==================== design 1
design_1/wires.png
Two of the layers only.
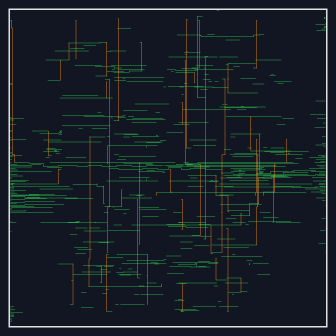

**src/rtl/simd_stop_cmd_queue_pkg.sv**
```systemverilog
`default_nettype none
// ============================================================================
// Module   : simd_stop_cmd_queue_pkg
// Purpose  : Shared constants, types and helpers for the SIMD -> streamingOps
//            command queue (regFile address map, status word layout).
// Revision : 1.0 - initial release
// ============================================================================
package simd_stop_cmd_queue_pkg;

   // regFile write address map
   localparam int unsigned                 WR_ADDR_W    = 3;
   localparam logic [WR_ADDR_W-1:0]        ADDR_LAUNCH  = 3'd4;
   localparam logic [WR_ADDR_W-1:0]        ADDR_CLR_ERR = 3'd7;

   // status word layout
   localparam int unsigned ST_FIELD_W  = 8;
   localparam int unsigned ST_TAG_LSB  = 0;
   localparam int unsigned ST_QCNT_LSB = 8;
   localparam int unsigned ST_OUT_LSB  = 16;
   localparam int unsigned ST_ERR_BIT  = 31;

   typedef enum logic [1:0] {
      WR_FIELD   = 2'd0,
      WR_LAUNCH  = 2'd1,
      WR_CLR_ERR = 2'd2,
      WR_ILLEGAL = 2'd3
   } wr_kind_e;

   // Width of the packed command payload (all staged fields side by side)
   function automatic int unsigned cmd_width(input int unsigned num_regs,
                                             input int unsigned data_w);
      return num_regs * data_w;
   endfunction

   // Classify a regFile write address
   function automatic wr_kind_e decode_wr_addr(input logic [WR_ADDR_W-1:0] addr,
                                               input int unsigned num_regs);
      wr_kind_e kind;
      if (32'(addr) < num_regs)       kind = WR_FIELD;
      else if (addr == ADDR_LAUNCH)   kind = WR_LAUNCH;
      else if (addr == ADDR_CLR_ERR)  kind = WR_CLR_ERR;
      else                            kind = WR_ILLEGAL;
      return kind;
   endfunction

endpackage
`default_nettype wire

```
**src/rtl/simd_stop_cmd_queue_if.sv**
```systemverilog
`default_nettype none
// ============================================================================
// Module   : simd_stop_cmd_queue_if
// Purpose  : Bundles the SIMD regFile write port, status return and the
//            streamingOps command/completion handshake.
// Revision : 1.0 - initial release
// ============================================================================
interface simd_stop_cmd_queue_if #(
   parameter int DATA_W   = 32,
   parameter int NUM_REGS = 4,
   parameter int TAG_W    = 8,
   parameter int PE_ID_W  = 6
);
   logic                         simd__scntl__wr_valid;
   logic                         simd__scntl__wr_ready;
   logic [2:0]                   simd__scntl__wr_addr;
   logic [DATA_W-1:0]            simd__scntl__wr_data;
   logic [DATA_W-1:0]            scntl__simd__status;
   logic                         scntl__simd__busy;
   logic                         scntl__stop__cmd_valid;
   logic                         stop__scntl__cmd_ready;
   logic [NUM_REGS*DATA_W-1:0]   scntl__stop__cmd_data;
   logic [TAG_W-1:0]             scntl__stop__cmd_tag;
   logic [PE_ID_W-1:0]           scntl__stop__cmd_peId;
   logic                         stop__scntl__complete;

   // Environment side: SIMD core plus streamingOps controller
   modport master (
      output simd__scntl__wr_valid, simd__scntl__wr_addr, simd__scntl__wr_data,
      output stop__scntl__cmd_ready, stop__scntl__complete,
      input  simd__scntl__wr_ready, scntl__simd__status, scntl__simd__busy,
      input  scntl__stop__cmd_valid, scntl__stop__cmd_data, scntl__stop__cmd_tag,
      input  scntl__stop__cmd_peId
   );

   // Command queue side
   modport slave (
      input  simd__scntl__wr_valid, simd__scntl__wr_addr, simd__scntl__wr_data,
      input  stop__scntl__cmd_ready, stop__scntl__complete,
      output simd__scntl__wr_ready, scntl__simd__status, scntl__simd__busy,
      output scntl__stop__cmd_valid, scntl__stop__cmd_data, scntl__stop__cmd_tag,
      output scntl__stop__cmd_peId
   );
endinterface
`default_nettype wire

```
**src/rtl/simd_stop_cmd_queue_fifo.sv**
```systemverilog
`default_nettype none
// ============================================================================
// Module   : simd_stop_cmd_queue_fifo
// Purpose  : Generic synchronous FIFO with a registered head entry and
//            extra-MSB pointers so full and empty stay distinct at wrap.
// Revision : 1.0 - initial release
// ============================================================================
module simd_stop_cmd_queue_fifo #(
   parameter int WIDTH = 136,
   parameter int DEPTH = 4
) (
   input  logic                   clk,
   input  logic                   reset_poweron,
   input  logic                   push,
   input  logic [WIDTH-1:0]       din,
   input  logic                   pop,
   output logic                   full,
   output logic                   empty,
   output logic [$clog2(DEPTH):0] count,
   output logic [WIDTH-1:0]       head
);
   localparam int AW = $clog2(DEPTH);

   logic [WIDTH-1:0] mem_q [DEPTH];
   logic [WIDTH-1:0] mem_d [DEPTH];
   logic [AW:0]      wr_ptr_q, wr_ptr_d;
   logic [AW:0]      rd_ptr_q, rd_ptr_d;
   logic [WIDTH-1:0] head_q, head_d;

   assign empty = (wr_ptr_q == rd_ptr_q);
   assign full  = (wr_ptr_q[AW-1:0] == rd_ptr_q[AW-1:0]) && (wr_ptr_q[AW] != rd_ptr_q[AW]);
   assign count = wr_ptr_q - rd_ptr_q;
   assign head  = head_q;

   // Next storage/pointer state; head is re-read from the post-update view
   always_comb begin
      mem_d    = mem_q;
      wr_ptr_d = wr_ptr_q;
      rd_ptr_d = rd_ptr_q;
      if (push && !full) begin
         mem_d[wr_ptr_q[AW-1:0]] = din;
         wr_ptr_d                = wr_ptr_q + 1'b1;
      end
      if (pop && !empty) begin
         rd_ptr_d = rd_ptr_q + 1'b1;
      end
      head_d = mem_d[rd_ptr_d[AW-1:0]];
   end

   // State registers
   always_ff @(posedge clk or negedge reset_poweron) begin
      if (!reset_poweron) begin
         for (int i = 0; i < DEPTH; i++) mem_q[i] <= '0;
         wr_ptr_q <= '0;
         rd_ptr_q <= '0;
         head_q   <= '0;
      end else begin
         mem_q    <= mem_d;
         wr_ptr_q <= wr_ptr_d;
         rd_ptr_q <= rd_ptr_d;
         head_q   <= head_d;
      end
   end

endmodule
`default_nettype wire

```
**src/rtl/simd_stop_cmd_queue.sv**
```systemverilog
`default_nettype none
// ============================================================================
// Module   : simd_stop_cmd_queue
// Purpose  : Stages SIMD regFile fields, queues tagged commands on LAUNCH,
//            issues them to streamingOps and tracks outstanding completions.
// Revision : 1.0 - initial release
// ============================================================================
module simd_stop_cmd_queue
   import simd_stop_cmd_queue_pkg::*;
#(
   parameter int DATA_W   = 32,
   parameter int NUM_REGS = 4,
   parameter int DEPTH    = 4,
   parameter int MAX_OUT  = 4,
   parameter int TAG_W    = 8,
   parameter int PE_ID_W  = 6
) (
   input  logic                clk,
   input  logic                reset_poweron,
   input  logic [PE_ID_W-1:0]  peId,
   simd_stop_cmd_queue_if.slave bus
);
   localparam int CMD_W   = cmd_width(NUM_REGS, DATA_W);
   localparam int ENTRY_W = CMD_W + TAG_W;
   localparam int CNT_W   = $clog2(DEPTH) + 1;
   localparam int IDX_W   = $clog2(NUM_REGS);

   logic [DATA_W-1:0]  stage_q [NUM_REGS];
   logic [DATA_W-1:0]  stage_d [NUM_REGS];
   logic [TAG_W-1:0]   tag_q, tag_d;
   logic [7:0]         out_q, out_d;
   logic               err_q, err_d;
   logic               wr_ready_q, wr_ready_d;
   logic [DATA_W-1:0]  status_q, status_d;
   logic               busy_q, busy_d;

   logic               wr_fire, push, hs, complete_ok;
   logic               fifo_full, fifo_empty;
   logic [CNT_W-1:0]   fifo_count, cnt_next;
   logic [ENTRY_W-1:0] fifo_din, fifo_head;
   wr_kind_e           wr_kind;

   assign wr_kind     = decode_wr_addr(bus.simd__scntl__wr_addr, NUM_REGS);
   assign wr_fire     = bus.simd__scntl__wr_valid && wr_ready_q;
   assign push        = wr_fire && (wr_kind == WR_LAUNCH) && !fifo_full;
   assign hs          = bus.scntl__stop__cmd_valid && bus.stop__scntl__cmd_ready;
   // A completion with nothing outstanding is spurious and only flags err
   assign complete_ok = bus.stop__scntl__complete && (out_q != '0);

   assign bus.scntl__stop__cmd_valid = !fifo_empty && (out_q < 8'(MAX_OUT));
   assign bus.scntl__stop__cmd_data  = fifo_head[ENTRY_W-1:TAG_W];
   assign bus.scntl__stop__cmd_tag   = fifo_head[TAG_W-1:0];
   assign bus.scntl__stop__cmd_peId  = peId;
   assign bus.simd__scntl__wr_ready  = wr_ready_q;
   assign bus.scntl__simd__status    = status_q;
   assign bus.scntl__simd__busy      = busy_q;

   // Snapshot of the staged fields with field 0 in the LSBs, tag underneath
   always_comb begin
      fifo_din              = '0;
      fifo_din[TAG_W-1:0]   = tag_q;
      for (int i = 0; i < NUM_REGS; i++) begin
         fifo_din[TAG_W + i*DATA_W +: DATA_W] = stage_q[i];
      end
   end

   // Next staging/tag/outstanding/err state and the registered status view
   always_comb begin
      stage_d = stage_q;
      tag_d   = tag_q;
      out_d   = out_q;
      err_d   = err_q;

      if (wr_fire && (wr_kind == WR_FIELD)) begin
         stage_d[bus.simd__scntl__wr_addr[IDX_W-1:0]] = bus.simd__scntl__wr_data;
      end
      if (push) begin
         tag_d = tag_q + 1'b1;
      end

      if (hs && !complete_ok)      out_d = out_q + 8'd1;
      else if (!hs && complete_ok) out_d = out_q - 8'd1;

      // Set beats clear when both happen together
      if ((wr_fire && (wr_kind == WR_ILLEGAL)) ||
          (bus.stop__scntl__complete && (out_q == '0))) begin
         err_d = 1'b1;
      end else if (wr_fire && (wr_kind == WR_CLR_ERR)) begin
         err_d = 1'b0;
      end

      cnt_next   = fifo_count + CNT_W'(push) - CNT_W'(hs);
      wr_ready_d = (cnt_next != CNT_W'(DEPTH));

      status_d                               = '0;
      status_d[ST_TAG_LSB +: TAG_W]          = tag_d;
      status_d[ST_QCNT_LSB +: ST_FIELD_W]    = ST_FIELD_W'(cnt_next);
      status_d[ST_OUT_LSB +: ST_FIELD_W]     = out_d;
      status_d[ST_ERR_BIT]                   = err_d;
      busy_d = (cnt_next != '0) || (out_d != '0);
   end

   // State registers
   always_ff @(posedge clk or negedge reset_poweron) begin
      if (!reset_poweron) begin
         for (int i = 0; i < NUM_REGS; i++) stage_q[i] <= '0;
         tag_q      <= '0;
         out_q      <= '0;
         err_q      <= 1'b0;
         wr_ready_q <= 1'b0;
         status_q   <= '0;
         busy_q     <= 1'b0;
      end else begin
         stage_q    <= stage_d;
         tag_q      <= tag_d;
         out_q      <= out_d;
         err_q      <= err_d;
         wr_ready_q <= wr_ready_d;
         status_q   <= status_d;
         busy_q     <= busy_d;
      end
   end

   simd_stop_cmd_queue_fifo #(
      .WIDTH (ENTRY_W),
      .DEPTH (DEPTH)
   ) u_fifo (
      .clk           (clk),
      .reset_poweron (reset_poweron),
      .push          (push),
      .din           (fifo_din),
      .pop           (hs),
      .full          (fifo_full),
      .empty         (fifo_empty),
      .count         (fifo_count),
      .head          (fifo_head)
   );

endmodule
`default_nettype wire

```
**src/flat_wrapper.sv**
```systemverilog
// flat-port wrapper written by rule: the top's interface ports become plain ports
module simd_stop_cmd_queue_flat import simd_stop_cmd_queue_pkg::*;
#(
   parameter int DATA_W   = 32,
   parameter int NUM_REGS = 4,
   parameter int DEPTH    = 4,
   parameter int MAX_OUT  = 4,
   parameter int TAG_W    = 8,
   parameter int PE_ID_W  = 6
)
  (clk, reset_poweron, peId, bus_simd__scntl__wr_valid, bus_simd__scntl__wr_addr, bus_simd__scntl__wr_data, bus_stop__scntl__cmd_ready, bus_stop__scntl__complete, bus_simd__scntl__wr_ready, bus_scntl__simd__status, bus_scntl__simd__busy, bus_scntl__stop__cmd_valid, bus_scntl__stop__cmd_data, bus_scntl__stop__cmd_tag, bus_scntl__stop__cmd_peId);
  simd_stop_cmd_queue_if #(.DATA_W(DATA_W), .NUM_REGS(NUM_REGS), .TAG_W(TAG_W), .PE_ID_W(PE_ID_W)) bus_i ();
  input  logic clk;
  input  logic reset_poweron;
  input  logic [PE_ID_W-1:0] peId;
  input wire logic [$bits(bus_i.simd__scntl__wr_valid)-1:0] bus_simd__scntl__wr_valid;
  input wire logic [$bits(bus_i.simd__scntl__wr_addr)-1:0] bus_simd__scntl__wr_addr;
  input wire logic [$bits(bus_i.simd__scntl__wr_data)-1:0] bus_simd__scntl__wr_data;
  input wire logic [$bits(bus_i.stop__scntl__cmd_ready)-1:0] bus_stop__scntl__cmd_ready;
  input wire logic [$bits(bus_i.stop__scntl__complete)-1:0] bus_stop__scntl__complete;
  output wire logic [$bits(bus_i.simd__scntl__wr_ready)-1:0] bus_simd__scntl__wr_ready;
  output wire logic [$bits(bus_i.scntl__simd__status)-1:0] bus_scntl__simd__status;
  output wire logic [$bits(bus_i.scntl__simd__busy)-1:0] bus_scntl__simd__busy;
  output wire logic [$bits(bus_i.scntl__stop__cmd_valid)-1:0] bus_scntl__stop__cmd_valid;
  output wire logic [$bits(bus_i.scntl__stop__cmd_data)-1:0] bus_scntl__stop__cmd_data;
  output wire logic [$bits(bus_i.scntl__stop__cmd_tag)-1:0] bus_scntl__stop__cmd_tag;
  output wire logic [$bits(bus_i.scntl__stop__cmd_peId)-1:0] bus_scntl__stop__cmd_peId;
  assign bus_i.simd__scntl__wr_valid = bus_simd__scntl__wr_valid;
  assign bus_i.simd__scntl__wr_addr = bus_simd__scntl__wr_addr;
  assign bus_i.simd__scntl__wr_data = bus_simd__scntl__wr_data;
  assign bus_i.stop__scntl__cmd_ready = bus_stop__scntl__cmd_ready;
  assign bus_i.stop__scntl__complete = bus_stop__scntl__complete;
  assign bus_simd__scntl__wr_ready = bus_i.simd__scntl__wr_ready;
  assign bus_scntl__simd__status = bus_i.scntl__simd__status;
  assign bus_scntl__simd__busy = bus_i.scntl__simd__busy;
  assign bus_scntl__stop__cmd_valid = bus_i.scntl__stop__cmd_valid;
  assign bus_scntl__stop__cmd_data = bus_i.scntl__stop__cmd_data;
  assign bus_scntl__stop__cmd_tag = bus_i.scntl__stop__cmd_tag;
  assign bus_scntl__stop__cmd_peId = bus_i.scntl__stop__cmd_peId;
  simd_stop_cmd_queue #(.DATA_W(DATA_W), .NUM_REGS(NUM_REGS), .DEPTH(DEPTH), .MAX_OUT(MAX_OUT), .TAG_W(TAG_W), .PE_ID_W(PE_ID_W)) u_core (.clk(clk), .reset_poweron(reset_poweron), .peId(peId), .bus(bus_i));
endmodule
```
**config.mk**
```make
export PLATFORM = sky130hd
export DESIGN_NAME = simd_stop_cmd_queue_flat
export DESIGN_NICKNAME = d
export VERILOG_FILES = /design/src/rtl/simd_stop_cmd_queue_pkg.sv /design/src/rtl/simd_stop_cmd_queue_if.sv /design/src/rtl/simd_stop_cmd_queue_fifo.sv /design/src/rtl/simd_stop_cmd_queue.sv /design/src/flat_wrapper.sv
export SDC_FILE = /design/constraint.sdc
export NUM_CORES = 1
export LEC_CHECK = 0
export ABC_AREA = 1
export CAP_MARGIN = 40
export CELL_PAD_IN_SITES_DETAIL_PLACEMENT = 0
export CELL_PAD_IN_SITES_GLOBAL_PLACEMENT = 1
export CORE_MARGIN = 2
export CORE_UTILIZATION = 45
export CTS_CLUSTER_SIZE = 28
export DETAILED_ROUTE_END_ITERATION = 10
export HOLD_SLACK_MARGIN = 0.12
export PLACE_DENSITY = 0.86
export SLEW_MARGIN = 20
export SYNTH_ARGS = -nofsm -noshare
export SYNTH_HDL_FRONTEND = slang
export SYNTH_SLANG_ARGS = --single-unit
export TNS_END_PERCENT = 20
```
**constraint.sdc**
```tcl
create_clock -name clk -period 4.08 [get_ports clk]
set_clock_uncertainty 0.1 [all_clocks]
set_input_delay 0.408 -clock clk [delete_from_list [all_inputs] [get_ports clk]]
set_output_delay 0.408 -clock clk [all_outputs]
set_load 0.01 [all_outputs]
```
==================== design 2
### src/rtl/gf_pkg.sv
// Shared types and default sizes for the GF(2^163) divider arbiter.
package gf_pkg;

    localparam int NUM_BITS   = 163;
    localparam int MAX_CYCLES = 1023;
    localparam int CNT_BITS   = 10;

    typedef enum logic [2:0] {
        IDLE,
        GRANT,
        START,
        WAIT,
        RESP
    } state_t;

    typedef logic req_id_t;

    // With both requesters asking, the one that was not served last wins.
    function automatic req_id_t rr_pick(input logic r0, input logic r1, input req_id_t last);
        if (r0 && r1) begin
            return ~last;
        end
        return r1;
    endfunction

endpackage

### src/rtl/flex_counter.sv
// Clearable up-counter that wraps at rollover_val; the flag marks the final
// enabled cycle before the wrap, which the arbiter uses as its watchdog timeout.
module flex_counter #(
    parameter int NUM_CNT_BITS = 4
) (
    input  logic                    clk,
    input  logic                    n_rst,
    input  logic                    clear,
    input  logic                    count_enable,
    input  logic [NUM_CNT_BITS-1:0] rollover_val,
    output logic                    rollover_flag
);

    logic [NUM_CNT_BITS-1:0] count;
    logic [NUM_CNT_BITS-1:0] last_val;

    assign last_val = rollover_val - NUM_CNT_BITS'(1);

    always_ff @(posedge clk or negedge n_rst) begin
        if (!n_rst) begin
            count <= '0;
        end else if (clear) begin
            count <= '0;
        end else if (count_enable) begin
            count <= (count == last_val) ? '0 : count + NUM_CNT_BITS'(1);
        end
    end

    assign rollover_flag = count_enable && (count == last_val);

endmodule

### src/rtl/gf_div_arbiter.sv
// Round-robin arbiter sharing one gf_Div between two requesters, with
// zero-divisor screening and a watchdog on the divider's done signal.
module gf_div_arbiter #(
    parameter int NUM_BITS   = gf_pkg::NUM_BITS,
    parameter int MAX_CYCLES = gf_pkg::MAX_CYCLES,
    parameter int CNT_BITS   = gf_pkg::CNT_BITS
) (
    input  logic              clk,
    input  logic              n_rst,
    input  logic              req0,
    input  logic              req1,
    input  logic [NUM_BITS:0] A0,
    input  logic [NUM_BITS:0] A1,
    input  logic [NUM_BITS:0] B0,
    input  logic [NUM_BITS:0] B1,
    output logic              ack0,
    output logic              ack1,
    output logic              rvalid0,
    output logic              rvalid1,
    output logic [NUM_BITS:0] Q_out,
    output logic              err,
    output logic              busy,
    output logic [NUM_BITS:0] div_A,
    output logic [NUM_BITS:0] div_B,
    output logic              div_start,
    input  logic [NUM_BITS:0] div_Q,
    input  logic              div_done
);
    import gf_pkg::*;

    state_t            state;
    state_t            state_n;
    req_id_t           owner;
    req_id_t           last;
    req_id_t           pick;
    logic [NUM_BITS:0] a_q;
    logic [NUM_BITS:0] b_q;
    logic [NUM_BITS:0] q_reg;
    logic              err_reg;
    logic              timeout;

    assign pick = rr_pick(req0, req1, last);

    flex_counter #(
        .NUM_CNT_BITS (CNT_BITS)
    ) u_watchdog (
        .clk           (clk),
        .n_rst         (n_rst),
        .clear         (state == START),
        .count_enable  (state == WAIT),
        .rollover_val  (CNT_BITS'(MAX_CYCLES)),
        .rollover_flag (timeout)
    );

    always_ff @(posedge clk or negedge n_rst) begin
        if (!n_rst) begin
            state <= IDLE;
        end else begin
            state <= state_n;
        end
    end

    always_comb begin
        state_n = state;
        case (state)
            IDLE:    if (req0 || req1) state_n = GRANT;
            GRANT:   state_n = (b_q == '0) ? RESP : START;
            START:   state_n = WAIT;
            WAIT:    if (div_done || timeout) state_n = RESP;
            RESP:    state_n = IDLE;
            default: state_n = IDLE;
        endcase
    end

    // Operands are captured on the IDLE->GRANT edge so requesters may change
    // them right after ack; done is checked before timeout so it wins a tie.
    always_ff @(posedge clk or negedge n_rst) begin
        if (!n_rst) begin
            owner   <= 1'b0;
            last    <= 1'b1;
            a_q     <= '0;
            b_q     <= '0;
            q_reg   <= '0;
            err_reg <= 1'b0;
        end else begin
            case (state)
                IDLE: begin
                    if (req0 || req1) begin
                        owner <= pick;
                        a_q   <= pick ? A1 : A0;
                        b_q   <= pick ? B1 : B0;
                    end
                end
                GRANT: begin
                    last <= owner;
                    if (b_q == '0) begin
                        q_reg   <= '0;
                        err_reg <= 1'b1;
                    end
                end
                WAIT: begin
                    if (div_done) begin
                        q_reg   <= div_Q;
                        err_reg <= 1'b0;
                    end else if (timeout) begin
                        q_reg   <= '0;
                        err_reg <= 1'b1;
                    end
                end
                default: begin
                end
            endcase
        end
    end

    always_comb begin
        ack0      = 1'b0;
        ack1      = 1'b0;
        rvalid0   = 1'b0;
        rvalid1   = 1'b0;
        div_start = 1'b0;
        busy      = (state != IDLE);
        case (state)
            GRANT: begin
                ack0 = (owner == 1'b0);
                ack1 = (owner == 1'b1);
            end
            START: div_start = 1'b1;
            RESP: begin
                rvalid0 = (owner == 1'b0);
                rvalid1 = (owner == 1'b1);
            end
            default: begin
            end
        endcase
    end

    assign Q_out = q_reg;
    assign err   = err_reg;
    assign div_A = a_q;
    assign div_B = b_q;

endmodule

### config.mk
export PLATFORM = sky130hd
export DESIGN_NAME = gf_div_arbiter
export DESIGN_NICKNAME = d
export VERILOG_FILES = /design/src/rtl/gf_pkg.sv /design/src/rtl/flex_counter.sv /design/src/rtl/gf_div_arbiter.sv
export SDC_FILE = /design/constraint.sdc
export NUM_CORES = 1
export LEC_CHECK = 0
export ABC_AREA = 1
export CORE_AREA = 5 5 518 520
export CTS_BUF_LIST = sky130_fd_sc_hd__clkbuf_4 sky130_fd_sc_hd__clkbuf_8
export DETAILED_ROUTE_END_ITERATION = 12
export DIE_AREA = 0 0 523 525
export SLEW_MARGIN = 20
export SYNTH_ARGS = -nofsm -noshare
export SYNTH_HDL_FRONTEND = slang
export SYNTH_SLANG_ARGS = --single-unit
### constraint.sdc
create_clock -name clk -period 1.57 [get_ports clk]
set_input_delay 0.2355 -clock clk [delete_from_list [all_inputs] [get_ports clk]]
set_output_delay 0.2355 -clock clk [all_outputs]
set_load 0.02 [all_outputs]
==================== design 3
## src/rtl/imu_i2c_sequencer.sv

```systemverilog
// imu_i2c_sequencer
// Drives a byte-level I2C master for an MPU6050: writes the init table after
// reset, then runs one burst read per data-ready interrupt edge and publishes
// the assembled sample. One command outstanding at a time, with a response timeout.
module imu_i2c_sequencer #(
    parameter logic [6:0] DEV_ADDR  = 7'h68,
    parameter logic [7:0] START_REG = 8'h3B,
    parameter int         NUM_BYTES = 14,
    parameter int         TIMEOUT   = 50000
) (
    input  logic         clk,
    input  logic         rst,
    input  logic         signal_INT,
    output logic         cmd_valid,
    input  logic         cmd_ready,
    output logic [2:0]   cmd_op,
    output logic [7:0]   cmd_wdata,
    input  logic         rsp_valid,
    input  logic [7:0]   rsp_rdata,
    input  logic         rsp_nack,
    output logic [111:0] sample_data,
    output logic         sample_valid,
    output logic         init_done,
    output logic         busy,
    output logic         err_nack,
    output logic         err_timeout,
    output logic         overrun
);

    localparam logic [2:0] OP_START     = 3'd0;
    localparam logic [2:0] OP_WRITE     = 3'd1;
    localparam logic [2:0] OP_READ_ACK  = 3'd2;
    localparam logic [2:0] OP_READ_NACK = 3'd3;
    localparam logic [2:0] OP_STOP      = 3'd4;

    localparam int TW    = $clog2(TIMEOUT + 1);
    // Staging fills from the LSB end; shift so byte 0 lands in [111:104].
    localparam int ALIGN = 8 * (14 - NUM_BYTES);

    typedef enum logic [3:0] {
        ST_INIT_START, ST_INIT_ADDR, ST_INIT_REG, ST_INIT_DATA, ST_INIT_STOP,
        ST_IDLE,
        ST_RD_START, ST_RD_ADDR_W, ST_RD_REG, ST_RD_RESTART, ST_RD_ADDR_R,
        ST_RD_BYTE, ST_RD_STOP,
        ST_PUBLISH, ST_ERR_STOP
    } state_t;

    state_t          state_reg;
    logic            wait_rsp_reg;
    logic [TW-1:0]   timer_reg;
    logic [1:0]      idx_reg;
    logic [3:0]      byte_cnt_reg;
    logic [111:0]    staging_reg;
    logic            pending_reg;
    logic [1:0]      int_sync_reg;
    logic            int_prev_reg;

    logic [2:0]      cmd_op_next;
    logic [7:0]      cmd_wdata_next;
    logic            cmd_is_write;
    logic [15:0]     init_cur;
    logic            int_rise;
    logic            pend_consume;

    // Init table entries as {register, data}.
    function automatic logic [15:0] init_entry(input logic [1:0] idx);
        case (idx)
            2'd0:    init_entry = 16'h6B00;
            2'd1:    init_entry = 16'h1907;
            default: init_entry = 16'h3801;
        endcase
    endfunction

    assign init_cur     = init_entry(idx_reg);
    assign int_rise     = int_sync_reg[1] & ~int_prev_reg;
    assign pend_consume = (state_reg == ST_IDLE) && pending_reg;

    // Command each state issues, decoded from state and counters.
    always_comb begin
        cmd_op_next    = OP_STOP;
        cmd_wdata_next = 8'h00;
        cmd_is_write   = 1'b0;
        case (state_reg)
            ST_INIT_START, ST_RD_START, ST_RD_RESTART: cmd_op_next = OP_START;
            ST_INIT_ADDR, ST_RD_ADDR_W: begin
                cmd_op_next    = OP_WRITE;
                cmd_wdata_next = {DEV_ADDR, 1'b0};
                cmd_is_write   = 1'b1;
            end
            ST_INIT_REG: begin
                cmd_op_next    = OP_WRITE;
                cmd_wdata_next = init_cur[15:8];
                cmd_is_write   = 1'b1;
            end
            ST_INIT_DATA: begin
                cmd_op_next    = OP_WRITE;
                cmd_wdata_next = init_cur[7:0];
                cmd_is_write   = 1'b1;
            end
            ST_RD_REG: begin
                cmd_op_next    = OP_WRITE;
                cmd_wdata_next = START_REG;
                cmd_is_write   = 1'b1;
            end
            ST_RD_ADDR_R: begin
                cmd_op_next    = OP_WRITE;
                cmd_wdata_next = {DEV_ADDR, 1'b1};
                cmd_is_write   = 1'b1;
            end
            ST_RD_BYTE: cmd_op_next = (byte_cnt_reg == 4'(NUM_BYTES - 1)) ? OP_READ_NACK : OP_READ_ACK;
            default: cmd_op_next = OP_STOP;
        endcase
    end

    // Sequencer FSM: interrupt sync, pending flag, command handshake and sample publish.
    always_ff @(posedge clk or posedge rst) begin
        if (rst) begin
            state_reg    <= ST_INIT_START;
            wait_rsp_reg <= 1'b0;
            timer_reg    <= '0;
            idx_reg      <= 2'd0;
            byte_cnt_reg <= 4'd0;
            staging_reg  <= '0;
            pending_reg  <= 1'b0;
            int_sync_reg <= 2'b00;
            int_prev_reg <= 1'b0;
            cmd_valid    <= 1'b0;
            cmd_op       <= 3'd0;
            cmd_wdata    <= 8'h00;
            sample_data  <= '0;
            sample_valid <= 1'b0;
            init_done    <= 1'b0;
            busy         <= 1'b0;
            err_nack     <= 1'b0;
            err_timeout  <= 1'b0;
            overrun      <= 1'b0;
        end else begin
            sample_valid <= 1'b0;
            busy         <= (state_reg != ST_IDLE);
            int_sync_reg <= {int_sync_reg[0], signal_INT};
            int_prev_reg <= int_sync_reg[1];

            // Depth-one request latch; edges before init completes are dropped.
            if (pend_consume) begin
                pending_reg <= int_rise && init_done;
            end else if (int_rise && init_done) begin
                if (pending_reg) begin
                    overrun <= 1'b1;
                end
                pending_reg <= 1'b1;
            end

            case (state_reg)
                ST_IDLE: begin
                    if (pending_reg) begin
                        state_reg    <= ST_RD_START;
                        staging_reg  <= '0;
                        byte_cnt_reg <= 4'd0;
                    end
                end
                ST_PUBLISH: state_reg <= ST_IDLE;
                default: begin
                    if (wait_rsp_reg) begin
                        // A response in the expiry cycle wins over the timeout.
                        if (rsp_valid) begin
                            wait_rsp_reg <= 1'b0;
                            if (cmd_is_write && rsp_nack) begin
                                err_nack  <= 1'b1;
                                state_reg <= ST_ERR_STOP;
                            end else begin
                                case (state_reg)
                                    ST_INIT_START: state_reg <= ST_INIT_ADDR;
                                    ST_INIT_ADDR:  state_reg <= ST_INIT_REG;
                                    ST_INIT_REG:   state_reg <= ST_INIT_DATA;
                                    ST_INIT_DATA:  state_reg <= ST_INIT_STOP;
                                    ST_INIT_STOP: begin
                                        if (idx_reg == 2'd2) begin
                                            init_done <= 1'b1;
                                            state_reg <= ST_IDLE;
                                        end else begin
                                            idx_reg   <= idx_reg + 2'd1;
                                            state_reg <= ST_INIT_START;
                                        end
                                    end
                                    ST_RD_START:   state_reg <= ST_RD_ADDR_W;
                                    ST_RD_ADDR_W:  state_reg <= ST_RD_REG;
                                    ST_RD_REG:     state_reg <= ST_RD_RESTART;
                                    ST_RD_RESTART: state_reg <= ST_RD_ADDR_R;
                                    ST_RD_ADDR_R:  state_reg <= ST_RD_BYTE;
                                    ST_RD_BYTE: begin
                                        staging_reg <= {staging_reg[103:0], rsp_rdata};
                                        if (byte_cnt_reg == 4'(NUM_BYTES - 1)) begin
                                            state_reg <= ST_RD_STOP;
                                        end else begin
                                            byte_cnt_reg <= byte_cnt_reg + 4'd1;
                                        end
                                    end
                                    ST_RD_STOP: begin
                                        sample_data  <= staging_reg << ALIGN;
                                        sample_valid <= 1'b1;
                                        state_reg    <= ST_PUBLISH;
                                    end
                                    default: begin
                                        idx_reg   <= 2'd0;
                                        state_reg <= init_done ? ST_IDLE : ST_INIT_START;
                                    end
                                endcase
                            end
                        end else if (timer_reg == TW'(TIMEOUT - 1)) begin
                            // Master presumed hung: abandon the transfer without a STOP.
                            err_timeout  <= 1'b1;
                            wait_rsp_reg <= 1'b0;
                            idx_reg      <= 2'd0;
                            state_reg    <= init_done ? ST_IDLE : ST_INIT_START;
                        end else begin
                            timer_reg <= timer_reg + TW'(1);
                        end
                    end else if (cmd_valid) begin
                        if (cmd_ready) begin
                            cmd_valid    <= 1'b0;
                            wait_rsp_reg <= 1'b1;
                            timer_reg    <= '0;
                        end
                    end else begin
                        cmd_valid <= 1'b1;
                        cmd_op    <= cmd_op_next;
                        cmd_wdata <= cmd_wdata_next;
                    end
                end
            endcase
        end
    end

endmodule

```

## config.mk

```make
export PLATFORM = sky130hd
export DESIGN_NAME = imu_i2c_sequencer
export DESIGN_NICKNAME = d
export VERILOG_FILES = /design/src/rtl/imu_i2c_sequencer.sv
export SDC_FILE = /design/constraint.sdc
export NUM_CORES = 1
export LEC_CHECK = 0
export ABC_CLOCK_PERIOD_IN_PS = 12860
export CORE_ASPECT_RATIO = 0.5
export CORE_MARGIN = 1
export CORE_UTILIZATION = 43
export CTS_BUF_LIST = sky130_fd_sc_hd__clkbuf_2 sky130_fd_sc_hd__clkbuf_4 sky130_fd_sc_hd__clkbuf_8
export DETAILED_ROUTE_END_ITERATION = 6
export SLEW_MARGIN = 30
export SYNTH_ARGS = -nofsm -noshare
export SYNTH_HDL_FRONTEND = slang
export SYNTH_SLANG_ARGS = --single-unit
```

## constraint.sdc

```tcl
create_clock -name clk -period 12.86 [get_ports clk]
set_clock_uncertainty 0.2 [all_clocks]
set_input_delay 2.572 -clock clk [delete_from_list [all_inputs] [get_ports clk]]
set_output_delay 2.572 -clock clk [all_outputs]
set_load 0.01 [all_outputs]
```

design_1/placement.png
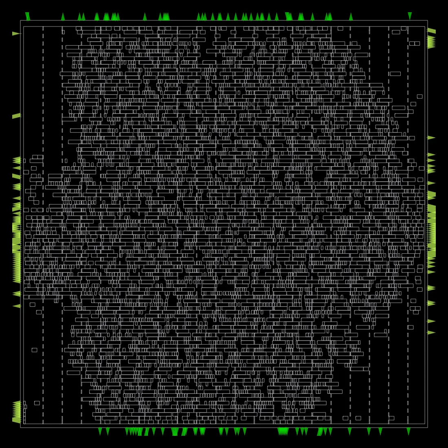
fill cell instance count of the final layout: 7574
sequential share of cell area: 48.3%
final core utilization: 52.6%

## Picture notes: design_1/wires.png
- green: metal 3 (wire length 7400 um)
- orange: metal 4 (wire length 2480 um)

==> ci_impl_report.md, design 1 <==
## PnR job results

| Metric | Value |
|---|---|
| Result of the run | complete, no violations |
| Commonest register cell after synthesis | sky130_fd_sc_hd__dfrtp_1 |
| Count of unresolved DRC violations after routing | 0 |
| Number of nets with antenna violations after routing | 0 |
| Combinational power share | between 30% and 40% |
| Antenna violations before repair | 24 |
| Transition time at the pin with the least slew margin | 0.920 ns |
| Pre-antenna DRT Iters | 6 |
| Combinational gate area | 0.0119 mm2 |
| Tap cell instance count | 1070 |
| Maximum net fanout on the critical path | 8 |
| Reg-to-Reg Start | u_core.out_q[2]$_DFF_PN0_ |
| Net Sw Frac | 38.8% |
| Maximum number of pins on one net before global-route repair | 155 |
| Clock buffer count from CTS | 90 |
| Worst vdd ir | 1.23 mV |
| Clock sinks | 836 |
| Top Layout Cells | sky130_fd_sc_hd__nand2_1, sky130_fd_sc_hd__dfrtp_1, sky130_fd_sc_hd__inv_1 |
| Wire length of the first global-routing pass | 160000 um |
design 1: registers in the layout, summed over array words and instances (netlist names), 3 cells and up:
name and cells:
u_core.bus.scntl__simd__status 6, u_core.fifo_din 128, u_core.out_q 7, u_core.tag_q 7
u_core.u_fifo.head 136, u_core.u_fifo.mem_q 544, u_core.u_fifo.rd_ptr_q 3, u_core.u_fifo.wr_ptr_q 3
design 1: per-stage QoR:
stage                     worst slack [ns]  utilization (%)  hold WS, ns  std cells
after global routing                 0.723             52.5        0.316       5792
after CTS                            0.964             52.5        0.291       5790
after detailed placement             0.964             48.8        0.360       5628
after global placement               0.983             48.8        0.356       5628
final                                0.956             52.6        0.314       5801
after floorplan                       1.23                -       0.0124       4565
design 1: routing by layer:
| metal | vias to the layer above | part of all wire, % | global-route usage, % |
|---|---|---|---|
| met4 | 8 | 2.5 | 7.40 |
| met5 | - | 0.044 | 0 |
| met3 | 132 | 7.3 | 4.80 |
| li1 | 13907 | - | - |
| met1 | 13572 | 46 | 34.7 |
| met2 | 834 | 44 | 36.3 |
design 1: cells by family after synthesis:
group,share of synthesized area [%]
compound gates,8.83
xor+xnor,0.484
fa+ha+maj,0.440
buf+inv,12.9
flops,55.8
other cells,0.0100
simple gates,21.6
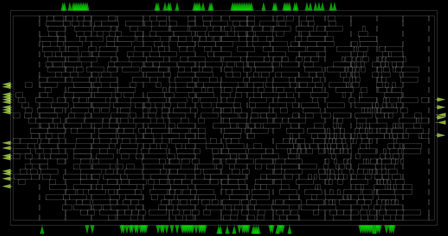
design_3/placement.png
final core utilization: 54.8%
filler-free cell count of the finished design: 1282

==> ci_impl_report.md, design 3 <==
## PnR job results

| Metric | Value |
|---|---|
| Area share, top type | 62.9% |
| Yosys stat cell total | 782 |
| Top Layout Cells | sky130_fd_sc_hd__dfrtp_1, sky130_fd_sc_hd__clkdlybuf4s50_1, sky130_fd_sc_hd__a22o_1 |
| Max Buffers Root-to-Sink | 3 |
| Sequential cell area fraction in the yosys report | 62.9% |
| Number of violations of the max-capacitance limit | 0 |
| Critical path's top delay family | buffers and inverters |
| Clock buffer count from CTS | 39 |
| Most frequently used cell type in the post-synthesis netlist | sky130_fd_sc_hd__dfrtp_1 |
| Combinational power share | 16.1% |
| Result of the run | complete, no violations |
| Setup Fix Bufs, Post-CTS | 0 |
| Power in combinational cells | ~340 uW |
| CP endpoint | sample_data[54]$_DFFE_PP0P_ |
| Kind of end point of the critical path | flip-flop |
| Maximum net fanout on the critical path | ~61 |
| Number of cells on the worst reg-to-reg path | 5 |
-- design 3: metrics by stage --
| stage | worst slack [ns] | power (uW) | cells | util (%) | hold slack (ns) |
|---|---|---|---|---|---|
| detailed placement | 6.79 | 1340 | 1213 | 51.1 | 0.150 |
| global placement | 6.80 | 1330 | 1213 | 51.1 | 0.134 |
| CTS | 7.36 | 2110 | 1282 | 54.7 | 0.165 |
| global route | 7.19 | 2200 | 1282 | 54.8 | 0.174 |
| finish | 7.32 | 2080 | 1282 | 54.8 | 0.158 |
| floorplan | 2.56 | 1230 | 782 | - | 0.131 |
-- design 3: layer usage --
layer	vias up	routed length [um]	global-route usage, %
li1	3155	-	-
met2	131	11000	28.5
met1	3565	11400	28.1
met4	0	349	4.50
met5	-	0	0
met3	35	919	4.18
-- design 3: final cells by class --
class | instances | area [um2]
Clock buffer | 61 | 777
Sequential cell | 273 | 6830
Multi-Input combinational cell | 445 | 3690
Inverter | 10 | 50.0
Timing Repair Buffer | 149 | 1480
Clock inverter | 8 | 96.3
Tap cell | 336 | 420
Fill cell | 2099 | 11000
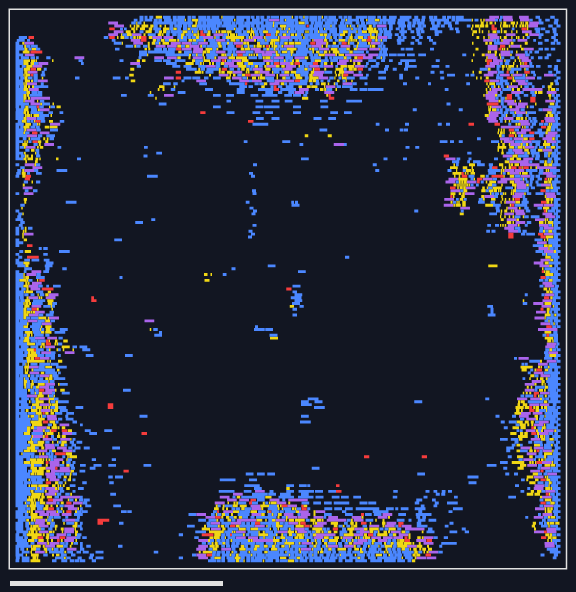
design_2/placement_by_type.png
Scale bar: 200 um.
- yellow: combinational and other logic (cells 2048; share of their area 21%)
- blue: other buffers and delay cells (cells 2835; share of their area 54%)
- red: clock drivers and dummy loads (cells 179; share of their area 3.7%)
- purple: flops (cells 508; share of their area 21%)

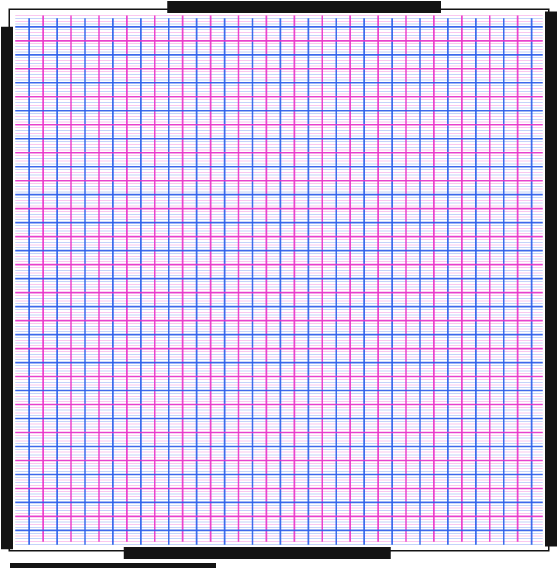
design_2/power_grid.png
Scale bar: 200 um. Pins as bars on the die edge.
- magenta: VDD
- blue: VSS
- rows: 189
- met5 straps: 37
- met1 rails: 190
- signal pins: 1324

==> ci_impl_report.md, design 2 <==
## PnR job results

| Metric | Value |
|---|---|
| Chip Height | 525 um |
| Placed standard-cell area | ~0.045 mm2 |
| Total core area | 0.264 mm2 |
| PnR worst setup slack | -0.884 ns |
| Violations in the final reports | negative setup slack |
| Die area | 0.275 mm2 |
| Setup violations, final | 1002 |
| Commonest register cell after synthesis | sky130_fd_sc_hd__dfrtp_1 |
| Result of the run | complete, but fails checks |
| Tap cell instance count | about 3.5k |
| Portion of the layout cell area used by clock cells | between 3 and 4% |
| Layout net count | 6321 |
| Antenna violations before repair | between 70 and 80 |
| Wire length after detailed routing | around 270000 um |
| Post-synth top area cell | sky130_fd_sc_hd__dfrtp_1 |
-- design 2: per-stage QoR --
| step | hold slack [ns] | util, % | setup TNS, ns | std cells | total power (uW) |
|---|---|---|---|---|---|
| 6_report | 0.0646 | 24.3 | -364.76 | 9138 | 135000 |
| 5_1_grt | -0.00335 | 24.3 | -465.23 | 9125 | 141000 |
| 4_1_cts | 0.000380 | 22.4 | -447.75 | 8941 | 123000 |
| 3_5_place_dp | 0.420 | 16.9 | -475.27 | 7784 | 90200 |
| 3_3_place_gp | 0.427 | 16.9 | -610.64 | 7782 | 89700 |
| 2_1_floorplan | -0.0601 | - | -17.77 | 2768 | 42700 |
-- design 2: cells by family (layout without fill, tap and decap cells) --
group / after synthesis / after routing / synth area share, %
AOI/OAI and AO/OA: 973 / 973 / 21.6
xor gates and xnor gates: 3 / 3 / 0.115
adders and majority gates: 2 / 2 / 0.110
buffers and inverters: 260 / 3061 / 5.04
DFF: 508 / 508 / 55.9
other: 0 / 35 / 0
and+or+nand+nor: 1022 / 1023 / 17.3
-- design 2: where the power goes --
part           total (uW)  switching (uW)  internal (uW)
clock               15600            6700           8890
combinational       93200           48300          44900
sequential          26100            6280          19800
total              135000           61300          73600

==> notes/layouts.md <==
Pictures saved along the way, in no particular order.

Clock distribution.
image #1
Scale bar: 200 um.
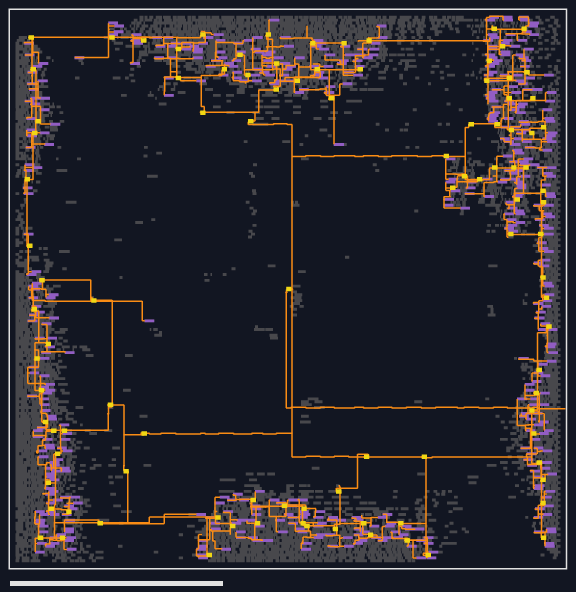
image #2
Scale bar: 50 um.
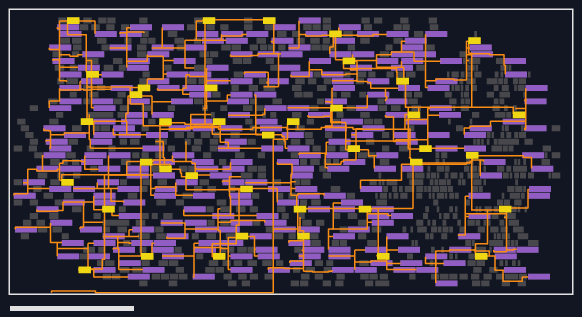
image #3
Scale bar: 100 um.
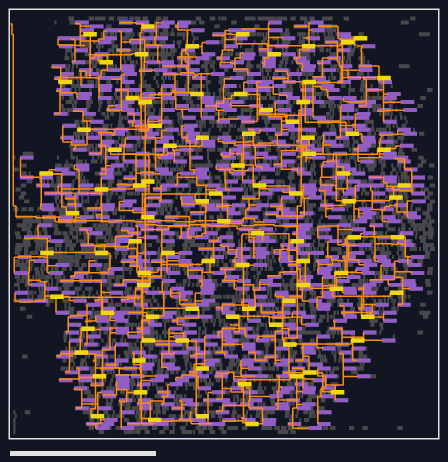
image #3 -> design 1
image #1 -> design 2
image #2 -> design 3
- largest die: image #1


==================== design 4
design_4/clk_routes.png
Scale bar: 20 um.
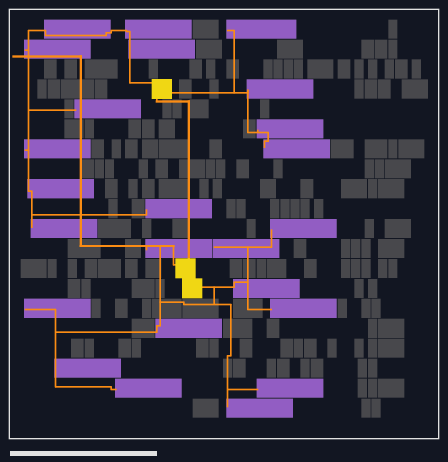

**src/rtl/uart_tx_param.sv**
```systemverilog
// Parametrised UART serializer for the clk_3125 domain: configurable width, bit period, order and stop bits.
// Define UART_TX_FIFO_EN to put a FIFO_DEPTH-entry buffer in front of the serializer.
module uart_tx_param #(
  parameter int unsigned DATA_BITS    = 8,
  parameter int unsigned CLKS_PER_BIT = 27,
  parameter int unsigned STOP_BITS    = 1,
  parameter int unsigned MSB_FIRST    = 1,
  parameter int unsigned FIFO_DEPTH   = 4
) (
  input  logic                 clk_3125,
  input  logic                 rst,
  input  logic                 parity_en,
  input  logic                 parity_type,
  input  logic                 tx_start,
  output logic                 tx_ready,
  input  logic [DATA_BITS-1:0] data,
  output logic                 tx,
  output logic                 tx_busy,
  output logic                 tx_done
);

  localparam int unsigned CNT_W = $clog2(CLKS_PER_BIT);
  localparam int unsigned BIT_W = $clog2(DATA_BITS);
  localparam logic [CNT_W-1:0] CNT_LAST = CNT_W'(CLKS_PER_BIT - 1);
  localparam logic [BIT_W-1:0] BIT_LAST = BIT_W'(DATA_BITS - 1);
  localparam logic STOP_LAST = (STOP_BITS == 2);

  localparam logic [2:0] S_IDLE   = 3'd0;
  localparam logic [2:0] S_START  = 3'd1;
  localparam logic [2:0] S_DATA   = 3'd2;
  localparam logic [2:0] S_PARITY = 3'd3;
  localparam logic [2:0] S_STOP   = 3'd4;

  if (DATA_BITS < 5 || DATA_BITS > 9 || CLKS_PER_BIT < 2 ||
      (STOP_BITS != 1 && STOP_BITS != 2) ||
      FIFO_DEPTH < 2 || (FIFO_DEPTH & (FIFO_DEPTH - 1)) != 0) begin : g_bad_param
    $error("uart_tx_param: illegal parameter value");
  end

  logic [2:0]           state;
  logic [CNT_W-1:0]     clk_cnt;
  logic [BIT_W-1:0]     bit_idx;
  logic                 stop_idx;
  logic [DATA_BITS-1:0] shreg;
  logic [DATA_BITS-1:0] shreg_nxt;
  logic                 out_bit;
  logic                 par_bit;
  logic                 par_en_q;
  logic                 load;
  logic [DATA_BITS-1:0] load_data;

`ifdef UART_TX_FIFO_EN
  localparam int unsigned PTR_W = $clog2(FIFO_DEPTH);
  localparam logic [PTR_W:0] FULL_CNT = FIFO_DEPTH[PTR_W:0];

  logic [DATA_BITS-1:0] fifo_mem [FIFO_DEPTH];
  logic [PTR_W-1:0]     wr_ptr;
  logic [PTR_W-1:0]     rd_ptr;
  logic [PTR_W:0]       fifo_cnt;
  logic                 fifo_full;
  logic                 push;
  logic                 pop;

  assign fifo_full = (fifo_cnt == FULL_CNT);
  assign tx_ready  = !fifo_full;
  assign push      = tx_start && !fifo_full;
  assign pop       = (state == S_IDLE) && (fifo_cnt != '0);
  assign load      = pop;
  assign load_data = fifo_mem[rd_ptr];

  always_ff @(posedge clk_3125) begin
    if (push) fifo_mem[wr_ptr] <= data;
  end

  always_ff @(posedge clk_3125 or posedge rst) begin
    if (rst) begin
      wr_ptr   <= '0;
      rd_ptr   <= '0;
      fifo_cnt <= '0;
    end else begin
      if (push) wr_ptr <= wr_ptr + 1'b1;
      if (pop)  rd_ptr <= rd_ptr + 1'b1;
      case ({push, pop})
        2'b10:   fifo_cnt <= fifo_cnt + 1'b1;
        2'b01:   fifo_cnt <= fifo_cnt - 1'b1;
        default: fifo_cnt <= fifo_cnt;
      endcase
    end
  end
`else
  assign tx_ready  = (state == S_IDLE);
  assign load      = tx_start && tx_ready;
  assign load_data = data;
`endif

  // The bit leaving next is always at the same end of shreg; the register shifts toward it.
  always_comb begin
    if (MSB_FIRST != 0) begin
      out_bit   = shreg[DATA_BITS-1];
      shreg_nxt = {shreg[DATA_BITS-2:0], 1'b0};
    end else begin
      out_bit   = shreg[0];
      shreg_nxt = {1'b0, shreg[DATA_BITS-1:1]};
    end
  end

  always_ff @(posedge clk_3125 or posedge rst) begin
    if (rst) begin
      state    <= S_IDLE;
      clk_cnt  <= '0;
      bit_idx  <= '0;
      stop_idx <= 1'b0;
      shreg    <= '0;
      par_bit  <= 1'b0;
      par_en_q <= 1'b0;
      tx       <= 1'b1;
      tx_busy  <= 1'b0;
      tx_done  <= 1'b0;
    end else begin
      tx_done <= 1'b0;
      if (state == S_IDLE) begin
        if (load) begin
          shreg    <= load_data;
          par_en_q <= parity_en;
          par_bit  <= parity_type ? ~^load_data : ^load_data;
          clk_cnt  <= '0;
          tx       <= 1'b0;
          tx_busy  <= 1'b1;
          state    <= S_START;
        end
      end else if (clk_cnt != CNT_LAST) begin
        clk_cnt <= clk_cnt + 1'b1;
      end else begin
        clk_cnt <= '0;
        case (state)
          S_START: begin
            tx      <= out_bit;
            shreg   <= shreg_nxt;
            bit_idx <= '0;
            state   <= S_DATA;
          end
          S_DATA: begin
            if (bit_idx != BIT_LAST) begin
              tx      <= out_bit;
              shreg   <= shreg_nxt;
              bit_idx <= bit_idx + 1'b1;
            end else if (par_en_q) begin
              tx    <= par_bit;
              state <= S_PARITY;
            end else begin
              tx       <= 1'b1;
              stop_idx <= 1'b0;
              state    <= S_STOP;
            end
          end
          S_PARITY: begin
            tx       <= 1'b1;
            stop_idx <= 1'b0;
            state    <= S_STOP;
          end
          S_STOP: begin
            if (stop_idx == STOP_LAST) begin
              tx_busy <= 1'b0;
              tx_done <= 1'b1;
              state   <= S_IDLE;
            end else begin
              stop_idx <= 1'b1;
            end
          end
          default: begin
            tx      <= 1'b1;
            tx_busy <= 1'b0;
            state   <= S_IDLE;
          end
        endcase
      end
    end
  end

endmodule

```
**config.mk**
```make
export PLATFORM = sky130hd
export DESIGN_NAME = uart_tx_param
export DESIGN_NICKNAME = d
export VERILOG_FILES = /design/src/rtl/uart_tx_param.sv
export SDC_FILE = /design/constraint.sdc
export NUM_CORES = 1
export LEC_CHECK = 0
export ABC_AREA = 1
export CELL_PAD_IN_SITES_DETAIL_PLACEMENT = 0
export CELL_PAD_IN_SITES_GLOBAL_PLACEMENT = 1
export CORE_UTILIZATION = 43
export CTS_CLUSTER_DIAMETER = 40
export DETAILED_ROUTE_END_ITERATION = 10
export PLACE_DENSITY_LB_ADDON = 0.1
export SYNTH_ARGS = -nofsm -noshare
export SYNTH_HDL_FRONTEND = slang
export SYNTH_SLANG_ARGS = --single-unit
```
**constraint.sdc**
```tcl
create_clock -name clk_3125 -period 3.15 [get_ports clk_3125]
set_clock_uncertainty 0.1 [all_clocks]
set_input_delay 0.63 -clock clk_3125 [delete_from_list [all_inputs] [get_ports clk_3125]]
set_output_delay 0.63 -clock clk_3125 [all_outputs]
set_load 0.005 [all_outputs]
```
==================== design 5
===== config.mk =====
export PLATFORM = sky130hd
export DESIGN_NAME = irq_priority_arbiter_flat
export DESIGN_NICKNAME = d
export VERILOG_FILES = /design/src/rtl/pic_pkg.sv /design/src/rtl/irq_priority_arbiter_if.sv /design/src/rtl/rotating_priority_encoder.sv /design/src/rtl/irq_priority_arbiter.sv /design/src/flat_wrapper.sv
export SDC_FILE = /design/constraint.sdc
export NUM_CORES = 1
export LEC_CHECK = 0
export CORE_UTILIZATION = 45
export CTS_CLUSTER_DIAMETER = 60
export DETAILED_ROUTE_END_ITERATION = 6
export MAX_ROUTING_LAYER = met4
export PLACE_DENSITY_LB_ADDON = 0.08
export SLEW_MARGIN = 20
export SYNTH_ARGS = -nofsm -noshare
export SYNTH_HDL_FRONTEND = slang
export SYNTH_SLANG_ARGS = --single-unit

===== constraint.sdc =====
create_clock -name clock -period 6.5 [get_ports clock]
set_input_delay 0.975 -clock clock [delete_from_list [all_inputs] [get_ports clock]]
set_output_delay 0.975 -clock clock [all_outputs]
set_load 0.02 [all_outputs]

===== src/rtl/pic_pkg.sv =====
// Shared PIC definitions: arbiter FSM states and the priority-order rotation helper.
package pic_pkg;

   typedef enum logic [1:0] {IDLE, REQ, ACKD} state_e;

   localparam int unsigned MAX_IRQ = 32;
   localparam int unsigned MAX_IDX_W = 5;

   // Reorders vec so bit 0 holds the highest-priority channel (base+1) and bit n-1 holds base.
   function automatic logic [MAX_IRQ-1:0] rot_left(input logic [MAX_IRQ-1:0] vec,
                                                   input int unsigned base,
                                                   input int unsigned n);
      logic [MAX_IRQ-1:0] res;
      int unsigned idx;
      res = '0;
      idx = 0;
      for (int unsigned i = 0; i < MAX_IRQ; i++) begin
         if (i < n) begin
            idx = base + 1 + i;
            if (idx >= n) idx = idx - n;
            res[i[MAX_IDX_W-1:0]] = vec[idx[MAX_IDX_W-1:0]];
         end
      end
      return res;
   endfunction

endpackage


===== src/rtl/irq_priority_arbiter_if.sv =====
// Request/acknowledge/EOI bundle between the IRR/IMR and sequencer logic and the arbiter.
interface irq_priority_arbiter_if #(
   parameter int unsigned NUM_IRQ = 8,
   parameter int unsigned ID_W    = $clog2(NUM_IRQ)
);
   logic [NUM_IRQ-1:0] irr;
   logic [NUM_IRQ-1:0] imr;
   logic               special_mask_mode;
   logic               auto_eoi;
   logic               auto_rotate;
   logic               rotate_on_eoi;
   logic               eoi_nonspecific;
   logic               eoi_specific;
   logic [ID_W-1:0]    eoi_level;
   logic               set_priority;
   logic [ID_W-1:0]    priority_level;
   logic               ack;
   logic               int_out;
   logic               vector_valid;
   logic [ID_W-1:0]    vector_id;
   logic [NUM_IRQ-1:0] isr;
   logic [ID_W-1:0]    priority_base;

   modport master (
      output irr, imr, special_mask_mode, auto_eoi, auto_rotate, rotate_on_eoi,
             eoi_nonspecific, eoi_specific, eoi_level, set_priority, priority_level, ack,
      input  int_out, vector_valid, vector_id, isr, priority_base
   );

   modport slave (
      input  irr, imr, special_mask_mode, auto_eoi, auto_rotate, rotate_on_eoi,
             eoi_nonspecific, eoi_specific, eoi_level, set_priority, priority_level, ack,
      output int_out, vector_valid, vector_id, isr, priority_base
   );
endinterface


===== src/rtl/rotating_priority_encoder.sv =====
// Finds the highest-priority set bit of vec, where channel base+1 (mod NUM_IRQ) ranks highest.
module rotating_priority_encoder
   import pic_pkg::*;
#(
   parameter int unsigned NUM_IRQ = 8,
   parameter int unsigned ID_W    = $clog2(NUM_IRQ)
) (
   input  logic [NUM_IRQ-1:0] vec,
   input  logic [ID_W-1:0]    base,
   output logic               found,
   output logic [ID_W-1:0]    index
);

   logic [NUM_IRQ-1:0] rot;
   int unsigned        pos;

   assign rot = NUM_IRQ'(rot_left(32'(vec), 32'(base), NUM_IRQ));

   always_comb begin
      found = 1'b0;
      index = '0;
      pos   = 0;
      // Walk from lowest to highest priority so the last hit is the winner.
      for (int j = NUM_IRQ - 1; j >= 0; j--) begin
         if (rot[j[ID_W-1:0]]) begin
            found = 1'b1;
            pos   = 32'(base) + 1 + 32'(j);
            if (pos >= NUM_IRQ) pos = pos - NUM_IRQ;
            index = pos[ID_W-1:0];
         end
      end
   end

endmodule


===== src/rtl/irq_priority_arbiter.sv =====
// PIC priority resolver: in-service register, rotating priority base, request/ack FSM.
module irq_priority_arbiter
   import pic_pkg::*;
#(
   parameter int unsigned NUM_IRQ     = 8,
   parameter int unsigned ID_W        = $clog2(NUM_IRQ),
   parameter int unsigned SPURIOUS_ID = NUM_IRQ - 1
) (
   input  logic                 clock,
   input  logic                 reset,
   irq_priority_arbiter_if.slave bus
);

   state_e             state_q;
   logic [NUM_IRQ-1:0] isr_q, isr_d;
   logic [ID_W-1:0]    base_q, base_d;
   logic               int_out_q, vector_valid_q;
   logic [ID_W-1:0]    vector_id_q;

   logic [NUM_IRQ-1:0] cand, blk, allowed, win_vec, eoi_clear, ack_set;
   logic               win_found, isr_found, ack_ok, eoi_lvl_ok, prio_lvl_ok, seen;
   logic [ID_W-1:0]    win_idx, isr_idx;
   int unsigned        ch;

   assign cand        = bus.irr & ~bus.imr & ~isr_q;
   assign blk         = isr_q & ~bus.imr;
   assign ack_ok      = bus.ack && (state_q != ACKD);
   assign eoi_lvl_ok  = 32'(bus.eoi_level) < NUM_IRQ;
   assign prio_lvl_ok = 32'(bus.priority_level) < NUM_IRQ;

   // Fully nested: only channels ranked strictly above the top unmasked in-service bit survive.
   always_comb begin
      allowed = '1;
      seen    = 1'b0;
      ch      = 0;
      if (!bus.special_mask_mode) begin
         for (int unsigned j = 0; j < NUM_IRQ; j++) begin
            ch = 32'(base_q) + 1 + j;
            if (ch >= NUM_IRQ) ch = ch - NUM_IRQ;
            seen = seen | blk[ch[ID_W-1:0]];
            allowed[ch[ID_W-1:0]] = ~seen;
         end
      end
   end

   assign win_vec = cand & allowed;

   rotating_priority_encoder #(.NUM_IRQ(NUM_IRQ), .ID_W(ID_W)) u_win_enc (
      .vec   (win_vec),
      .base  (base_q),
      .found (win_found),
      .index (win_idx)
   );

   rotating_priority_encoder #(.NUM_IRQ(NUM_IRQ), .ID_W(ID_W)) u_isr_enc (
      .vec   (isr_q),
      .base  (base_q),
      .found (isr_found),
      .index (isr_idx)
   );

   // All same-cycle commands act on pre-cycle isr/base; later assignments take precedence.
   always_comb begin
      eoi_clear = '0;
      ack_set   = '0;
      base_d    = base_q;
      if (bus.eoi_specific) begin
         if (eoi_lvl_ok) eoi_clear[bus.eoi_level] = 1'b1;
      end else if (bus.eoi_nonspecific && isr_found) begin
         eoi_clear[isr_idx] = 1'b1;
      end
      if (ack_ok && win_found && !bus.auto_eoi) ack_set[win_idx] = 1'b1;
      isr_d = (isr_q & ~eoi_clear) | ack_set;

      if (ack_ok && win_found && bus.auto_eoi && bus.auto_rotate) base_d = win_idx;
      if (bus.rotate_on_eoi) begin
         if (bus.eoi_specific) begin
            if (eoi_lvl_ok) base_d = bus.eoi_level;
         end else if (bus.eoi_nonspecific && isr_found) begin
            base_d = isr_idx;
         end
      end
      if (bus.set_priority && prio_lvl_ok) base_d = bus.priority_level;
   end

   always_ff @(posedge clock or posedge reset) begin
      if (reset) begin
         state_q        <= IDLE;
         isr_q          <= '0;
         base_q         <= ID_W'(NUM_IRQ - 1);
         int_out_q      <= 1'b0;
         vector_valid_q <= 1'b0;
         vector_id_q    <= '0;
      end else begin
         isr_q          <= isr_d;
         base_q         <= base_d;
         vector_valid_q <= 1'b0;
         if (ack_ok) begin
            vector_valid_q <= 1'b1;
            vector_id_q    <= win_found ? win_idx : ID_W'(SPURIOUS_ID);
            int_out_q      <= 1'b0;
            state_q        <= ACKD;
         end else begin
            case (state_q)
               IDLE: begin
                  if (win_found) begin
                     state_q   <= REQ;
                     int_out_q <= 1'b1;
                  end
               end
               REQ: begin
                  if (!win_found) begin
                     state_q   <= IDLE;
                     int_out_q <= 1'b0;
                  end
               end
               default: begin
                  state_q   <= IDLE;
                  int_out_q <= 1'b0;
               end
            endcase
         end
      end
   end

   assign bus.int_out       = int_out_q;
   assign bus.vector_valid  = vector_valid_q;
   assign bus.vector_id     = vector_id_q;
   assign bus.isr           = isr_q;
   assign bus.priority_base = base_q;

endmodule


===== src/flat_wrapper.sv =====
// flat-port wrapper written by rule: the top's interface ports become plain ports
module irq_priority_arbiter_flat import pic_pkg::*;
#(
   parameter int unsigned NUM_IRQ     = 8,
   parameter int unsigned ID_W        = $clog2(NUM_IRQ),
   parameter int unsigned SPURIOUS_ID = NUM_IRQ - 1
)
  (clock, reset, bus_irr, bus_imr, bus_special_mask_mode, bus_auto_eoi, bus_auto_rotate, bus_rotate_on_eoi, bus_eoi_nonspecific, bus_eoi_specific, bus_eoi_level, bus_set_priority, bus_priority_level, bus_ack, bus_int_out, bus_vector_valid, bus_vector_id, bus_isr, bus_priority_base);
  irq_priority_arbiter_if #(.NUM_IRQ(NUM_IRQ), .ID_W(ID_W)) bus_i ();
  input  logic clock;
  input  logic reset;
  input wire logic [$bits(bus_i.irr)-1:0] bus_irr;
  input wire logic [$bits(bus_i.imr)-1:0] bus_imr;
  input wire logic [$bits(bus_i.special_mask_mode)-1:0] bus_special_mask_mode;
  input wire logic [$bits(bus_i.auto_eoi)-1:0] bus_auto_eoi;
  input wire logic [$bits(bus_i.auto_rotate)-1:0] bus_auto_rotate;
  input wire logic [$bits(bus_i.rotate_on_eoi)-1:0] bus_rotate_on_eoi;
  input wire logic [$bits(bus_i.eoi_nonspecific)-1:0] bus_eoi_nonspecific;
  input wire logic [$bits(bus_i.eoi_specific)-1:0] bus_eoi_specific;
  input wire logic [$bits(bus_i.eoi_level)-1:0] bus_eoi_level;
  input wire logic [$bits(bus_i.set_priority)-1:0] bus_set_priority;
  input wire logic [$bits(bus_i.priority_level)-1:0] bus_priority_level;
  input wire logic [$bits(bus_i.ack)-1:0] bus_ack;
  output wire logic [$bits(bus_i.int_out)-1:0] bus_int_out;
  output wire logic [$bits(bus_i.vector_valid)-1:0] bus_vector_valid;
  output wire logic [$bits(bus_i.vector_id)-1:0] bus_vector_id;
  output wire logic [$bits(bus_i.isr)-1:0] bus_isr;
  output wire logic [$bits(bus_i.priority_base)-1:0] bus_priority_base;
  assign bus_i.irr = bus_irr;
  assign bus_i.imr = bus_imr;
  assign bus_i.special_mask_mode = bus_special_mask_mode;
  assign bus_i.auto_eoi = bus_auto_eoi;
  assign bus_i.auto_rotate = bus_auto_rotate;
  assign bus_i.rotate_on_eoi = bus_rotate_on_eoi;
  assign bus_i.eoi_nonspecific = bus_eoi_nonspecific;
  assign bus_i.eoi_specific = bus_eoi_specific;
  assign bus_i.eoi_level = bus_eoi_level;
  assign bus_i.set_priority = bus_set_priority;
  assign bus_i.priority_level = bus_priority_level;
  assign bus_i.ack = bus_ack;
  assign bus_int_out = bus_i.int_out;
  assign bus_vector_valid = bus_i.vector_valid;
  assign bus_vector_id = bus_i.vector_id;
  assign bus_isr = bus_i.isr;
  assign bus_priority_base = bus_i.priority_base;
  irq_priority_arbiter #(.NUM_IRQ(NUM_IRQ), .ID_W(ID_W), .SPURIOUS_ID(SPURIOUS_ID)) u_core (.clock(clock), .reset(reset), .bus(bus_i));
endmodule

==================== design 6
**src/rtl/ssi_frm_tx.sv**
```systemverilog
// SSI frame transmitter: 32-bit word FIFO feeding a 4-lane serial port.
// Frames of FRM_WORDS words, each preceded by a one-bit FSS pulse.
module ssi_frm_tx #(
  parameter int CLK_DIV   = 4,
  parameter int FIFO_AW   = 4,
  parameter int FRM_WORDS = 8,
  parameter int GAP_BITS  = 2
) (
  input  logic        clk,
  input  logic        rst,
  input  logic        din_valid,
  input  logic [31:0] din,
  output logic        din_ready,
  input  logic        tx_en,
  input  logic        clr_ovf,
  output logic        ssi_clk,
  output logic        ssi_fss,
  output logic [3:0]  ssi_xdat,
  output logic        busy,
  output logic        ovf
);

  localparam int DEPTH = 2 ** FIFO_AW;
  localparam int CW    = FIFO_AW + 1;
  localparam int DW    = (2 * CLK_DIV > 1) ? $clog2(2 * CLK_DIV) : 1;
  localparam int WW    = (FRM_WORDS > 1) ? $clog2(FRM_WORDS + 1) : 1;
  localparam int GW    = (GAP_BITS > 1) ? $clog2(GAP_BITS + 1) : 1;

  typedef enum logic [1:0] {IDLE, SYNC, SHIFT, GAP} state_t;

  state_t state, state_nxt;

  logic [31:0]        mem [DEPTH];
  logic [FIFO_AW-1:0] wr_ptr, rd_ptr;
  logic [CW-1:0]      count;
  logic [31:0]        sh;
  logic [DW-1:0]      div_cnt;
  logic [2:0]         bit_cnt;
  logic [WW-1:0]      word_cnt;
  logic [GW-1:0]      gap_cnt;
  logic               push, pop, bit_end, shifting;

  assign din_ready = (count != CW'(DEPTH));
  assign push      = din_valid && din_ready;
  assign bit_end   = (div_cnt == DW'(2 * CLK_DIV - 1));
  assign shifting  = (state == SYNC) || (state == SHIFT);

  assign busy     = (state != IDLE);
  assign ssi_clk  = shifting && (div_cnt >= DW'(CLK_DIV));
  assign ssi_fss  = (state == SYNC);
  assign ssi_xdat = (state == SHIFT) ? {sh[31], sh[23], sh[15], sh[7]}
                                     : 4'd0;

  always_comb begin
    state_nxt = state;
    pop       = 1'b0;
    unique case (state)
      IDLE: begin
        if (tx_en && count >= CW'(FRM_WORDS)) begin
          state_nxt = SYNC;
          pop       = 1'b1;
        end
      end
      SYNC: begin
        if (bit_end) state_nxt = SHIFT;
      end
      SHIFT: begin
        if (bit_end && bit_cnt == 3'd7) begin
          if (word_cnt == WW'(FRM_WORDS - 1)) state_nxt = GAP;
          else                                pop       = 1'b1;
        end
      end
      GAP: begin
        if (bit_end && gap_cnt == GW'(GAP_BITS - 1)) state_nxt = IDLE;
      end
      default: state_nxt = IDLE;
    endcase
  end

  always_ff @(posedge clk) begin
    if (push) mem[wr_ptr] <= din;
  end

  always_ff @(posedge clk) begin
    if (rst) begin
      state    <= IDLE;
      wr_ptr   <= '0;
      rd_ptr   <= '0;
      count    <= '0;
      ovf      <= 1'b0;
      sh       <= '0;
      div_cnt  <= '0;
      bit_cnt  <= '0;
      word_cnt <= '0;
      gap_cnt  <= '0;
    end else begin
      state <= state_nxt;
      if (push) wr_ptr <= wr_ptr + 1'b1;
      if (pop)  rd_ptr <= rd_ptr + 1'b1;
      if (push && !pop)      count <= count + 1'b1;
      else if (pop && !push) count <= count - 1'b1;
      // a dropped write in the same cycle as a clear keeps the flag
      if (din_valid && !din_ready) ovf <= 1'b1;
      else if (clr_ovf)            ovf <= 1'b0;
      if (pop)
        sh <= mem[rd_ptr];
      else if (state == SHIFT && bit_end)
        sh <= {sh[30:24], 1'b0, sh[22:16], 1'b0,
               sh[14:8], 1'b0, sh[6:0], 1'b0};
      if (state == IDLE || bit_end) div_cnt <= '0;
      else                          div_cnt <= div_cnt + 1'b1;
      if (state != SHIFT)  bit_cnt <= '0;
      else if (bit_end)    bit_cnt <= bit_cnt + 3'd1;
      if (state == IDLE)
        word_cnt <= '0;
      else if (state == SHIFT && bit_end && bit_cnt == 3'd7)
        word_cnt <= word_cnt + 1'b1;
      if (state != GAP)  gap_cnt <= '0;
      else if (bit_end)  gap_cnt <= gap_cnt + 1'b1;
    end
  end

endmodule

```
**config.mk**
```make
export PLATFORM = sky130hd
export DESIGN_NAME = ssi_frm_tx
export DESIGN_NICKNAME = d
export VERILOG_FILES = /design/src/rtl/ssi_frm_tx.sv
export SDC_FILE = /design/constraint.sdc
export NUM_CORES = 1
export LEC_CHECK = 0
export CELL_PAD_IN_SITES_DETAIL_PLACEMENT = 0
export CELL_PAD_IN_SITES_GLOBAL_PLACEMENT = 1
export CORE_MARGIN = 2
export CORE_UTILIZATION = 54
export CTS_BUF_LIST = sky130_fd_sc_hd__clkbuf_8 sky130_fd_sc_hd__clkbuf_16
export CTS_CLUSTER_SIZE = 16
export DETAILED_ROUTE_END_ITERATION = 6
export HOLD_SLACK_MARGIN = 0.02
export MAX_ROUTING_LAYER = met4
export PLACE_DENSITY = 0.86
export SLEW_MARGIN = 20
export SYNTH_ARGS = -nofsm -noshare
export SYNTH_HDL_FRONTEND = slang
export SYNTH_SLANG_ARGS = --single-unit
```
**constraint.sdc**
```tcl
create_clock -name clk -period 4.4 [get_ports clk]
set_input_delay 0.88 -clock clk [delete_from_list [all_inputs] [get_ports clk]]
set_output_delay 0.88 -clock clk [all_outputs]
set_load 0.01 [all_outputs]
```
==================== design 7
**src/rtl/eco_bist_pkg.sv**
```systemverilog
// Shared types and constants for the ECO self-test controller.
// Latency: n/a (definitions only); backpressure: n/a.
package eco_bist_pkg;

  typedef enum logic [1:0] {
    IDLE = 2'd0,
    RUN  = 2'd1,
    DONE = 2'd2
  } state_t;

  localparam int AB_W   = 5;
  localparam int Y_W    = 3;
  localparam int SIG_W  = 16;
  localparam int LFSR_W = 2 * AB_W;
  localparam int CNT_W  = 10;

  // x^10 + x^7 + 1 taps, expressed as register bit positions
  localparam int LFSR_TAP_HI = 9;
  localparam int LFSR_TAP_LO = 6;

  localparam logic [SIG_W-1:0] MISR_POLY = 16'h1021;

  function automatic logic [LFSR_W-1:0] lfsr_step(input logic [LFSR_W-1:0] l);
    return {l[LFSR_W-2:0], l[LFSR_TAP_HI] ^ l[LFSR_TAP_LO]};
  endfunction

endpackage

```
**src/rtl/eco_misr16.sv**
```systemverilog
// 16-bit CCITT MISR compacting the circuit response; one-cycle update latency.
// Backpressure: none; clr wins over en, rst wins over both.
module eco_misr16 import eco_bist_pkg::*; (
  input  logic             clk,
  input  logic             rst,
  input  logic             clr,
  input  logic             en,
  input  logic [Y_W-1:0]   y,
  output logic [SIG_W-1:0] sig
);

  always_ff @(posedge clk) begin
    if (rst || clr) begin
      sig <= '0;
    end else if (en) begin
      sig <= {sig[SIG_W-2:0], 1'b0}
           ^ (sig[SIG_W-1] ? MISR_POLY : '0)
           ^ {{(SIG_W-Y_W){1'b0}}, y};
    end
  end

endmodule

```
**src/rtl/eco_bist_ctrl.sv**
```systemverilog
// LFSR-driven BIST for a 5+5 -> 3 combinational ECO circuit, MISR signature vs GOLDEN.
// Latency: N_PAT cycles of busy per run; backpressure: none, start ignored while busy.
module eco_bist_ctrl import eco_bist_pkg::*; #(
  parameter logic [LFSR_W-1:0] SEED   = 10'h001,
  parameter int                N_PAT  = 1023,
  parameter logic [SIG_W-1:0]  GOLDEN = 16'h0000
) (
  input  logic             clk,
  input  logic             rst,
  input  logic             start,
  output logic [AB_W-1:0]  a_out,
  output logic [AB_W-1:0]  b_out,
  input  logic [Y_W-1:0]   y_in,
  output logic             busy,
  output logic             done,
  output logic             pass,
  output logic [SIG_W-1:0] sig
);

  localparam logic [CNT_W-1:0] LAST_CNT = CNT_W'(N_PAT - 1);

  state_t            state, state_nxt;
  logic [LFSR_W-1:0] lfsr;
  logic [CNT_W-1:0]  cnt;
  logic              load;
  logic              step;
  logic              last;

  assign last = (cnt == LAST_CNT);

  always_ff @(posedge clk) begin
    if (rst) state <= IDLE;
    else     state <= state_nxt;
  end

  always_comb begin
    state_nxt = state;
    load      = 1'b0;
    step      = 1'b0;
    busy      = 1'b0;
    done      = 1'b0;
    unique case (state)
      IDLE: begin
        if (start) begin
          load      = 1'b1;
          state_nxt = RUN;
        end
      end
      RUN: begin
        busy = 1'b1;
        step = 1'b1;
        if (last) state_nxt = DONE;
      end
      DONE: begin
        done = 1'b1;
        if (start) begin
          load      = 1'b1;
          state_nxt = RUN;
        end
      end
      default: state_nxt = IDLE;
    endcase
  end

  // The final compaction edge leaves the last applied pattern on the outputs.
  always_ff @(posedge clk) begin
    if (rst || load) begin
      lfsr <= SEED;
      cnt  <= '0;
    end else if (step) begin
      cnt <= cnt + 1'b1;
      if (!last) lfsr <= lfsr_step(lfsr);
    end
  end

  eco_misr16 u_misr (
    .clk (clk),
    .rst (rst),
    .clr (load),
    .en  (step),
    .y   (y_in),
    .sig (sig)
  );

  assign a_out = lfsr[AB_W-1:0];
  assign b_out = lfsr[LFSR_W-1:AB_W];
  assign pass  = done && (sig == GOLDEN);

endmodule
```
**config.mk**
```make
export PLATFORM = sky130hd
export DESIGN_NAME = eco_bist_ctrl
export DESIGN_NICKNAME = d
export VERILOG_FILES = /design/src/rtl/eco_bist_pkg.sv /design/src/rtl/eco_misr16.sv /design/src/rtl/eco_bist_ctrl.sv
export SDC_FILE = /design/constraint.sdc
export NUM_CORES = 1
export LEC_CHECK = 0
export ABC_AREA = 1
export CORE_MARGIN = 4
export CORE_UTILIZATION = 57
export CTS_BUF_LIST = sky130_fd_sc_hd__clkbuf_8
export DETAILED_ROUTE_END_ITERATION = 16
export PLACE_DENSITY = 0.87
export SYNTH_ARGS = -nofsm -noshare
export SYNTH_HDL_FRONTEND = slang
export SYNTH_HIERARCHICAL = 1
export SYNTH_SLANG_ARGS = --single-unit
```
**constraint.sdc**
```tcl
create_clock -name clk -period 3.2 [get_ports clk]
set_clock_uncertainty 0.2 [all_clocks]
set_input_delay 0.32 -clock clk [delete_from_list [all_inputs] [get_ports clk]]
set_output_delay 0.32 -clock clk [all_outputs]
set_load 0.01 [all_outputs]
```
design_7/placement_by_type.png
Scale bar: 20 um.
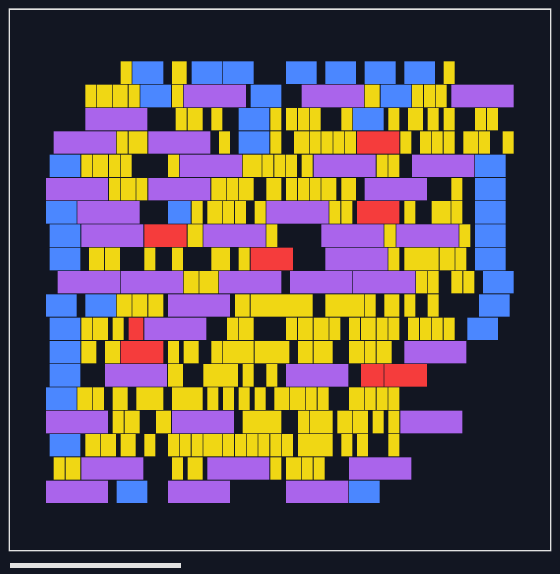
- yellow: combinational and other logic (cells 193; share of their area 43%)
- purple: flops (cells 38; share of their area 36%)
- red: clock drivers and dummy loads (cells 8; share of their area 4.5%)
- blue: other buffers and delay cells (cells 35; share of their area 17%)

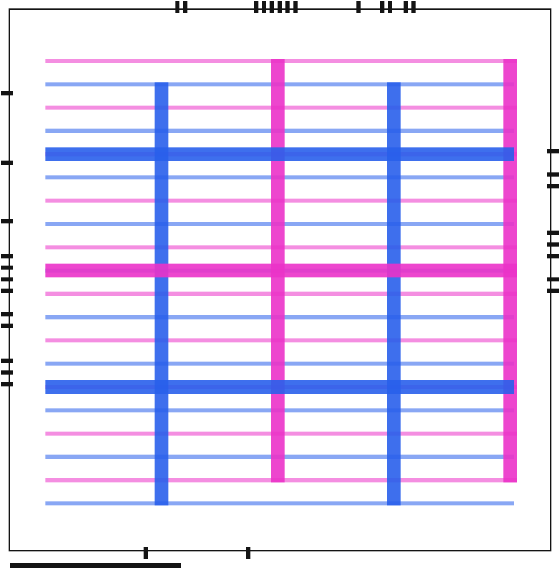
design_7/power_grid.png
Scale bar: 20 um. Pins as bars on the die edge.
- blue: VSS
- magenta: VDD
- rows: 19
- signal pins: 35
- met1 rails: 20
- met4 straps: 4

==> ci_impl_report.md, design 7 <==
## PnR job results

| Metric | Value |
|---|---|
| Clock sinks | 38 |
| Top cells, area | sky130_fd_sc_hd__dfxtp_1, sky130_fd_sc_hd__nand2_1, sky130_fd_sc_hd__a21oi_1, sky130_fd_sc_hd__nand3_1, sky130_fd_sc_hd__inv_1 |
| Maximum number of pins on one net before global-route repair | 30 |
| Clk Latency, worst-skew pair | 0.29 ns |
| Share of flip-flops with an asynchronous set or reset | 0% |
| Slew Limit Headroom | 52.7% |
| Chip area line of the yosys report | approximately 0.0017 mm2 |
| Post-synthesis share of cell area spent on and, or, nand and nor gates | 34.5% |
| Yosys stat cell total | 240 |
| Reg-to-Reg Start | state[0]$_SDFFE_PP0P_ |
| Result of the run | complete, no violations |
| Endpoints failing hold | 0 |
| Worst reg-to-reg setup slack | 1.36 ns |
| Final core utilization | 75.5% |
| Die area | 0.00398 mm2 |
| Critical path's top delay family | simple AND/OR/NAND/NOR gates |
| Worst hold path class | flip-flop to flip-flop |
| Number of global-route vias before repair | roughly 1.4k |
| Pre-antenna DRT Iters | 4 |
| # resized after CTS | 0 |
| Global-route usage over all layers | 20.4% |
| Filler-free cell count of the finished design | 305 |
| I/O pin count | 35 |
| Number of enable-type register cells in the synthesized netlist | 0 |
| Cell count after placement | 297 |
| Row Count | 19 |
| CP endpoint | pass |
| Area delta synth->final | 23.5% |
| Wire length of the first global-routing pass | 6480 um |
| Post-Layout Inst Area | 0.00214 mm2 |
| Required arrival time at the worst endpoint | 2.68 ns |
| Antenna violations before repair | 0 |
| Total half-perimeter wirelength after legalization and detailed placement | 2610 um |
| Synthesized area | between 0.0015 and 0.002 mm2 |
-- design 7: per-layer routing --
layer,vias to the layer above,part of all wire [%],GRT usage [%]
met2,46,47,32.7
met5,-,0,0
met4,0,1.9,9.37
met3,8,4.8,5.86
li1,819,-,-
met1,720,46,25.2
-- design 7: sequential cells by signal (all words and copies together), names as in the netlist --
register,count
u_misr/sig,16
cnt,10
state,2
lfsr,10
-- design 7: area by class of cell --
cell class | count | area (um2)
well taps | 31 | 38.8
repair buffers | 35 | 348
clock buffers | 6 | 82.6
clock inverters | 2 | 12.5
inverters | 30 | 113
fillers | 204 | 693
multi-input cells | 163 | 781
flip-flops and latches | 38 | 761
-- design 7: worst reg2reg max path, stage by stage, from the launching register on --
cell and delay (ns):
sky130_fd_sc_hd__dfxtp_1 0.39, sky130_fd_sc_hd__inv_2 0.06, sky130_fd_sc_hd__nor2_4 0.26, sky130_fd_sc_hd__buf_4 0.38, sky130_fd_sc_hd__nand2_2 0.24, sky130_fd_sc_hd__nand2_1 0.10, sky130_fd_sc_hd__nand3_1 0.06
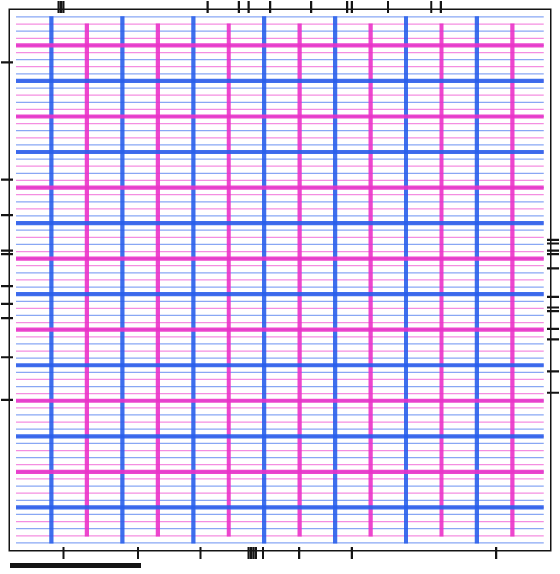
design_6/power_grid.png
Scale bar: 50 um. Pins as bars on the die edge.
- blue: VSS
- magenta: VDD
- met1 rails: 75
- met5 straps: 14
- rows: 74

==> ci_impl_report.md, design 6 <==
## PnR job results

| Metric | Value |
|---|---|
| Critical path's slowest cell | sky130_fd_sc_hd__ha_1 |
| Antenna cells | 0 |
| Endpoints failing hold | 0 |
| Share of flip-flops with an asynchronous set or reset | 0% |
| Setup violations, final | 0 |
| Total half-perimeter wirelength after legalization and detailed placement | 26100 um |
| CP endpoint | count[4]$_SDFFE_PP0P_ |
| Top Layout Cells | sky130_fd_sc_hd__edfxtp_1, sky130_fd_sc_hd__mux4_2, sky130_fd_sc_hd__mux2i_1 |
| Avg Synthesized Cell Area | around 20 um2 |
| Multi-input gate share of the layout cell area | between 20% and 30% |
| Setup repair after global routing missed its margin | no |
| Total core area | 0.0406 mm2 |
| Result of the run | complete, no violations |
| Synthesized registers | 576 |
| Sequential cell area fraction in the yosys report | 75.1% |
| PnR worst setup slack | 1.18 ns |
| Total via count after detailed routing | around 11k |
| Complex-gate fraction of the synthesized area | 4.48% |
| Area delta synth->final | 13.7% |
| XORs/XNORs by Area | 0.553% |
| Hold depth | 1 |
| Wire length on met1 | 18600 um |
| Worst reg-to-reg setup slack | 1.18 ns |
| Clk Latency, worst-skew pair | 0.60 ns |
| Buffers outside the clock class | 86 |
| Signal arrival time at the worst endpoint | 3.70 ns |
| Commonest register cell after synthesis | sky130_fd_sc_hd__edfxtp_1 |
| Transition time at the pin with the least slew margin | about 0.95 ns |
| Global-route usage over all layers | 23.1% |
-- design 6: Yosys cell counts, types with 21 or more instances --
library cell,number
sky130_fd_sc_hd__edfxtp_1,512
sky130_fd_sc_hd__mux4_2,101
sky130_fd_sc_hd__mux2i_1,91
sky130_fd_sc_hd__dfxtp_1,64
sky130_fd_sc_hd__nor2_1,43
sky130_fd_sc_hd__a21oi_1,41
sky130_fd_sc_hd__buf_2,33
sky130_fd_sc_hd__a22oi_1,28
sky130_fd_sc_hd__a221oi_1,27
sky130_fd_sc_hd__o221ai_1,27
sky130_fd_sc_hd__clkbuf_1,23
sky130_fd_sc_hd__ha_1,21
-- design 6: registers in the layout, summed over array words and instances (netlist names), named ones only --
signal and cells:
word_cnt 4, wr_ptr 4, rd_ptr 4, mem 512
ovf 1, gap_cnt 2, bit_cnt 3, sh 32
count 5, state 2, div_cnt 3
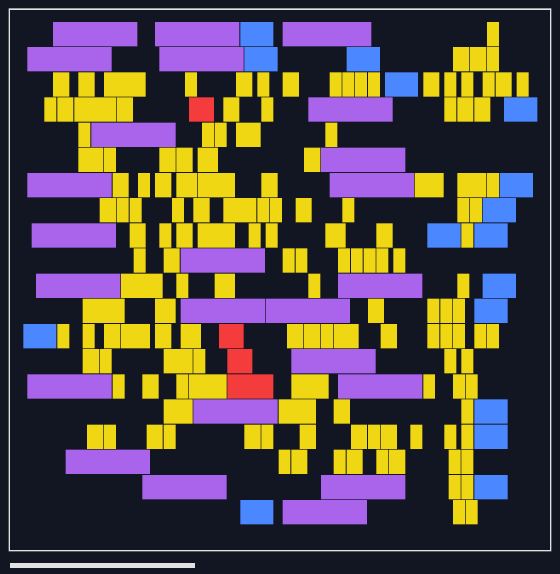
design_4/placement_by_type.png
Scale bar: 20 um.
- purple: flops (cells 24; share of their area 39%)
- red: clock drivers and dummy loads (cells 4; share of their area 2.3%)
- blue: other buffers and delay cells (cells 16; share of their area 10%)
- yellow: combinational and other logic (cells 150; share of their area 48%)

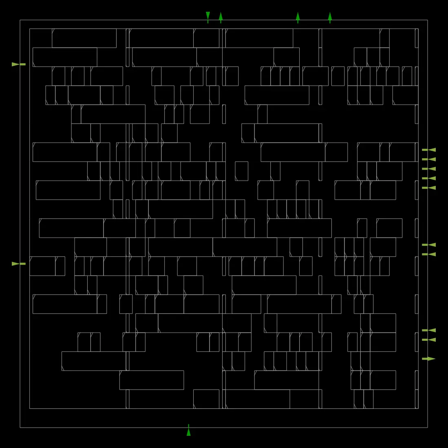
design_4/placement.png
number of flip-flops and latches: 24
final core utilization: 52.9%

About design_4/clk_routes.png:
- yellow: clock drivers (count 3)
- orange: clock wires (length 304 um)
- purple: flip-flops (count 24)
- routed clock nets: 4

==> ci_impl_report.md, design 4 <==
## PnR job results

| Metric | Value |
|---|---|
| XORs/XNORs by Area | 3.21% |
| Post-synth top area cell | sky130_fd_sc_hd__dfrtp_1 |
| Antenna cells | 0 |
| Result of the run | complete, no violations |
| Total core area | 0.00303 mm2 |
| Wire length after detailed routing | about 2700 um |
| Clock sinks | 24 |
| Max FFs per register | 8 |
| Synth mux share | 0% |
| # port buffers | 16 |
| Complex-gate fraction of the synthesized area | 13.5% |
| Wire length of the first global-routing pass | between 4000 and 5000 um |
| Global placer's final weighted congestion | 0.819 |
| Synthesized registers | 24 |
| Max Slew Vio Count | 0 |
| Syn. warnings | 0 |
| Share of flip-flops with an asynchronous set or reset | 100% |
| Clock tree root buffer cell | sky130_fd_sc_hd__clkbuf_4 |
| Chip area line of the yosys report | 0.00137 mm2 |
| Min Clock Period, post-route | 2.55 ns |
| Routed WL per cell | 11.4 um |
| Most utilized layer in the global route result | met2 |
| Synthesized netlist cell count | between 150 and 200 |
| Final worst hold slack | 0.399 ns |
| Critical Path Source Type | flip-flop |
| Most frequently used cell type in the post-synthesis netlist | sky130_fd_sc_hd__nand2_1 |
| Row Count | 20 |
| Max Buffers Root-to-Sink | 2 |
| CP Cell Sequence | nor2_4 > nand2_4 > inv_2 > clkdlybuf4s50_1 |
| Synthesized netlist net count | about 190 |
| Number of global-route vias before repair | 1139 |
-- design 4: metal layers --
layer	wire length, um	part of all wire [%]
met1	1220	45
met2	1340	49
met3	104	3.8
met4	48	1.8
met5	0	0
-- design 4: final cells by class --
class | instances | area [um2]
Clock buffer | 4 | 36.3
Fill cell | 304 | 1430
Sequential cell | 24 | 602
Timing Repair Buffer | 16 | 160
Multi-Input combinational cell | 128 | 666
Inverter | 22 | 82.6
Tap cell | 44 | 55.1
-- design 4: tightest hold or removal path: cells and delay by family, from the launching register on --
family          cells  cell delay [ns]
flops               1             0.39
compound gates      1             0.07
simple gates        1             0.05
-- design 4: worst paths after layout --
path | end | from | cells after the start
worst max register to register | bit_idx[0]$_DFFE_PP0P_ | bit_idx[0]$_DFFE_PP0P_ | 7
worst max-delay path | tx_ready | state[1]$_DFFE_PP0P_ | 4
worst min-delay path | tx$_DFFE_PP1P_ | tx$_DFFE_PP1P_ | 2
min in group asynchronous | clk_cnt[4]$_DFFE_PP0P_ | rst | 2
max in group asynchronous | par_bit$_DFFE_PP0P_ | rst | 2
worst min register to register | tx$_DFFE_PP1P_ | tx$_DFFE_PP1P_ | 2
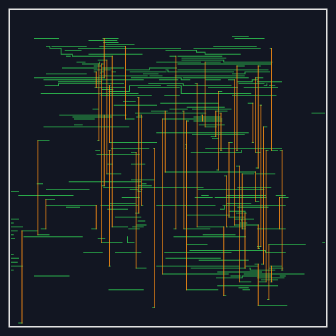
design_5/wires.png
Two of the layers only.
- green: metal 3 (wire length 2320 um)
- orange: metal 4 (wire length 1510 um)

==> ci_impl_report.md, design 5 <==
## PnR job results

| Metric | Value |
|---|---|
| Row Count | 38 |
| Syn. warnings | 0 |
| Most utilized layer in the global route result | met2 |
| Layout cell share with drive strength beyond 1 | 13.4% |
| Distinct cell type count after synthesis | 111 |
| Pre-antenna DRT Iters | 7 |
| Multi-input gate share of the layout cell area | 76.4% |
| Maximum number of pins on one net before global-route repair | 48 |
| Slew Limit Headroom | between 40% and 50% |
| Count of unresolved DRC violations after routing | 8 |
| Fa+ha+maj area frac | 3.13% |
| TritonCTS clock tree | yes |
| Violations in the final reports | design-rule violations |
| Reg-to-Reg Start | u_core.bus.priority_base[1]$_DFF_PP1_ |
| Result of the run | complete, but fails checks |
| Antenna cells | 0 |
| Max Slew Vio Count | 0 |
==> design 5: critical path, cell delays in order, from the launching register on <==
cell and delay, ns:
sky130_fd_sc_hd__dfstp_2 0.63, sky130_fd_sc_hd__inv_1 0.17, sky130_fd_sc_hd__ha_2 0.48, sky130_fd_sc_hd__buf_4 0.55, sky130_fd_sc_hd__nand2b_1 0.54, sky130_fd_sc_hd__a21oi_1 0.11, sky130_fd_sc_hd__nor4bb_1 0.31, sky130_fd_sc_hd__o221ai_1 0.16
sky130_fd_sc_hd__a21oi_1 0.38, sky130_fd_sc_hd__o221ai_4 0.25, sky130_fd_sc_hd__o21ai_0 0.57, sky130_fd_sc_hd__nor3_1 0.12, sky130_fd_sc_hd__a2111o_1 0.39, sky130_fd_sc_hd__a211oi_2 0.29, sky130_fd_sc_hd__nor4_1 0.12, sky130_fd_sc_hd__a211oi_4 0.44
sky130_fd_sc_hd__inv_2 0.13, sky130_fd_sc_hd__o41ai_2 0.23
==> design 5: registers in the layout (all words and copies together) (netlist names) <==
signal	flops
u_core.bus.isr	8
u_core.bus.priority_base	3
u_core.bus.vector_id	3
u_core.state_q	2
u_core.bus.vector_valid	1

==> gallery <==
Clock distribution.
picture 1
Scale bar: 20 um.
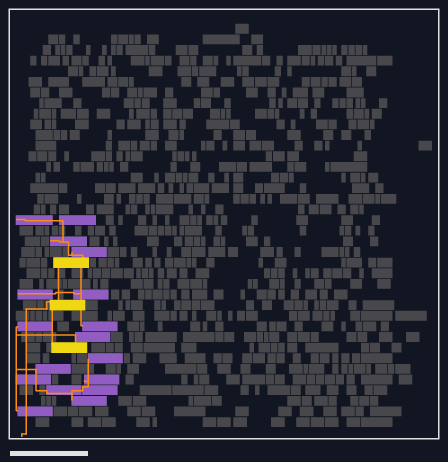
picture 2
Scale bar: 50 um.
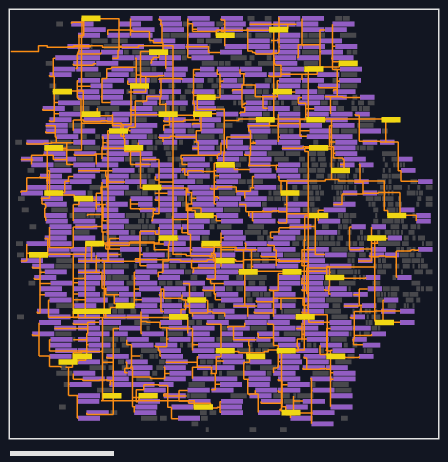
picture 3
Scale bar: 20 um.
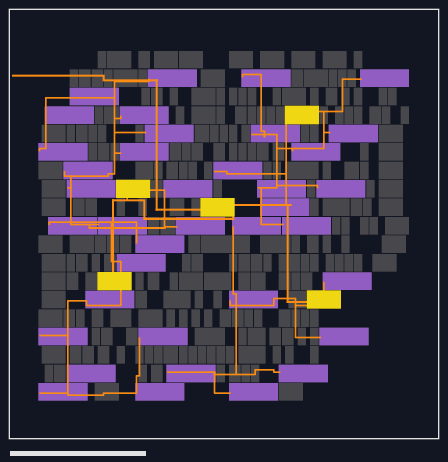
| picture | from |
|---|---|
| picture 1 | design 5 |
| picture 2 | design 6 |
| picture 3 | design 7 |
Of these, fewest sequential cells: picture 1
Of these, smallest die: picture 3

Key to picture 1:
- yellow: clock drivers (count 3)
- orange: clock wires (length 224 um)
- purple: flip-flops (count 17)
- routed clock nets: 4


==================== design 8
## config.mk

```make
export PLATFORM = sky130hd
export DESIGN_NAME = sd_xfer_sched
export DESIGN_NICKNAME = d
export VERILOG_FILES = /design/src/rtl/sd_xfer_sched.sv
export SDC_FILE = /design/constraint.sdc
export NUM_CORES = 1
export LEC_CHECK = 0
export ABC_AREA = 1
export CAP_MARGIN = 20
export CORE_MARGIN = 1
export CORE_UTILIZATION = 42
export DETAILED_ROUTE_END_ITERATION = 16
export GPL_TIMING_DRIVEN = 0
export PLACE_DENSITY = 0.77
export REMOVE_ABC_BUFFERS = 1
export SYNTH_ARGS = -nofsm -noshare
export SYNTH_HDL_FRONTEND = slang
export SYNTH_SLANG_ARGS = --single-unit
```

## constraint.sdc

```tcl
create_clock -name CLK -period 2.5 [get_ports CLK]
set_input_delay 0.375 -clock CLK [delete_from_list [all_inputs] [get_ports CLK]]
set_output_delay 0.375 -clock CLK [all_outputs]
set_load 0.03 [all_outputs]
```

## src/rtl/sd_xfer_sched.sv

```systemverilog
// SD host transfer scheduler: runs one descriptor through CMD, then DAT + ADMA, and reports the outcome.
// Optional feature macro AUTO_CMD12_EN: automatic CMD12 after multi-block transfers and on abort.
module sd_xfer_sched #(
  parameter int CMD_TIMEOUT = 64,
  parameter int TO_W        = 16
) (
  input  logic        CLK,
  input  logic        RESET,
  input  logic        start,
  input  logic [5:0]  cmd_index,
  input  logic [31:0] cmd_arg,
  input  logic        data_present,
  input  logic [15:0] block_count,
  input  logic        stop,
  output logic        cmd_req,
  input  logic        cmd_ack,
  output logic [5:0]  cmd_idx_o,
  output logic [31:0] cmd_arg_o,
  input  logic        cmd_done,
  input  logic        cmd_error,
  output logic        dat_start,
  input  logic        dat_block_done,
  input  logic        dat_error,
  output logic        dma_start,
  input  logic        dma_done,
  output logic        busy,
  output logic [15:0] blocks_left,
  output logic        xfer_done,
  output logic        error,
  output logic [2:0]  err_code
);

  localparam logic [3:0] ST_IDLE      = 4'd0;
  localparam logic [3:0] ST_CMD_ISSUE = 4'd1;
  localparam logic [3:0] ST_CMD_WAIT  = 4'd2;
  localparam logic [3:0] ST_DAT_RUN   = 4'd3;
  localparam logic [3:0] ST_DMA_DRAIN = 4'd4;
  localparam logic [3:0] ST_DONE      = 4'd5;
  localparam logic [3:0] ST_ERR       = 4'd6;
`ifdef AUTO_CMD12_EN
  localparam logic [3:0] ST_AUTO_ISSUE = 4'd7;
  localparam logic [3:0] ST_AUTO_WAIT  = 4'd8;
  localparam logic [5:0] CMD12_IDX     = 6'd12;
`endif

  localparam logic [2:0] ERR_NONE    = 3'd0;
  localparam logic [2:0] ERR_CMD     = 3'd1;
  localparam logic [2:0] ERR_TIMEOUT = 3'd2;
  localparam logic [2:0] ERR_DAT     = 3'd3;
  localparam logic [2:0] ERR_ABORT   = 3'd4;
  localparam logic [2:0] ERR_COUNT   = 3'd5;

  localparam logic [TO_W-1:0] TO_LAST = TO_W'(CMD_TIMEOUT - 1);

  logic [3:0]      state_r;
  logic [3:0]      state_nx_s;
  logic [2:0]      code_nx_s;
  logic            accept_s;
  logic            dec_s;
  logic            in_wait_s;
  logic [TO_W-1:0] to_cnt_r;
  logic            cmd_req_r;
  logic [5:0]      cmd_idx_r;
  logic [31:0]     cmd_arg_r;
  logic            dp_r;
  logic            dat_start_r;
  logic            dma_start_r;
  logic            dma_seen_r;
  logic            busy_r;
  logic [15:0]     blocks_left_r;
  logic            xfer_done_r;
  logic            error_r;
  logic [2:0]      err_code_r;
`ifdef AUTO_CMD12_EN
  logic            multi_r;
  logic            auto_stop_r;
  logic            auto_stop_nx_s;
`endif

  // Next-state and error-code selection; all exits honour the documented priorities.
  always_comb begin
    state_nx_s = state_r;
    code_nx_s  = err_code_r;
    accept_s   = 1'b0;
    dec_s      = 1'b0;
`ifdef AUTO_CMD12_EN
    auto_stop_nx_s = auto_stop_r;
`endif
    case (state_r)
      ST_IDLE: begin
        if (start) begin
          accept_s = 1'b1;
`ifdef AUTO_CMD12_EN
          auto_stop_nx_s = 1'b0;
`endif
          if (data_present && (block_count == 16'd0)) begin
            state_nx_s = ST_ERR;
            code_nx_s  = ERR_COUNT;
          end else begin
            state_nx_s = ST_CMD_ISSUE;
            code_nx_s  = ERR_NONE;
          end
        end else begin
          state_nx_s = ST_IDLE;
        end
      end
      ST_CMD_ISSUE: begin
        if (cmd_req_r && cmd_ack) begin
          state_nx_s = ST_CMD_WAIT;
        end else begin
          state_nx_s = ST_CMD_ISSUE;
        end
      end
      ST_CMD_WAIT: begin
        if (cmd_error) begin
          state_nx_s = ST_ERR;
          code_nx_s  = ERR_CMD;
        end else if (cmd_done) begin
          if (dp_r) begin
            state_nx_s = ST_DAT_RUN;
          end else begin
            state_nx_s = ST_DONE;
          end
        end else if (to_cnt_r == TO_LAST) begin
          state_nx_s = ST_ERR;
          code_nx_s  = ERR_TIMEOUT;
        end else begin
          state_nx_s = ST_CMD_WAIT;
        end
      end
      ST_DAT_RUN: begin
        if (dat_error) begin
          state_nx_s = ST_ERR;
          code_nx_s  = ERR_DAT;
        end else if (stop) begin
`ifdef AUTO_CMD12_EN
          state_nx_s     = ST_AUTO_ISSUE;
          auto_stop_nx_s = 1'b1;
`else
          state_nx_s = ST_ERR;
          code_nx_s  = ERR_ABORT;
`endif
        end else if (dat_block_done) begin
          dec_s = 1'b1;
          if (blocks_left_r == 16'd1) begin
            state_nx_s = ST_DMA_DRAIN;
          end else begin
            state_nx_s = ST_DAT_RUN;
          end
        end else begin
          state_nx_s = ST_DAT_RUN;
        end
      end
      ST_DMA_DRAIN: begin
        if (dma_seen_r || dma_done) begin
`ifdef AUTO_CMD12_EN
          if (multi_r) begin
            state_nx_s = ST_AUTO_ISSUE;
          end else begin
            state_nx_s = ST_DONE;
          end
`else
          state_nx_s = ST_DONE;
`endif
        end else if (stop) begin
`ifdef AUTO_CMD12_EN
          state_nx_s     = ST_AUTO_ISSUE;
          auto_stop_nx_s = 1'b1;
`else
          state_nx_s = ST_ERR;
          code_nx_s  = ERR_ABORT;
`endif
        end else begin
          state_nx_s = ST_DMA_DRAIN;
        end
      end
`ifdef AUTO_CMD12_EN
      ST_AUTO_ISSUE: begin
        if (cmd_req_r && cmd_ack) begin
          state_nx_s = ST_AUTO_WAIT;
        end else begin
          state_nx_s = ST_AUTO_ISSUE;
        end
      end
      ST_AUTO_WAIT: begin
        if (cmd_error) begin
          state_nx_s = ST_ERR;
          code_nx_s  = ERR_CMD;
        end else if (cmd_done) begin
          if (auto_stop_r) begin
            state_nx_s = ST_ERR;
            code_nx_s  = ERR_ABORT;
          end else begin
            state_nx_s = ST_DONE;
          end
        end else if (to_cnt_r == TO_LAST) begin
          state_nx_s = ST_ERR;
          code_nx_s  = ERR_TIMEOUT;
        end else begin
          state_nx_s = ST_AUTO_WAIT;
        end
      end
`endif
      ST_DONE: state_nx_s = ST_IDLE;
      ST_ERR:  state_nx_s = ST_IDLE;
      default: state_nx_s = ST_IDLE;
    endcase
  end

  // Timeout counting is shared by the normal and automatic command waits.
  always_comb begin
`ifdef AUTO_CMD12_EN
    in_wait_s = (state_r == ST_CMD_WAIT) || (state_r == ST_AUTO_WAIT);
`else
    in_wait_s = (state_r == ST_CMD_WAIT);
`endif
  end

  // State, latched descriptor fields and registered outputs.
  always_ff @(posedge CLK or negedge RESET) begin
    if (!RESET) begin
      state_r       <= ST_IDLE;
      to_cnt_r      <= '0;
      cmd_req_r     <= 1'b0;
      cmd_idx_r     <= 6'd0;
      cmd_arg_r     <= 32'd0;
      dp_r          <= 1'b0;
      dat_start_r   <= 1'b0;
      dma_start_r   <= 1'b0;
      dma_seen_r    <= 1'b0;
      busy_r        <= 1'b0;
      blocks_left_r <= 16'd0;
      xfer_done_r   <= 1'b0;
      error_r       <= 1'b0;
      err_code_r    <= ERR_NONE;
`ifdef AUTO_CMD12_EN
      multi_r       <= 1'b0;
      auto_stop_r   <= 1'b0;
`endif
    end else begin
      state_r     <= state_nx_s;
      err_code_r  <= code_nx_s;
      busy_r      <= (state_nx_s != ST_IDLE);
      xfer_done_r <= (state_nx_s == ST_DONE);
      error_r     <= (state_nx_s == ST_ERR);
      dat_start_r <= (state_nx_s == ST_DAT_RUN) && (state_r != ST_DAT_RUN);
      dma_start_r <= (state_nx_s == ST_DAT_RUN) && (state_r != ST_DAT_RUN);
`ifdef AUTO_CMD12_EN
      cmd_req_r   <= (state_nx_s == ST_CMD_ISSUE) || (state_nx_s == ST_AUTO_ISSUE);
      auto_stop_r <= auto_stop_nx_s;
`else
      cmd_req_r   <= (state_nx_s == ST_CMD_ISSUE);
`endif
      to_cnt_r <= in_wait_s ? (to_cnt_r + TO_W'(1)) : '0;

      if (accept_s) begin
        cmd_idx_r     <= cmd_index;
        cmd_arg_r     <= cmd_arg;
        dp_r          <= data_present;
        blocks_left_r <= block_count;
`ifdef AUTO_CMD12_EN
        multi_r       <= (block_count > 16'd1);
      end else if ((state_nx_s == ST_AUTO_ISSUE) && (state_r != ST_AUTO_ISSUE)) begin
        cmd_idx_r <= CMD12_IDX;
        cmd_arg_r <= 32'd0;
`endif
      end else if (dec_s && (blocks_left_r != 16'd0)) begin
        blocks_left_r <= blocks_left_r - 16'd1;
      end

      // dma_done may land at any point after dma_start, so it is remembered until the next descriptor.
      if (accept_s) begin
        dma_seen_r <= 1'b0;
      end else if (dma_done) begin
        dma_seen_r <= 1'b1;
      end
    end
  end

  assign cmd_req     = cmd_req_r;
  assign cmd_idx_o   = cmd_idx_r;
  assign cmd_arg_o   = cmd_arg_r;
  assign dat_start   = dat_start_r;
  assign dma_start   = dma_start_r;
  assign busy        = busy_r;
  assign blocks_left = blocks_left_r;
  assign xfer_done   = xfer_done_r;
  assign error       = error_r;
  assign err_code    = err_code_r;

endmodule
```

==================== design 9
**config.mk**
```make
export PLATFORM = sky130hd
export DESIGN_NAME = stopwatch_ctrl
export DESIGN_NICKNAME = d
export VERILOG_FILES = /design/src/rtl/stopwatch_pkg.sv /design/src/rtl/btn_debounce.sv /design/src/rtl/stopwatch_ctrl.sv
export SDC_FILE = /design/constraint.sdc
export NUM_CORES = 1
export LEC_CHECK = 0
export ABC_AREA = 1
export CORE_ASPECT_RATIO = 0.7
export CORE_MARGIN = 2
export CORE_UTILIZATION = 35
export CTS_CLUSTER_DIAMETER = 120
export DETAILED_ROUTE_END_ITERATION = 8
export PLACE_DENSITY = 0.51
export SYNTH_ARGS = -nofsm -noshare
export SYNTH_HDL_FRONTEND = slang
export SYNTH_SLANG_ARGS = --single-unit
```
**constraint.sdc**
```tcl
create_clock -name clk -period 2.15 [get_ports clk]
set_input_delay 0.43 -clock clk [delete_from_list [all_inputs] [get_ports clk]]
set_output_delay 0.43 -clock clk [all_outputs]
set_load 0.01 [all_outputs]
```
**src/rtl/stopwatch_pkg.sv**
```systemverilog
// Shared definitions for the stopwatch control sequencer.
// State codes are fixed because they are driven straight out on the state port.
package stopwatch_pkg;

   localparam logic [1:0] ST_IDLE  = 2'b00;
   localparam logic [1:0] ST_RUN   = 2'b01;
   localparam logic [1:0] ST_PAUSE = 2'b10;
   localparam logic [1:0] ST_LAP   = 2'b11;

endpackage : stopwatch_pkg

```
**src/rtl/btn_debounce.sv**
```systemverilog
// Raw push-button conditioner: 2-flop synchroniser, stable-count debounce,
// and a one-cycle pulse on each debounced press (release is silent).
module btn_debounce #(
   parameter int unsigned DEBOUNCE_CYCLES = 50000
) (
   input  logic clk,
   input  logic rst_n,
   input  logic btn_raw_i,
   output logic press_o
);

   localparam int unsigned CW = $clog2(DEBOUNCE_CYCLES + 1);
   localparam logic [CW-1:0] CNT_LAST = CW'(DEBOUNCE_CYCLES);

   logic [1:0]    sync_q;
   logic [CW-1:0] cnt_q, cnt_d;
   logic          lvl_q, lvl_d;
   logic          press_q, press_d;

   // The level flips on the cycle after the count has sat at DEBOUNCE_CYCLES,
   // so the press pulse lands 2 + DEBOUNCE_CYCLES + 1 cycles after the raw edge.
   always_comb begin
      cnt_d   = '0;
      lvl_d   = lvl_q;
      press_d = 1'b0;
      if (sync_q[1] != lvl_q) begin
         if (cnt_q == CNT_LAST) begin
            lvl_d   = sync_q[1];
            press_d = sync_q[1];
         end else begin
            cnt_d = cnt_q + 1'b1;
         end
      end
   end

   always_ff @(posedge clk or negedge rst_n) begin
      if (!rst_n) begin
         sync_q  <= '0;
         cnt_q   <= '0;
         lvl_q   <= 1'b0;
         press_q <= 1'b0;
      end else begin
         sync_q  <= {sync_q[0], btn_raw_i};
         cnt_q   <= cnt_d;
         lvl_q   <= lvl_d;
         press_q <= press_d;
      end
   end

   assign press_o = press_q;

endmodule : btn_debounce

```
**src/rtl/stopwatch_ctrl.sv**
```systemverilog
// Stopwatch sequencer: debounced start/stop and lap/reset buttons drive an
// idle/run/pause/lap FSM, a tick prescaler and the timer control strobes.
module stopwatch_ctrl
   import stopwatch_pkg::*;
#(
   parameter int unsigned DEBOUNCE_CYCLES = 50000,
   parameter int unsigned TICK_DIV        = 100000
) (
   input  logic       clk,
   input  logic       rst_n,
   input  logic       btn_ss_raw,
   input  logic       btn_lr_raw,
   input  logic       cnt_max,
   output logic       cnt_en,
   output logic       cnt_clr,
   output logic       disp_hold,
   output logic       ovf,
   output logic [1:0] state
);

   localparam int unsigned PW = $clog2(TICK_DIV);
   localparam logic [PW-1:0] PS_LAST = PW'(TICK_DIV - 1);

   logic          ss_p, lr_p;
   logic [1:0]    state_q, state_d;
   logic [PW-1:0] ps_q, ps_d;
   logic          ovf_q, ovf_d;
   logic          counting, tick, ovf_tick;

   btn_debounce #(.DEBOUNCE_CYCLES(DEBOUNCE_CYCLES)) u_ss (
      .clk       (clk),
      .rst_n     (rst_n),
      .btn_raw_i (btn_ss_raw),
      .press_o   (ss_p)
   );

   btn_debounce #(.DEBOUNCE_CYCLES(DEBOUNCE_CYCLES)) u_lr (
      .clk       (clk),
      .rst_n     (rst_n),
      .btn_raw_i (btn_lr_raw),
      .press_o   (lr_p)
   );

   assign counting = (state_q == ST_RUN) || (state_q == ST_LAP);
   assign tick     = counting && (ps_q == PS_LAST);
   assign ovf_tick = tick && cnt_max;

   // Priority per state: overflow tick, then start/stop, then lap/reset.
   always_comb begin
      state_d = state_q;
      ovf_d   = ovf_q;
      case (state_q)
         ST_IDLE: begin
            if (ss_p) state_d = ST_RUN;
         end
         ST_RUN: begin
            if (ovf_tick) begin
               state_d = ST_PAUSE;
               ovf_d   = 1'b1;
            end else if (ss_p) state_d = ST_PAUSE;
            else if (lr_p)     state_d = ST_LAP;
         end
         ST_LAP: begin
            if (ovf_tick) begin
               state_d = ST_PAUSE;
               ovf_d   = 1'b1;
            end else if (ss_p) state_d = ST_PAUSE;
            else if (lr_p)     state_d = ST_RUN;
         end
         default: begin
            if (ss_p && !ovf_q) state_d = ST_RUN;
            else if (lr_p) begin
               state_d = ST_IDLE;
               ovf_d   = 1'b0;
            end
         end
      endcase
   end

   // Pause holds the prescaler so a resume keeps its sub-tick phase.
   always_comb begin
      ps_d = ps_q;
      if (state_q == ST_IDLE)  ps_d = '0;
      else if (counting)       ps_d = (ps_q == PS_LAST) ? '0 : ps_q + 1'b1;
   end

   always_ff @(posedge clk or negedge rst_n) begin
      if (!rst_n) begin
         state_q <= ST_IDLE;
         ps_q    <= '0;
         ovf_q   <= 1'b0;
      end else begin
         state_q <= state_d;
         ps_q    <= ps_d;
         ovf_q   <= ovf_d;
      end
   end

   assign cnt_en    = tick && !cnt_max;
   assign cnt_clr   = (state_q == ST_IDLE);
   assign disp_hold = (state_q == ST_LAP);
   assign ovf       = ovf_q;
   assign state     = state_q;

endmodule : stopwatch_ctrl

```
==================== design 10
[src/rtl/pipelined_cla_addsub.sv]
// Pipelined carry-lookahead adder/subtractor. Each stage resolves one BLOCK-bit
// slice with a flat lookahead network and registers the slice carry-out for the
// next stage. Each stage's data register packs {sum_done, b_rem, a_rem}. As a
// slice is consumed, its operand bits leave and its sum bits join at the top, so
// the register narrows by BLOCK bits per stage and no dead bits are carried.

module pipelined_cla_block #(
  parameter int BLOCK = 8
) (
  input  logic [BLOCK-1:0] a,
  input  logic [BLOCK-1:0] b,
  input  logic             ci,
  output logic [BLOCK-1:0] s,
  output logic             co
);
  logic [BLOCK-1:0] g, p;
  logic [BLOCK:0]   c;
  logic             term;

  // Every carry is a flat sum-of-products of g, p and ci; no carry feeds another.
  always_comb begin
    g    = a & b;
    p    = a ^ b;
    c    = '0;
    term = 1'b0;
    for (int i = 0; i <= BLOCK; i++) begin
      term = ci;
      for (int k = 0; k < i; k++) term = term & p[k];
      c[i] = term;
      for (int j = 0; j < i; j++) begin
        term = g[j];
        for (int k = j + 1; k < i; k++) term = term & p[k];
        c[i] = c[i] | term;
      end
    end
    s  = p ^ c[BLOCK-1:0];
    co = c[BLOCK];
  end
endmodule

module pipelined_cla_addsub #(
  parameter int WIDTH = 32,
  parameter int BLOCK = 8
) (
  input  logic             clk,
  input  logic             rst,
  input  logic             in_valid,
  output logic             in_ready,
  input  logic [WIDTH-1:0] a,
  input  logic [WIDTH-1:0] b,
  input  logic             cin,
  input  logic             sub,
  output logic             out_valid,
  input  logic             out_ready,
  output logic [WIDTH-1:0] sum,
  output logic             cout,
  output logic             overflow,
  output logic [WIDTH:0]   final_sum
);
  // WIDTH must be a multiple of BLOCK
  localparam int NUM_STAGES = WIDTH / BLOCK;

  logic advance;
  logic ov_nxt, ov_d, ov_q;

  // Whole pipeline moves in lockstep; it only stalls when a full output is refused.
  assign advance  = !out_valid || out_ready;
  assign in_ready = advance;

  for (genvar k = 0; k < NUM_STAGES; k++) begin : g_stg
    localparam int R  = WIDTH - k*BLOCK;          // operand bits still unresolved
    localparam int XW = 2*R + k*BLOCK;            // stage input: {sum_done, b_rem, a_rem}
    localparam logic [XW-1:0] MASK_A = (XW'(1) << (R - BLOCK)) - XW'(1);

    logic [XW-1:0]       x;
    logic                xc, xv;
    logic [BLOCK-1:0]    s_blk;
    logic                co_blk;
    logic [XW-BLOCK-1:0] dat_d, dat_q;
    logic                c_d, c_q, v_d, v_q;

    if (k == 0) begin : g_in
      // Subtract is a + ~b + 1, so cin is replaced by 1 when sub is set.
      assign x  = {(sub ? ~b : b), a};
      assign xc = sub | cin;
      assign xv = in_valid;
    end else begin : g_chain
      assign x  = g_stg[k-1].dat_q;
      assign xc = g_stg[k-1].c_q;
      assign xv = g_stg[k-1].v_q;
    end

    pipelined_cla_block #(.BLOCK(BLOCK)) u_cla (
      .a  (x[BLOCK-1:0]),
      .b  (x[R +: BLOCK]),
      .ci (xc),
      .s  (s_blk),
      .co (co_blk)
    );

    // Drop this slice's operand bits and append its sum slice on top of the done bits.
    always_comb begin
      dat_d = dat_q;
      c_d   = c_q;
      v_d   = v_q;
      if (advance) begin
        dat_d = (XW-BLOCK)'((XW'(s_blk) << (XW - 2*BLOCK))
                          | ((x >> BLOCK)   &  MASK_A)
                          | ((x >> 2*BLOCK) & ~MASK_A));
        c_d   = co_blk;
        v_d   = xv;
      end
    end

    // Stage register; reset clears data as well so the outputs read zero.
    always_ff @(posedge clk) begin
      if (rst) begin
        dat_q <= '0;
        c_q   <= 1'b0;
        v_q   <= 1'b0;
      end else begin
        dat_q <= dat_d;
        c_q   <= c_d;
        v_q   <= v_d;
      end
    end

    if (k == NUM_STAGES - 1) begin : g_last
      // Carry into the MSB is a^b^s there, so overflow needs no extra carry tap.
      assign ov_nxt = x[BLOCK-1] ^ x[R+BLOCK-1] ^ s_blk[BLOCK-1] ^ co_blk;
    end
  end

  // Overflow flag rides in the output stage and holds with it.
  always_comb begin
    ov_d = ov_q;
    if (advance) ov_d = ov_nxt;
  end

  // Overflow register.
  always_ff @(posedge clk) begin
    if (rst) ov_q <= 1'b0;
    else     ov_q <= ov_d;
  end

  assign out_valid = g_stg[NUM_STAGES-1].v_q;
  assign sum       = g_stg[NUM_STAGES-1].dat_q;
  assign cout      = g_stg[NUM_STAGES-1].c_q;
  assign overflow  = ov_q;
  assign final_sum = {cout, sum};
endmodule
[config.mk]
export PLATFORM = sky130hd
export DESIGN_NAME = pipelined_cla_addsub
export DESIGN_NICKNAME = d
export VERILOG_FILES = /design/src/rtl/pipelined_cla_addsub.sv
export SDC_FILE = /design/constraint.sdc
export NUM_CORES = 1
export LEC_CHECK = 0
export CAP_MARGIN = 25
export CORE_MARGIN = 5
export CORE_UTILIZATION = 57
export DETAILED_ROUTE_END_ITERATION = 8
export HOLD_SLACK_MARGIN = 0.06
export PLACE_DENSITY_LB_ADDON = 0.12
export REMOVE_ABC_BUFFERS = 1
export SLEW_MARGIN = 30
export SYNTH_ARGS = -nofsm -noshare
export SYNTH_HDL_FRONTEND = slang
export SYNTH_SLANG_ARGS = --single-unit
[constraint.sdc]
create_clock -name clk -period 6 [get_ports clk]
set_input_delay 1.5 -clock clk [delete_from_list [all_inputs] [get_ports clk]]
set_output_delay 1.5 -clock clk [all_outputs]
set_load 0.01 [all_outputs]
design_10/wires.png
Two of the layers only.
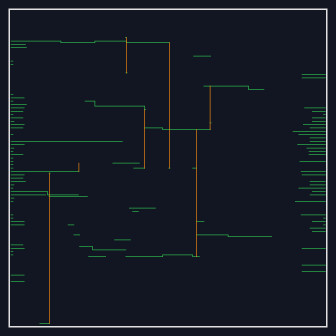
- green: metal 3 (wire length 807 um)
- orange: metal 4 (wire length 223 um)

==> ci_impl_report.md, design 10 <==
## PnR job results

| Metric | Value |
|---|---|
| Result of the run | complete, no violations |
| Detailed-routed wire length on met3 | ~810 um |
| Fa+ha+maj area frac | 6.62% |
| Number of violations of the max-capacitance limit | 0 |
| Clock buffer count from CTS | 17 |
| Synthesized netlist cell count | about 970 |
| Synthesized registers | between 150 and 200 |
| Commonest register cell after synthesis | sky130_fd_sc_hd__dfxtp_1 |
| Top routing layer in use | met5 |
| Clock Pin Slew Worst Setup and Hold Paths | 0.06 ns |
| Register ranked first by flip-flop count | g_stg.dat_q |
| Initial cell density of the core | ~58% |
| Detailed Route Iter0 Violations | 330 |
| Die area | 0.0165 mm2 |
| Area delta synth->final | 21.2% |
| Met2 routed WL | 7370 um |
| Fill cell instance count of the final layout | ~1.2k |
| Most frequently used cell type in the post-synthesis netlist | sky130_fd_sc_hd__nand2_1 |
| Maximum number of pins on one net before global-route repair | between 100 and 150 |
| Horiz. Die Dim | 129 um |
| Part of the total power dissipated in the clock network | approximately two fifths |
| Synth mux share | 0% |
design 10: final cells by class:
type | instances | area [um2] | share of cell area, %
flip-flops and latches | 185 | 3700 | 38.1
multi-input cells | 685 | 3770 | 38.8
clock inverters | 8 | 95.1 | 0.979
repair buffers | 143 | 1420 | 14.6
well taps | 180 | 225 | 2.32
clock buffers | 23 | 478 | 4.92
inverters | 4 | 20.0 | 0.206
design 10: layout by cell type, fill, tap and decap left out, drive strengths merged, types with 5 or more instances in the layout:
cell           netlist  final
a21oi              150    150
clkdlybuf4s50        0    136
a211oi              34     34
or3                 15     15
o211ai               5      5
nand3                8      8
clkbuf              48     23
o21a                 5      5
nand2              282    282
buf                 48      7
o21ai               15     15
dfxtp              185    185
xnor2               33     33
ha                  36     36
xor2                 9      9
nor2                54     54
design 10: power by group through the flow:
stage	sequential, uW	clock [uW]	combinational, uW
finish	1350	1080	318
global route	1370	1160	357
CTS	1350	1100	321
detailed placement	1380	0	318
global placement	1380	0	311
floorplan	1380	0	173
design 10: routing by layer:
metal / up-vias / GRT usage (%)
li1: 3338 / -
met1: 2924 / 24.4
met2: 114 / 33.1
met3: 19 / 5.15
met4: 2 / 5.81
met5: - / 0
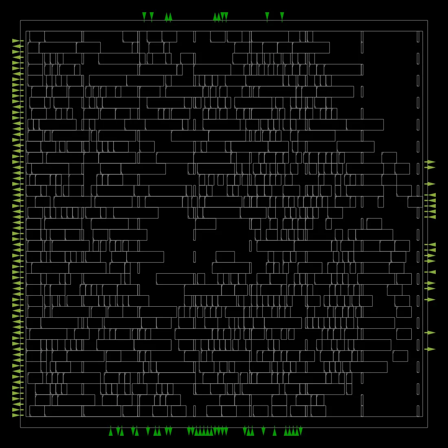
design_8/placement.png
total core area: 0.00933 mm2
final core utilization: 61.2%
number of flip-flops and latches: 83

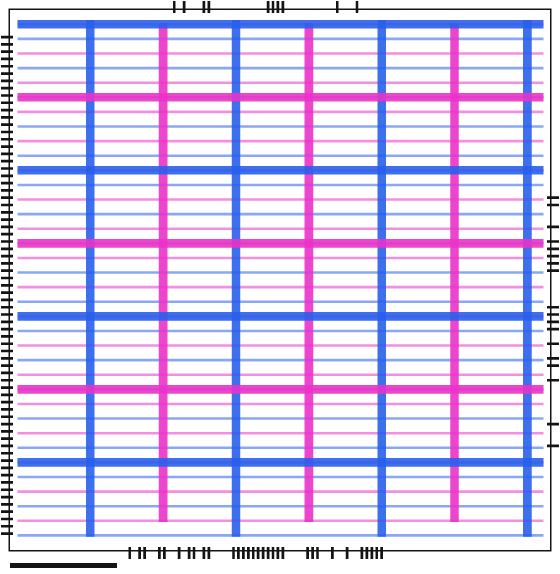
design_8/power_grid.png
Scale bar: 20 um. Pins as bars on the die edge.
- magenta: VDD
- blue: VSS
- met4 straps: 7
- signal pins: 128
- rows: 35
- met5 straps: 7

==> ci_impl_report.md, design 8 <==
## PnR job results

| Metric | Value |
|---|---|
| Result of the run | complete, but fails checks |
| Violations in the final reports | negative hold slack |
| Layout cell share with drive strength beyond 1 | roughly 4.8% |
| # resized after CTS | 3 |
| Part of the total power dissipated in the clock network | 16.1% |
| Number of violations of the max-capacitance limit | 0 |
| Avg Synthesized Cell Area | 7.61 um2 |
| Pre-antenna DRT Iters | 4 |
| Crit share post-route | 86.9% |
| Final worst hold slack | -0.0122 ns |
| Required arrival time at the worst endpoint | 2.78 ns |
| Worst reg-to-reg setup slack | between 0.3 and 0.4 ns |
| Area share, top type | 50.9% |
| Global-route usage over all layers | 21.8% |
| Endpoints failing hold | 3 |
| Avg Vias per Cell | 4.84 |
| Signal arrival time at the worst endpoint | 2.46 ns |
| Hold bufs inserted after CTS | 0 |
| Wire length on met1 | 4400 um |
| Synthesized registers | 83 |
| Setup violations, final | 0 |
| Critical path type | flip-flop to flip-flop |
| Critical Path Source Type | flip-flop |
-- design 8: power groups by stage --
stage,logic (uW),clock network (uW),registers (uW)
after detailed placement,3600,0,2270
after floorplan,1290,0,3120
after global routing,3950,1200,2330
after global placement,3540,0,2250
after CTS,3630,1150,2260
final,3610,1130,2260
-- design 8: cell type report --
cell class | count | area [um2] | share of cell area (%)
clock buffer | 11 | 151 | 2.65
clock inverter | 5 | 83.8 | 1.47
inverter | 37 | 151 | 2.65
multi-input combinational | 402 | 1790 | 31.4
sequential | 83 | 2080 | 36.4
tap | 129 | 161 | 2.83
timing repair buffer | 128 | 1300 | 22.7
-- design 8: logic make-up after synthesis --
group                      synth area share, %
AOI/OAI and AO/OA                         4.78
xor gates and xnor gates                  2.79
adders and majority gates                 1.23
buffers and inverters                     5.52
DFF                                       50.9
and+or+nand+nor                           34.8
-- design 8: flip-flops by register name (all words and copies together) (netlist names) --
name and flops:
cmd_arg_o 32, blocks_left 16, to_cnt_r 16, cmd_idx_o 6, err_code 3, state_r 3
busy 1, cmd_req 1, dma_seen_r 1, dma_start 1, dp_r 1, error 1
xfer_done 1
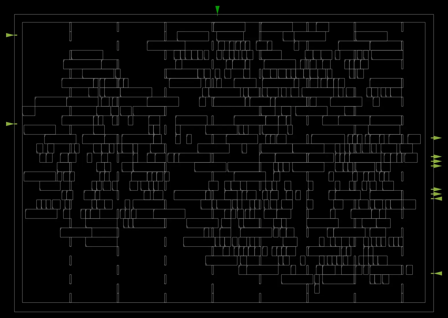
design_9/placement.png
Row Count: 30
final core utilization: 42.6%
filler-free cell count of the finished design: 567
number of flip-flops and latches: 60
fill cell instance count of the final layout: 952

==> ci_impl_report.md, design 9 <==
## PnR job results

| Metric | Value |
|---|---|
| Result of the run | complete, no violations |
| Total half-perimeter wirelength after legalization and detailed placement | 5170 um |
| Critical path's largest stage delay | 0.45 ns |
| Transition time at the pin with the least slew margin | 0.479 ns |
| Total core area | 0.00957 mm2 |
| Clock tree root buffer cell | sky130_fd_sc_hd__clkbuf_16 |
| Avg Synthesized Cell Area | between 8 and 9 um2 |
| Combinational gate area | roughly 0.0017 mm2 |
| Required arrival time at the worst endpoint | 1.72 ns |
| Sequential fraction of design power | around two fifths |
| Power in sequential cells | 1150 uW |
| Worst vdd ir | approximately 0.36 mV |
| Signal arrival time at the worst endpoint | roughly 1.7 ns |
| Wire length after detailed routing | 6960 um |
| Number of global-route vias before repair | 2608 |
| Antenna violations before repair | 0 |
| Number of H-tree levels | 3 |
| Total via count after detailed routing | 2691 |
| Top cells, area | sky130_fd_sc_hd__dfrtp_1, sky130_fd_sc_hd__nand2_1, sky130_fd_sc_hd__nor2_1, sky130_fd_sc_hd__inv_1, sky130_fd_sc_hd__xor2_1 |
| Post-synth top area cell | sky130_fd_sc_hd__dfrtp_1 |
| Count of multi-input gates | 285 |
| Number of cells on the worst reg-to-reg path | 9 |
| Sequential share of cell area | a little under two fifths |
-- design 9: routing by layer --
metal / GRT usage [%] / routed length, um / vias to the layer above
li1: - / - / 1396
met1: 22.4 / 3770 / 1244
met2: 20.5 / 2770 / 39
met3: 4.41 / 295 / 12
met4: 6.06 / 124 / 0
met5: 0 / 0 / -
-- design 9: timing repair --
action                     in CTS  in global routing
setup buffers                   2                  1
setup endpoints to repair       2                  2
pin swaps                       1                  2
resized                         6                  6
-- design 9: stage by stage --
stage | instances | cell area (um2)
2_1_floorplan | 408 | 3410
3_3_place_gp | 548 | 3700
3_5_place_dp | 548 | 3700
4_1_cts | 566 | 4040
5_1_grt | 567 | 4080
6_report | 567 | 4080
-- design 9: kinds of logic (layout without fill, tap and decap cells) --
group	Yosys count	after routing	synth area share, %
compound gates	38	38	6.41
xor+xnor	14	14	3.59
fa+ha+maj	9	9	3.30
buf+inv	63	94	7.11
flops	60	60	44.0
simple gates	224	224	35.6


==> layout pictures side by side <==
Metal layers overlaid.
Two of the layers only.
Plate I
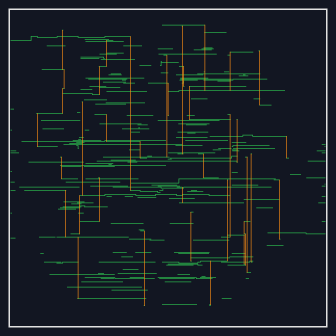
Plate II
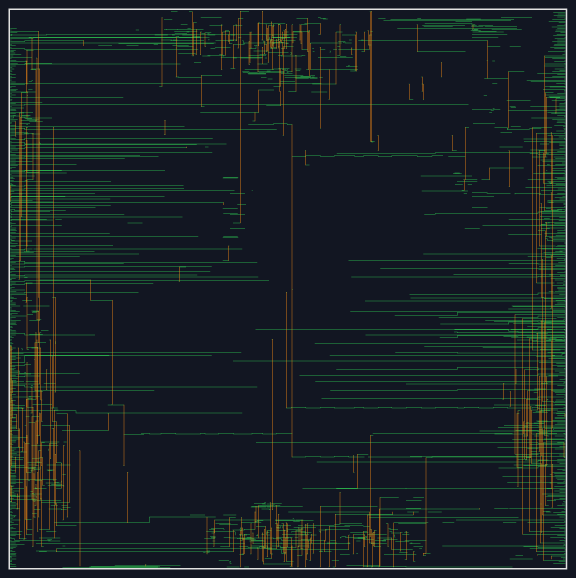
Plate III
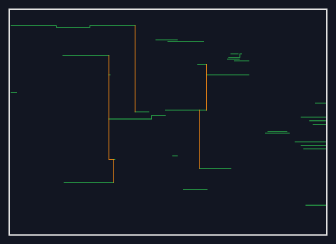
Plate IV
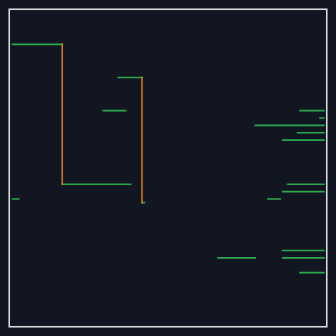
Plate V
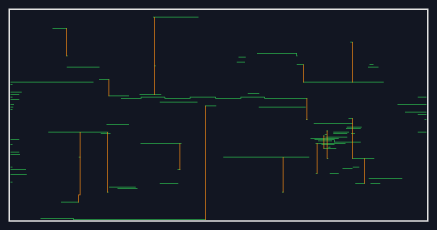
Plate VI
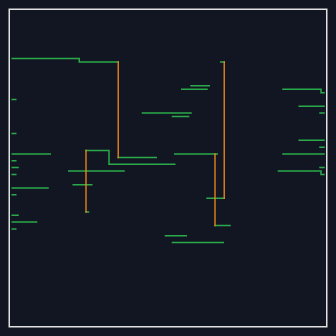
Plate IV is design 4.
Plate II is design 2.
Plate VI is design 7.
Plate V is design 3.
Plate I is design 6.
Plate III is design 9.

Key to Plate I:
- green: metal 3 (wire length 3940 um)
- orange: metal 4 (wire length 1290 um)


## Gallery

Cell classes on the final placement.
shot_01.png
Scale bar: 100 um.
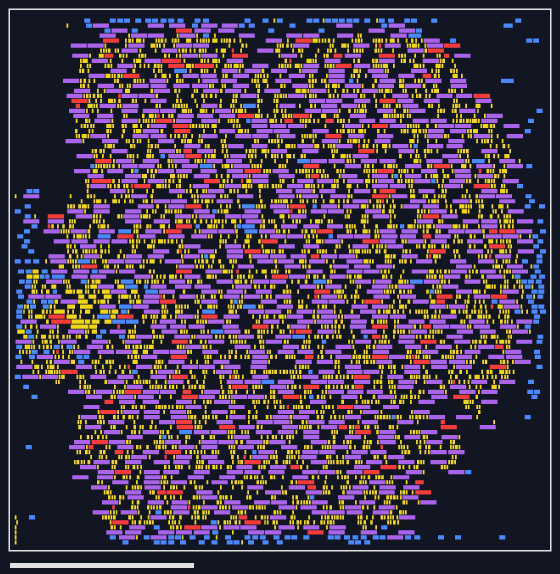
shot_02.png
Scale bar: 20 um.
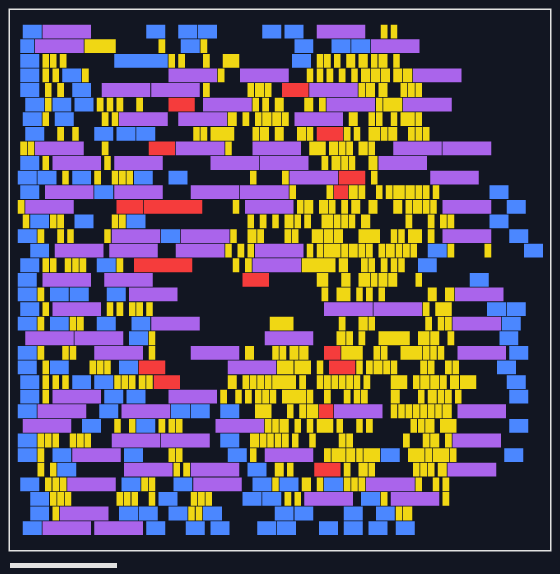
shot_03.png
Scale bar: 50 um.
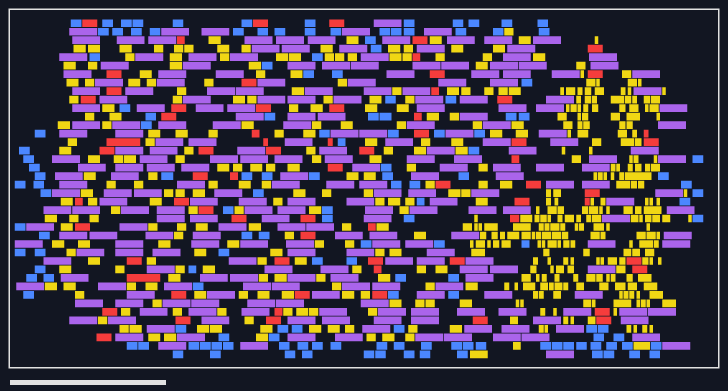
shot_04.png
Scale bar: 50 um.
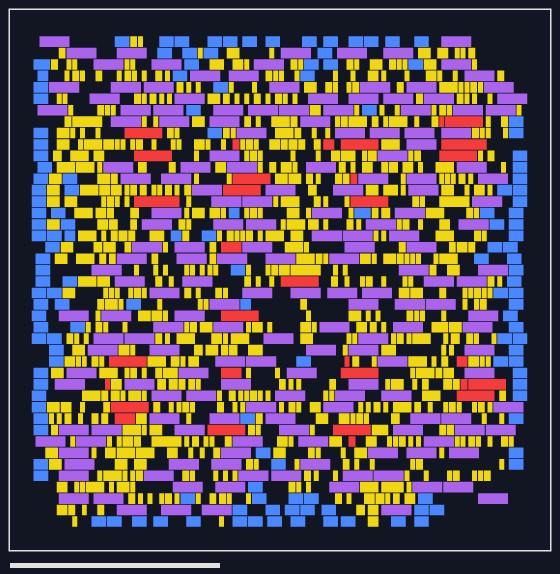
shot_05.png
Scale bar: 50 um.
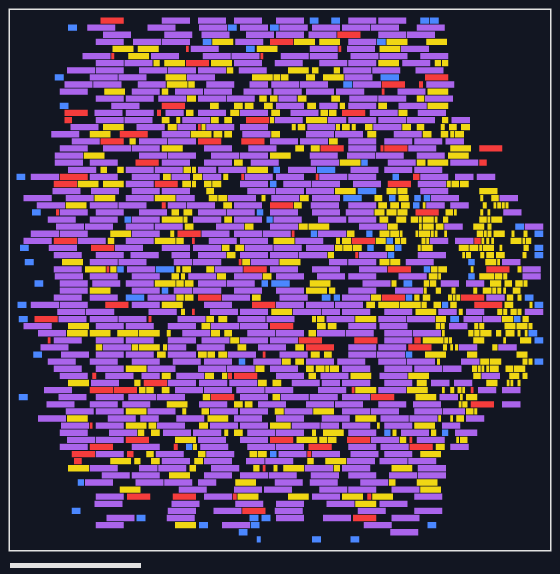
shot_06.png
Scale bar: 20 um.
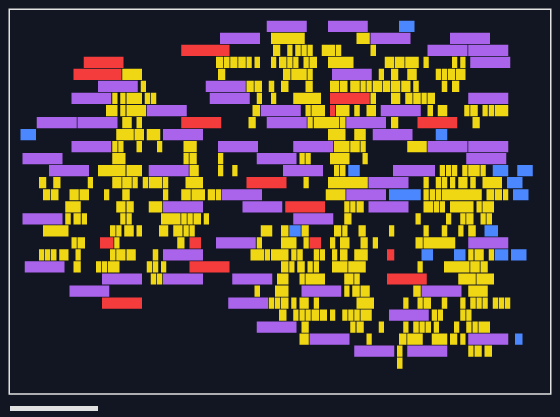
- fewest cells: shot_06.png
shot_02.png is design 8.
shot_06.png is design 9.
shot_03.png is design 3.
shot_05.png is design 6.
shot_04.png is design 10.
shot_01.png is design 1.

Key to shot_06.png:
- red: clock drivers and dummy loads (cells 16; share of their area 8.1%)
- yellow: combinational and other logic (cells 347; share of their area 50%)
- purple: flops (cells 60; share of their area 38%)
- blue: other buffers and delay cells (cells 16; share of their area 3.8%)

Power and IR drop assume default switching activity.
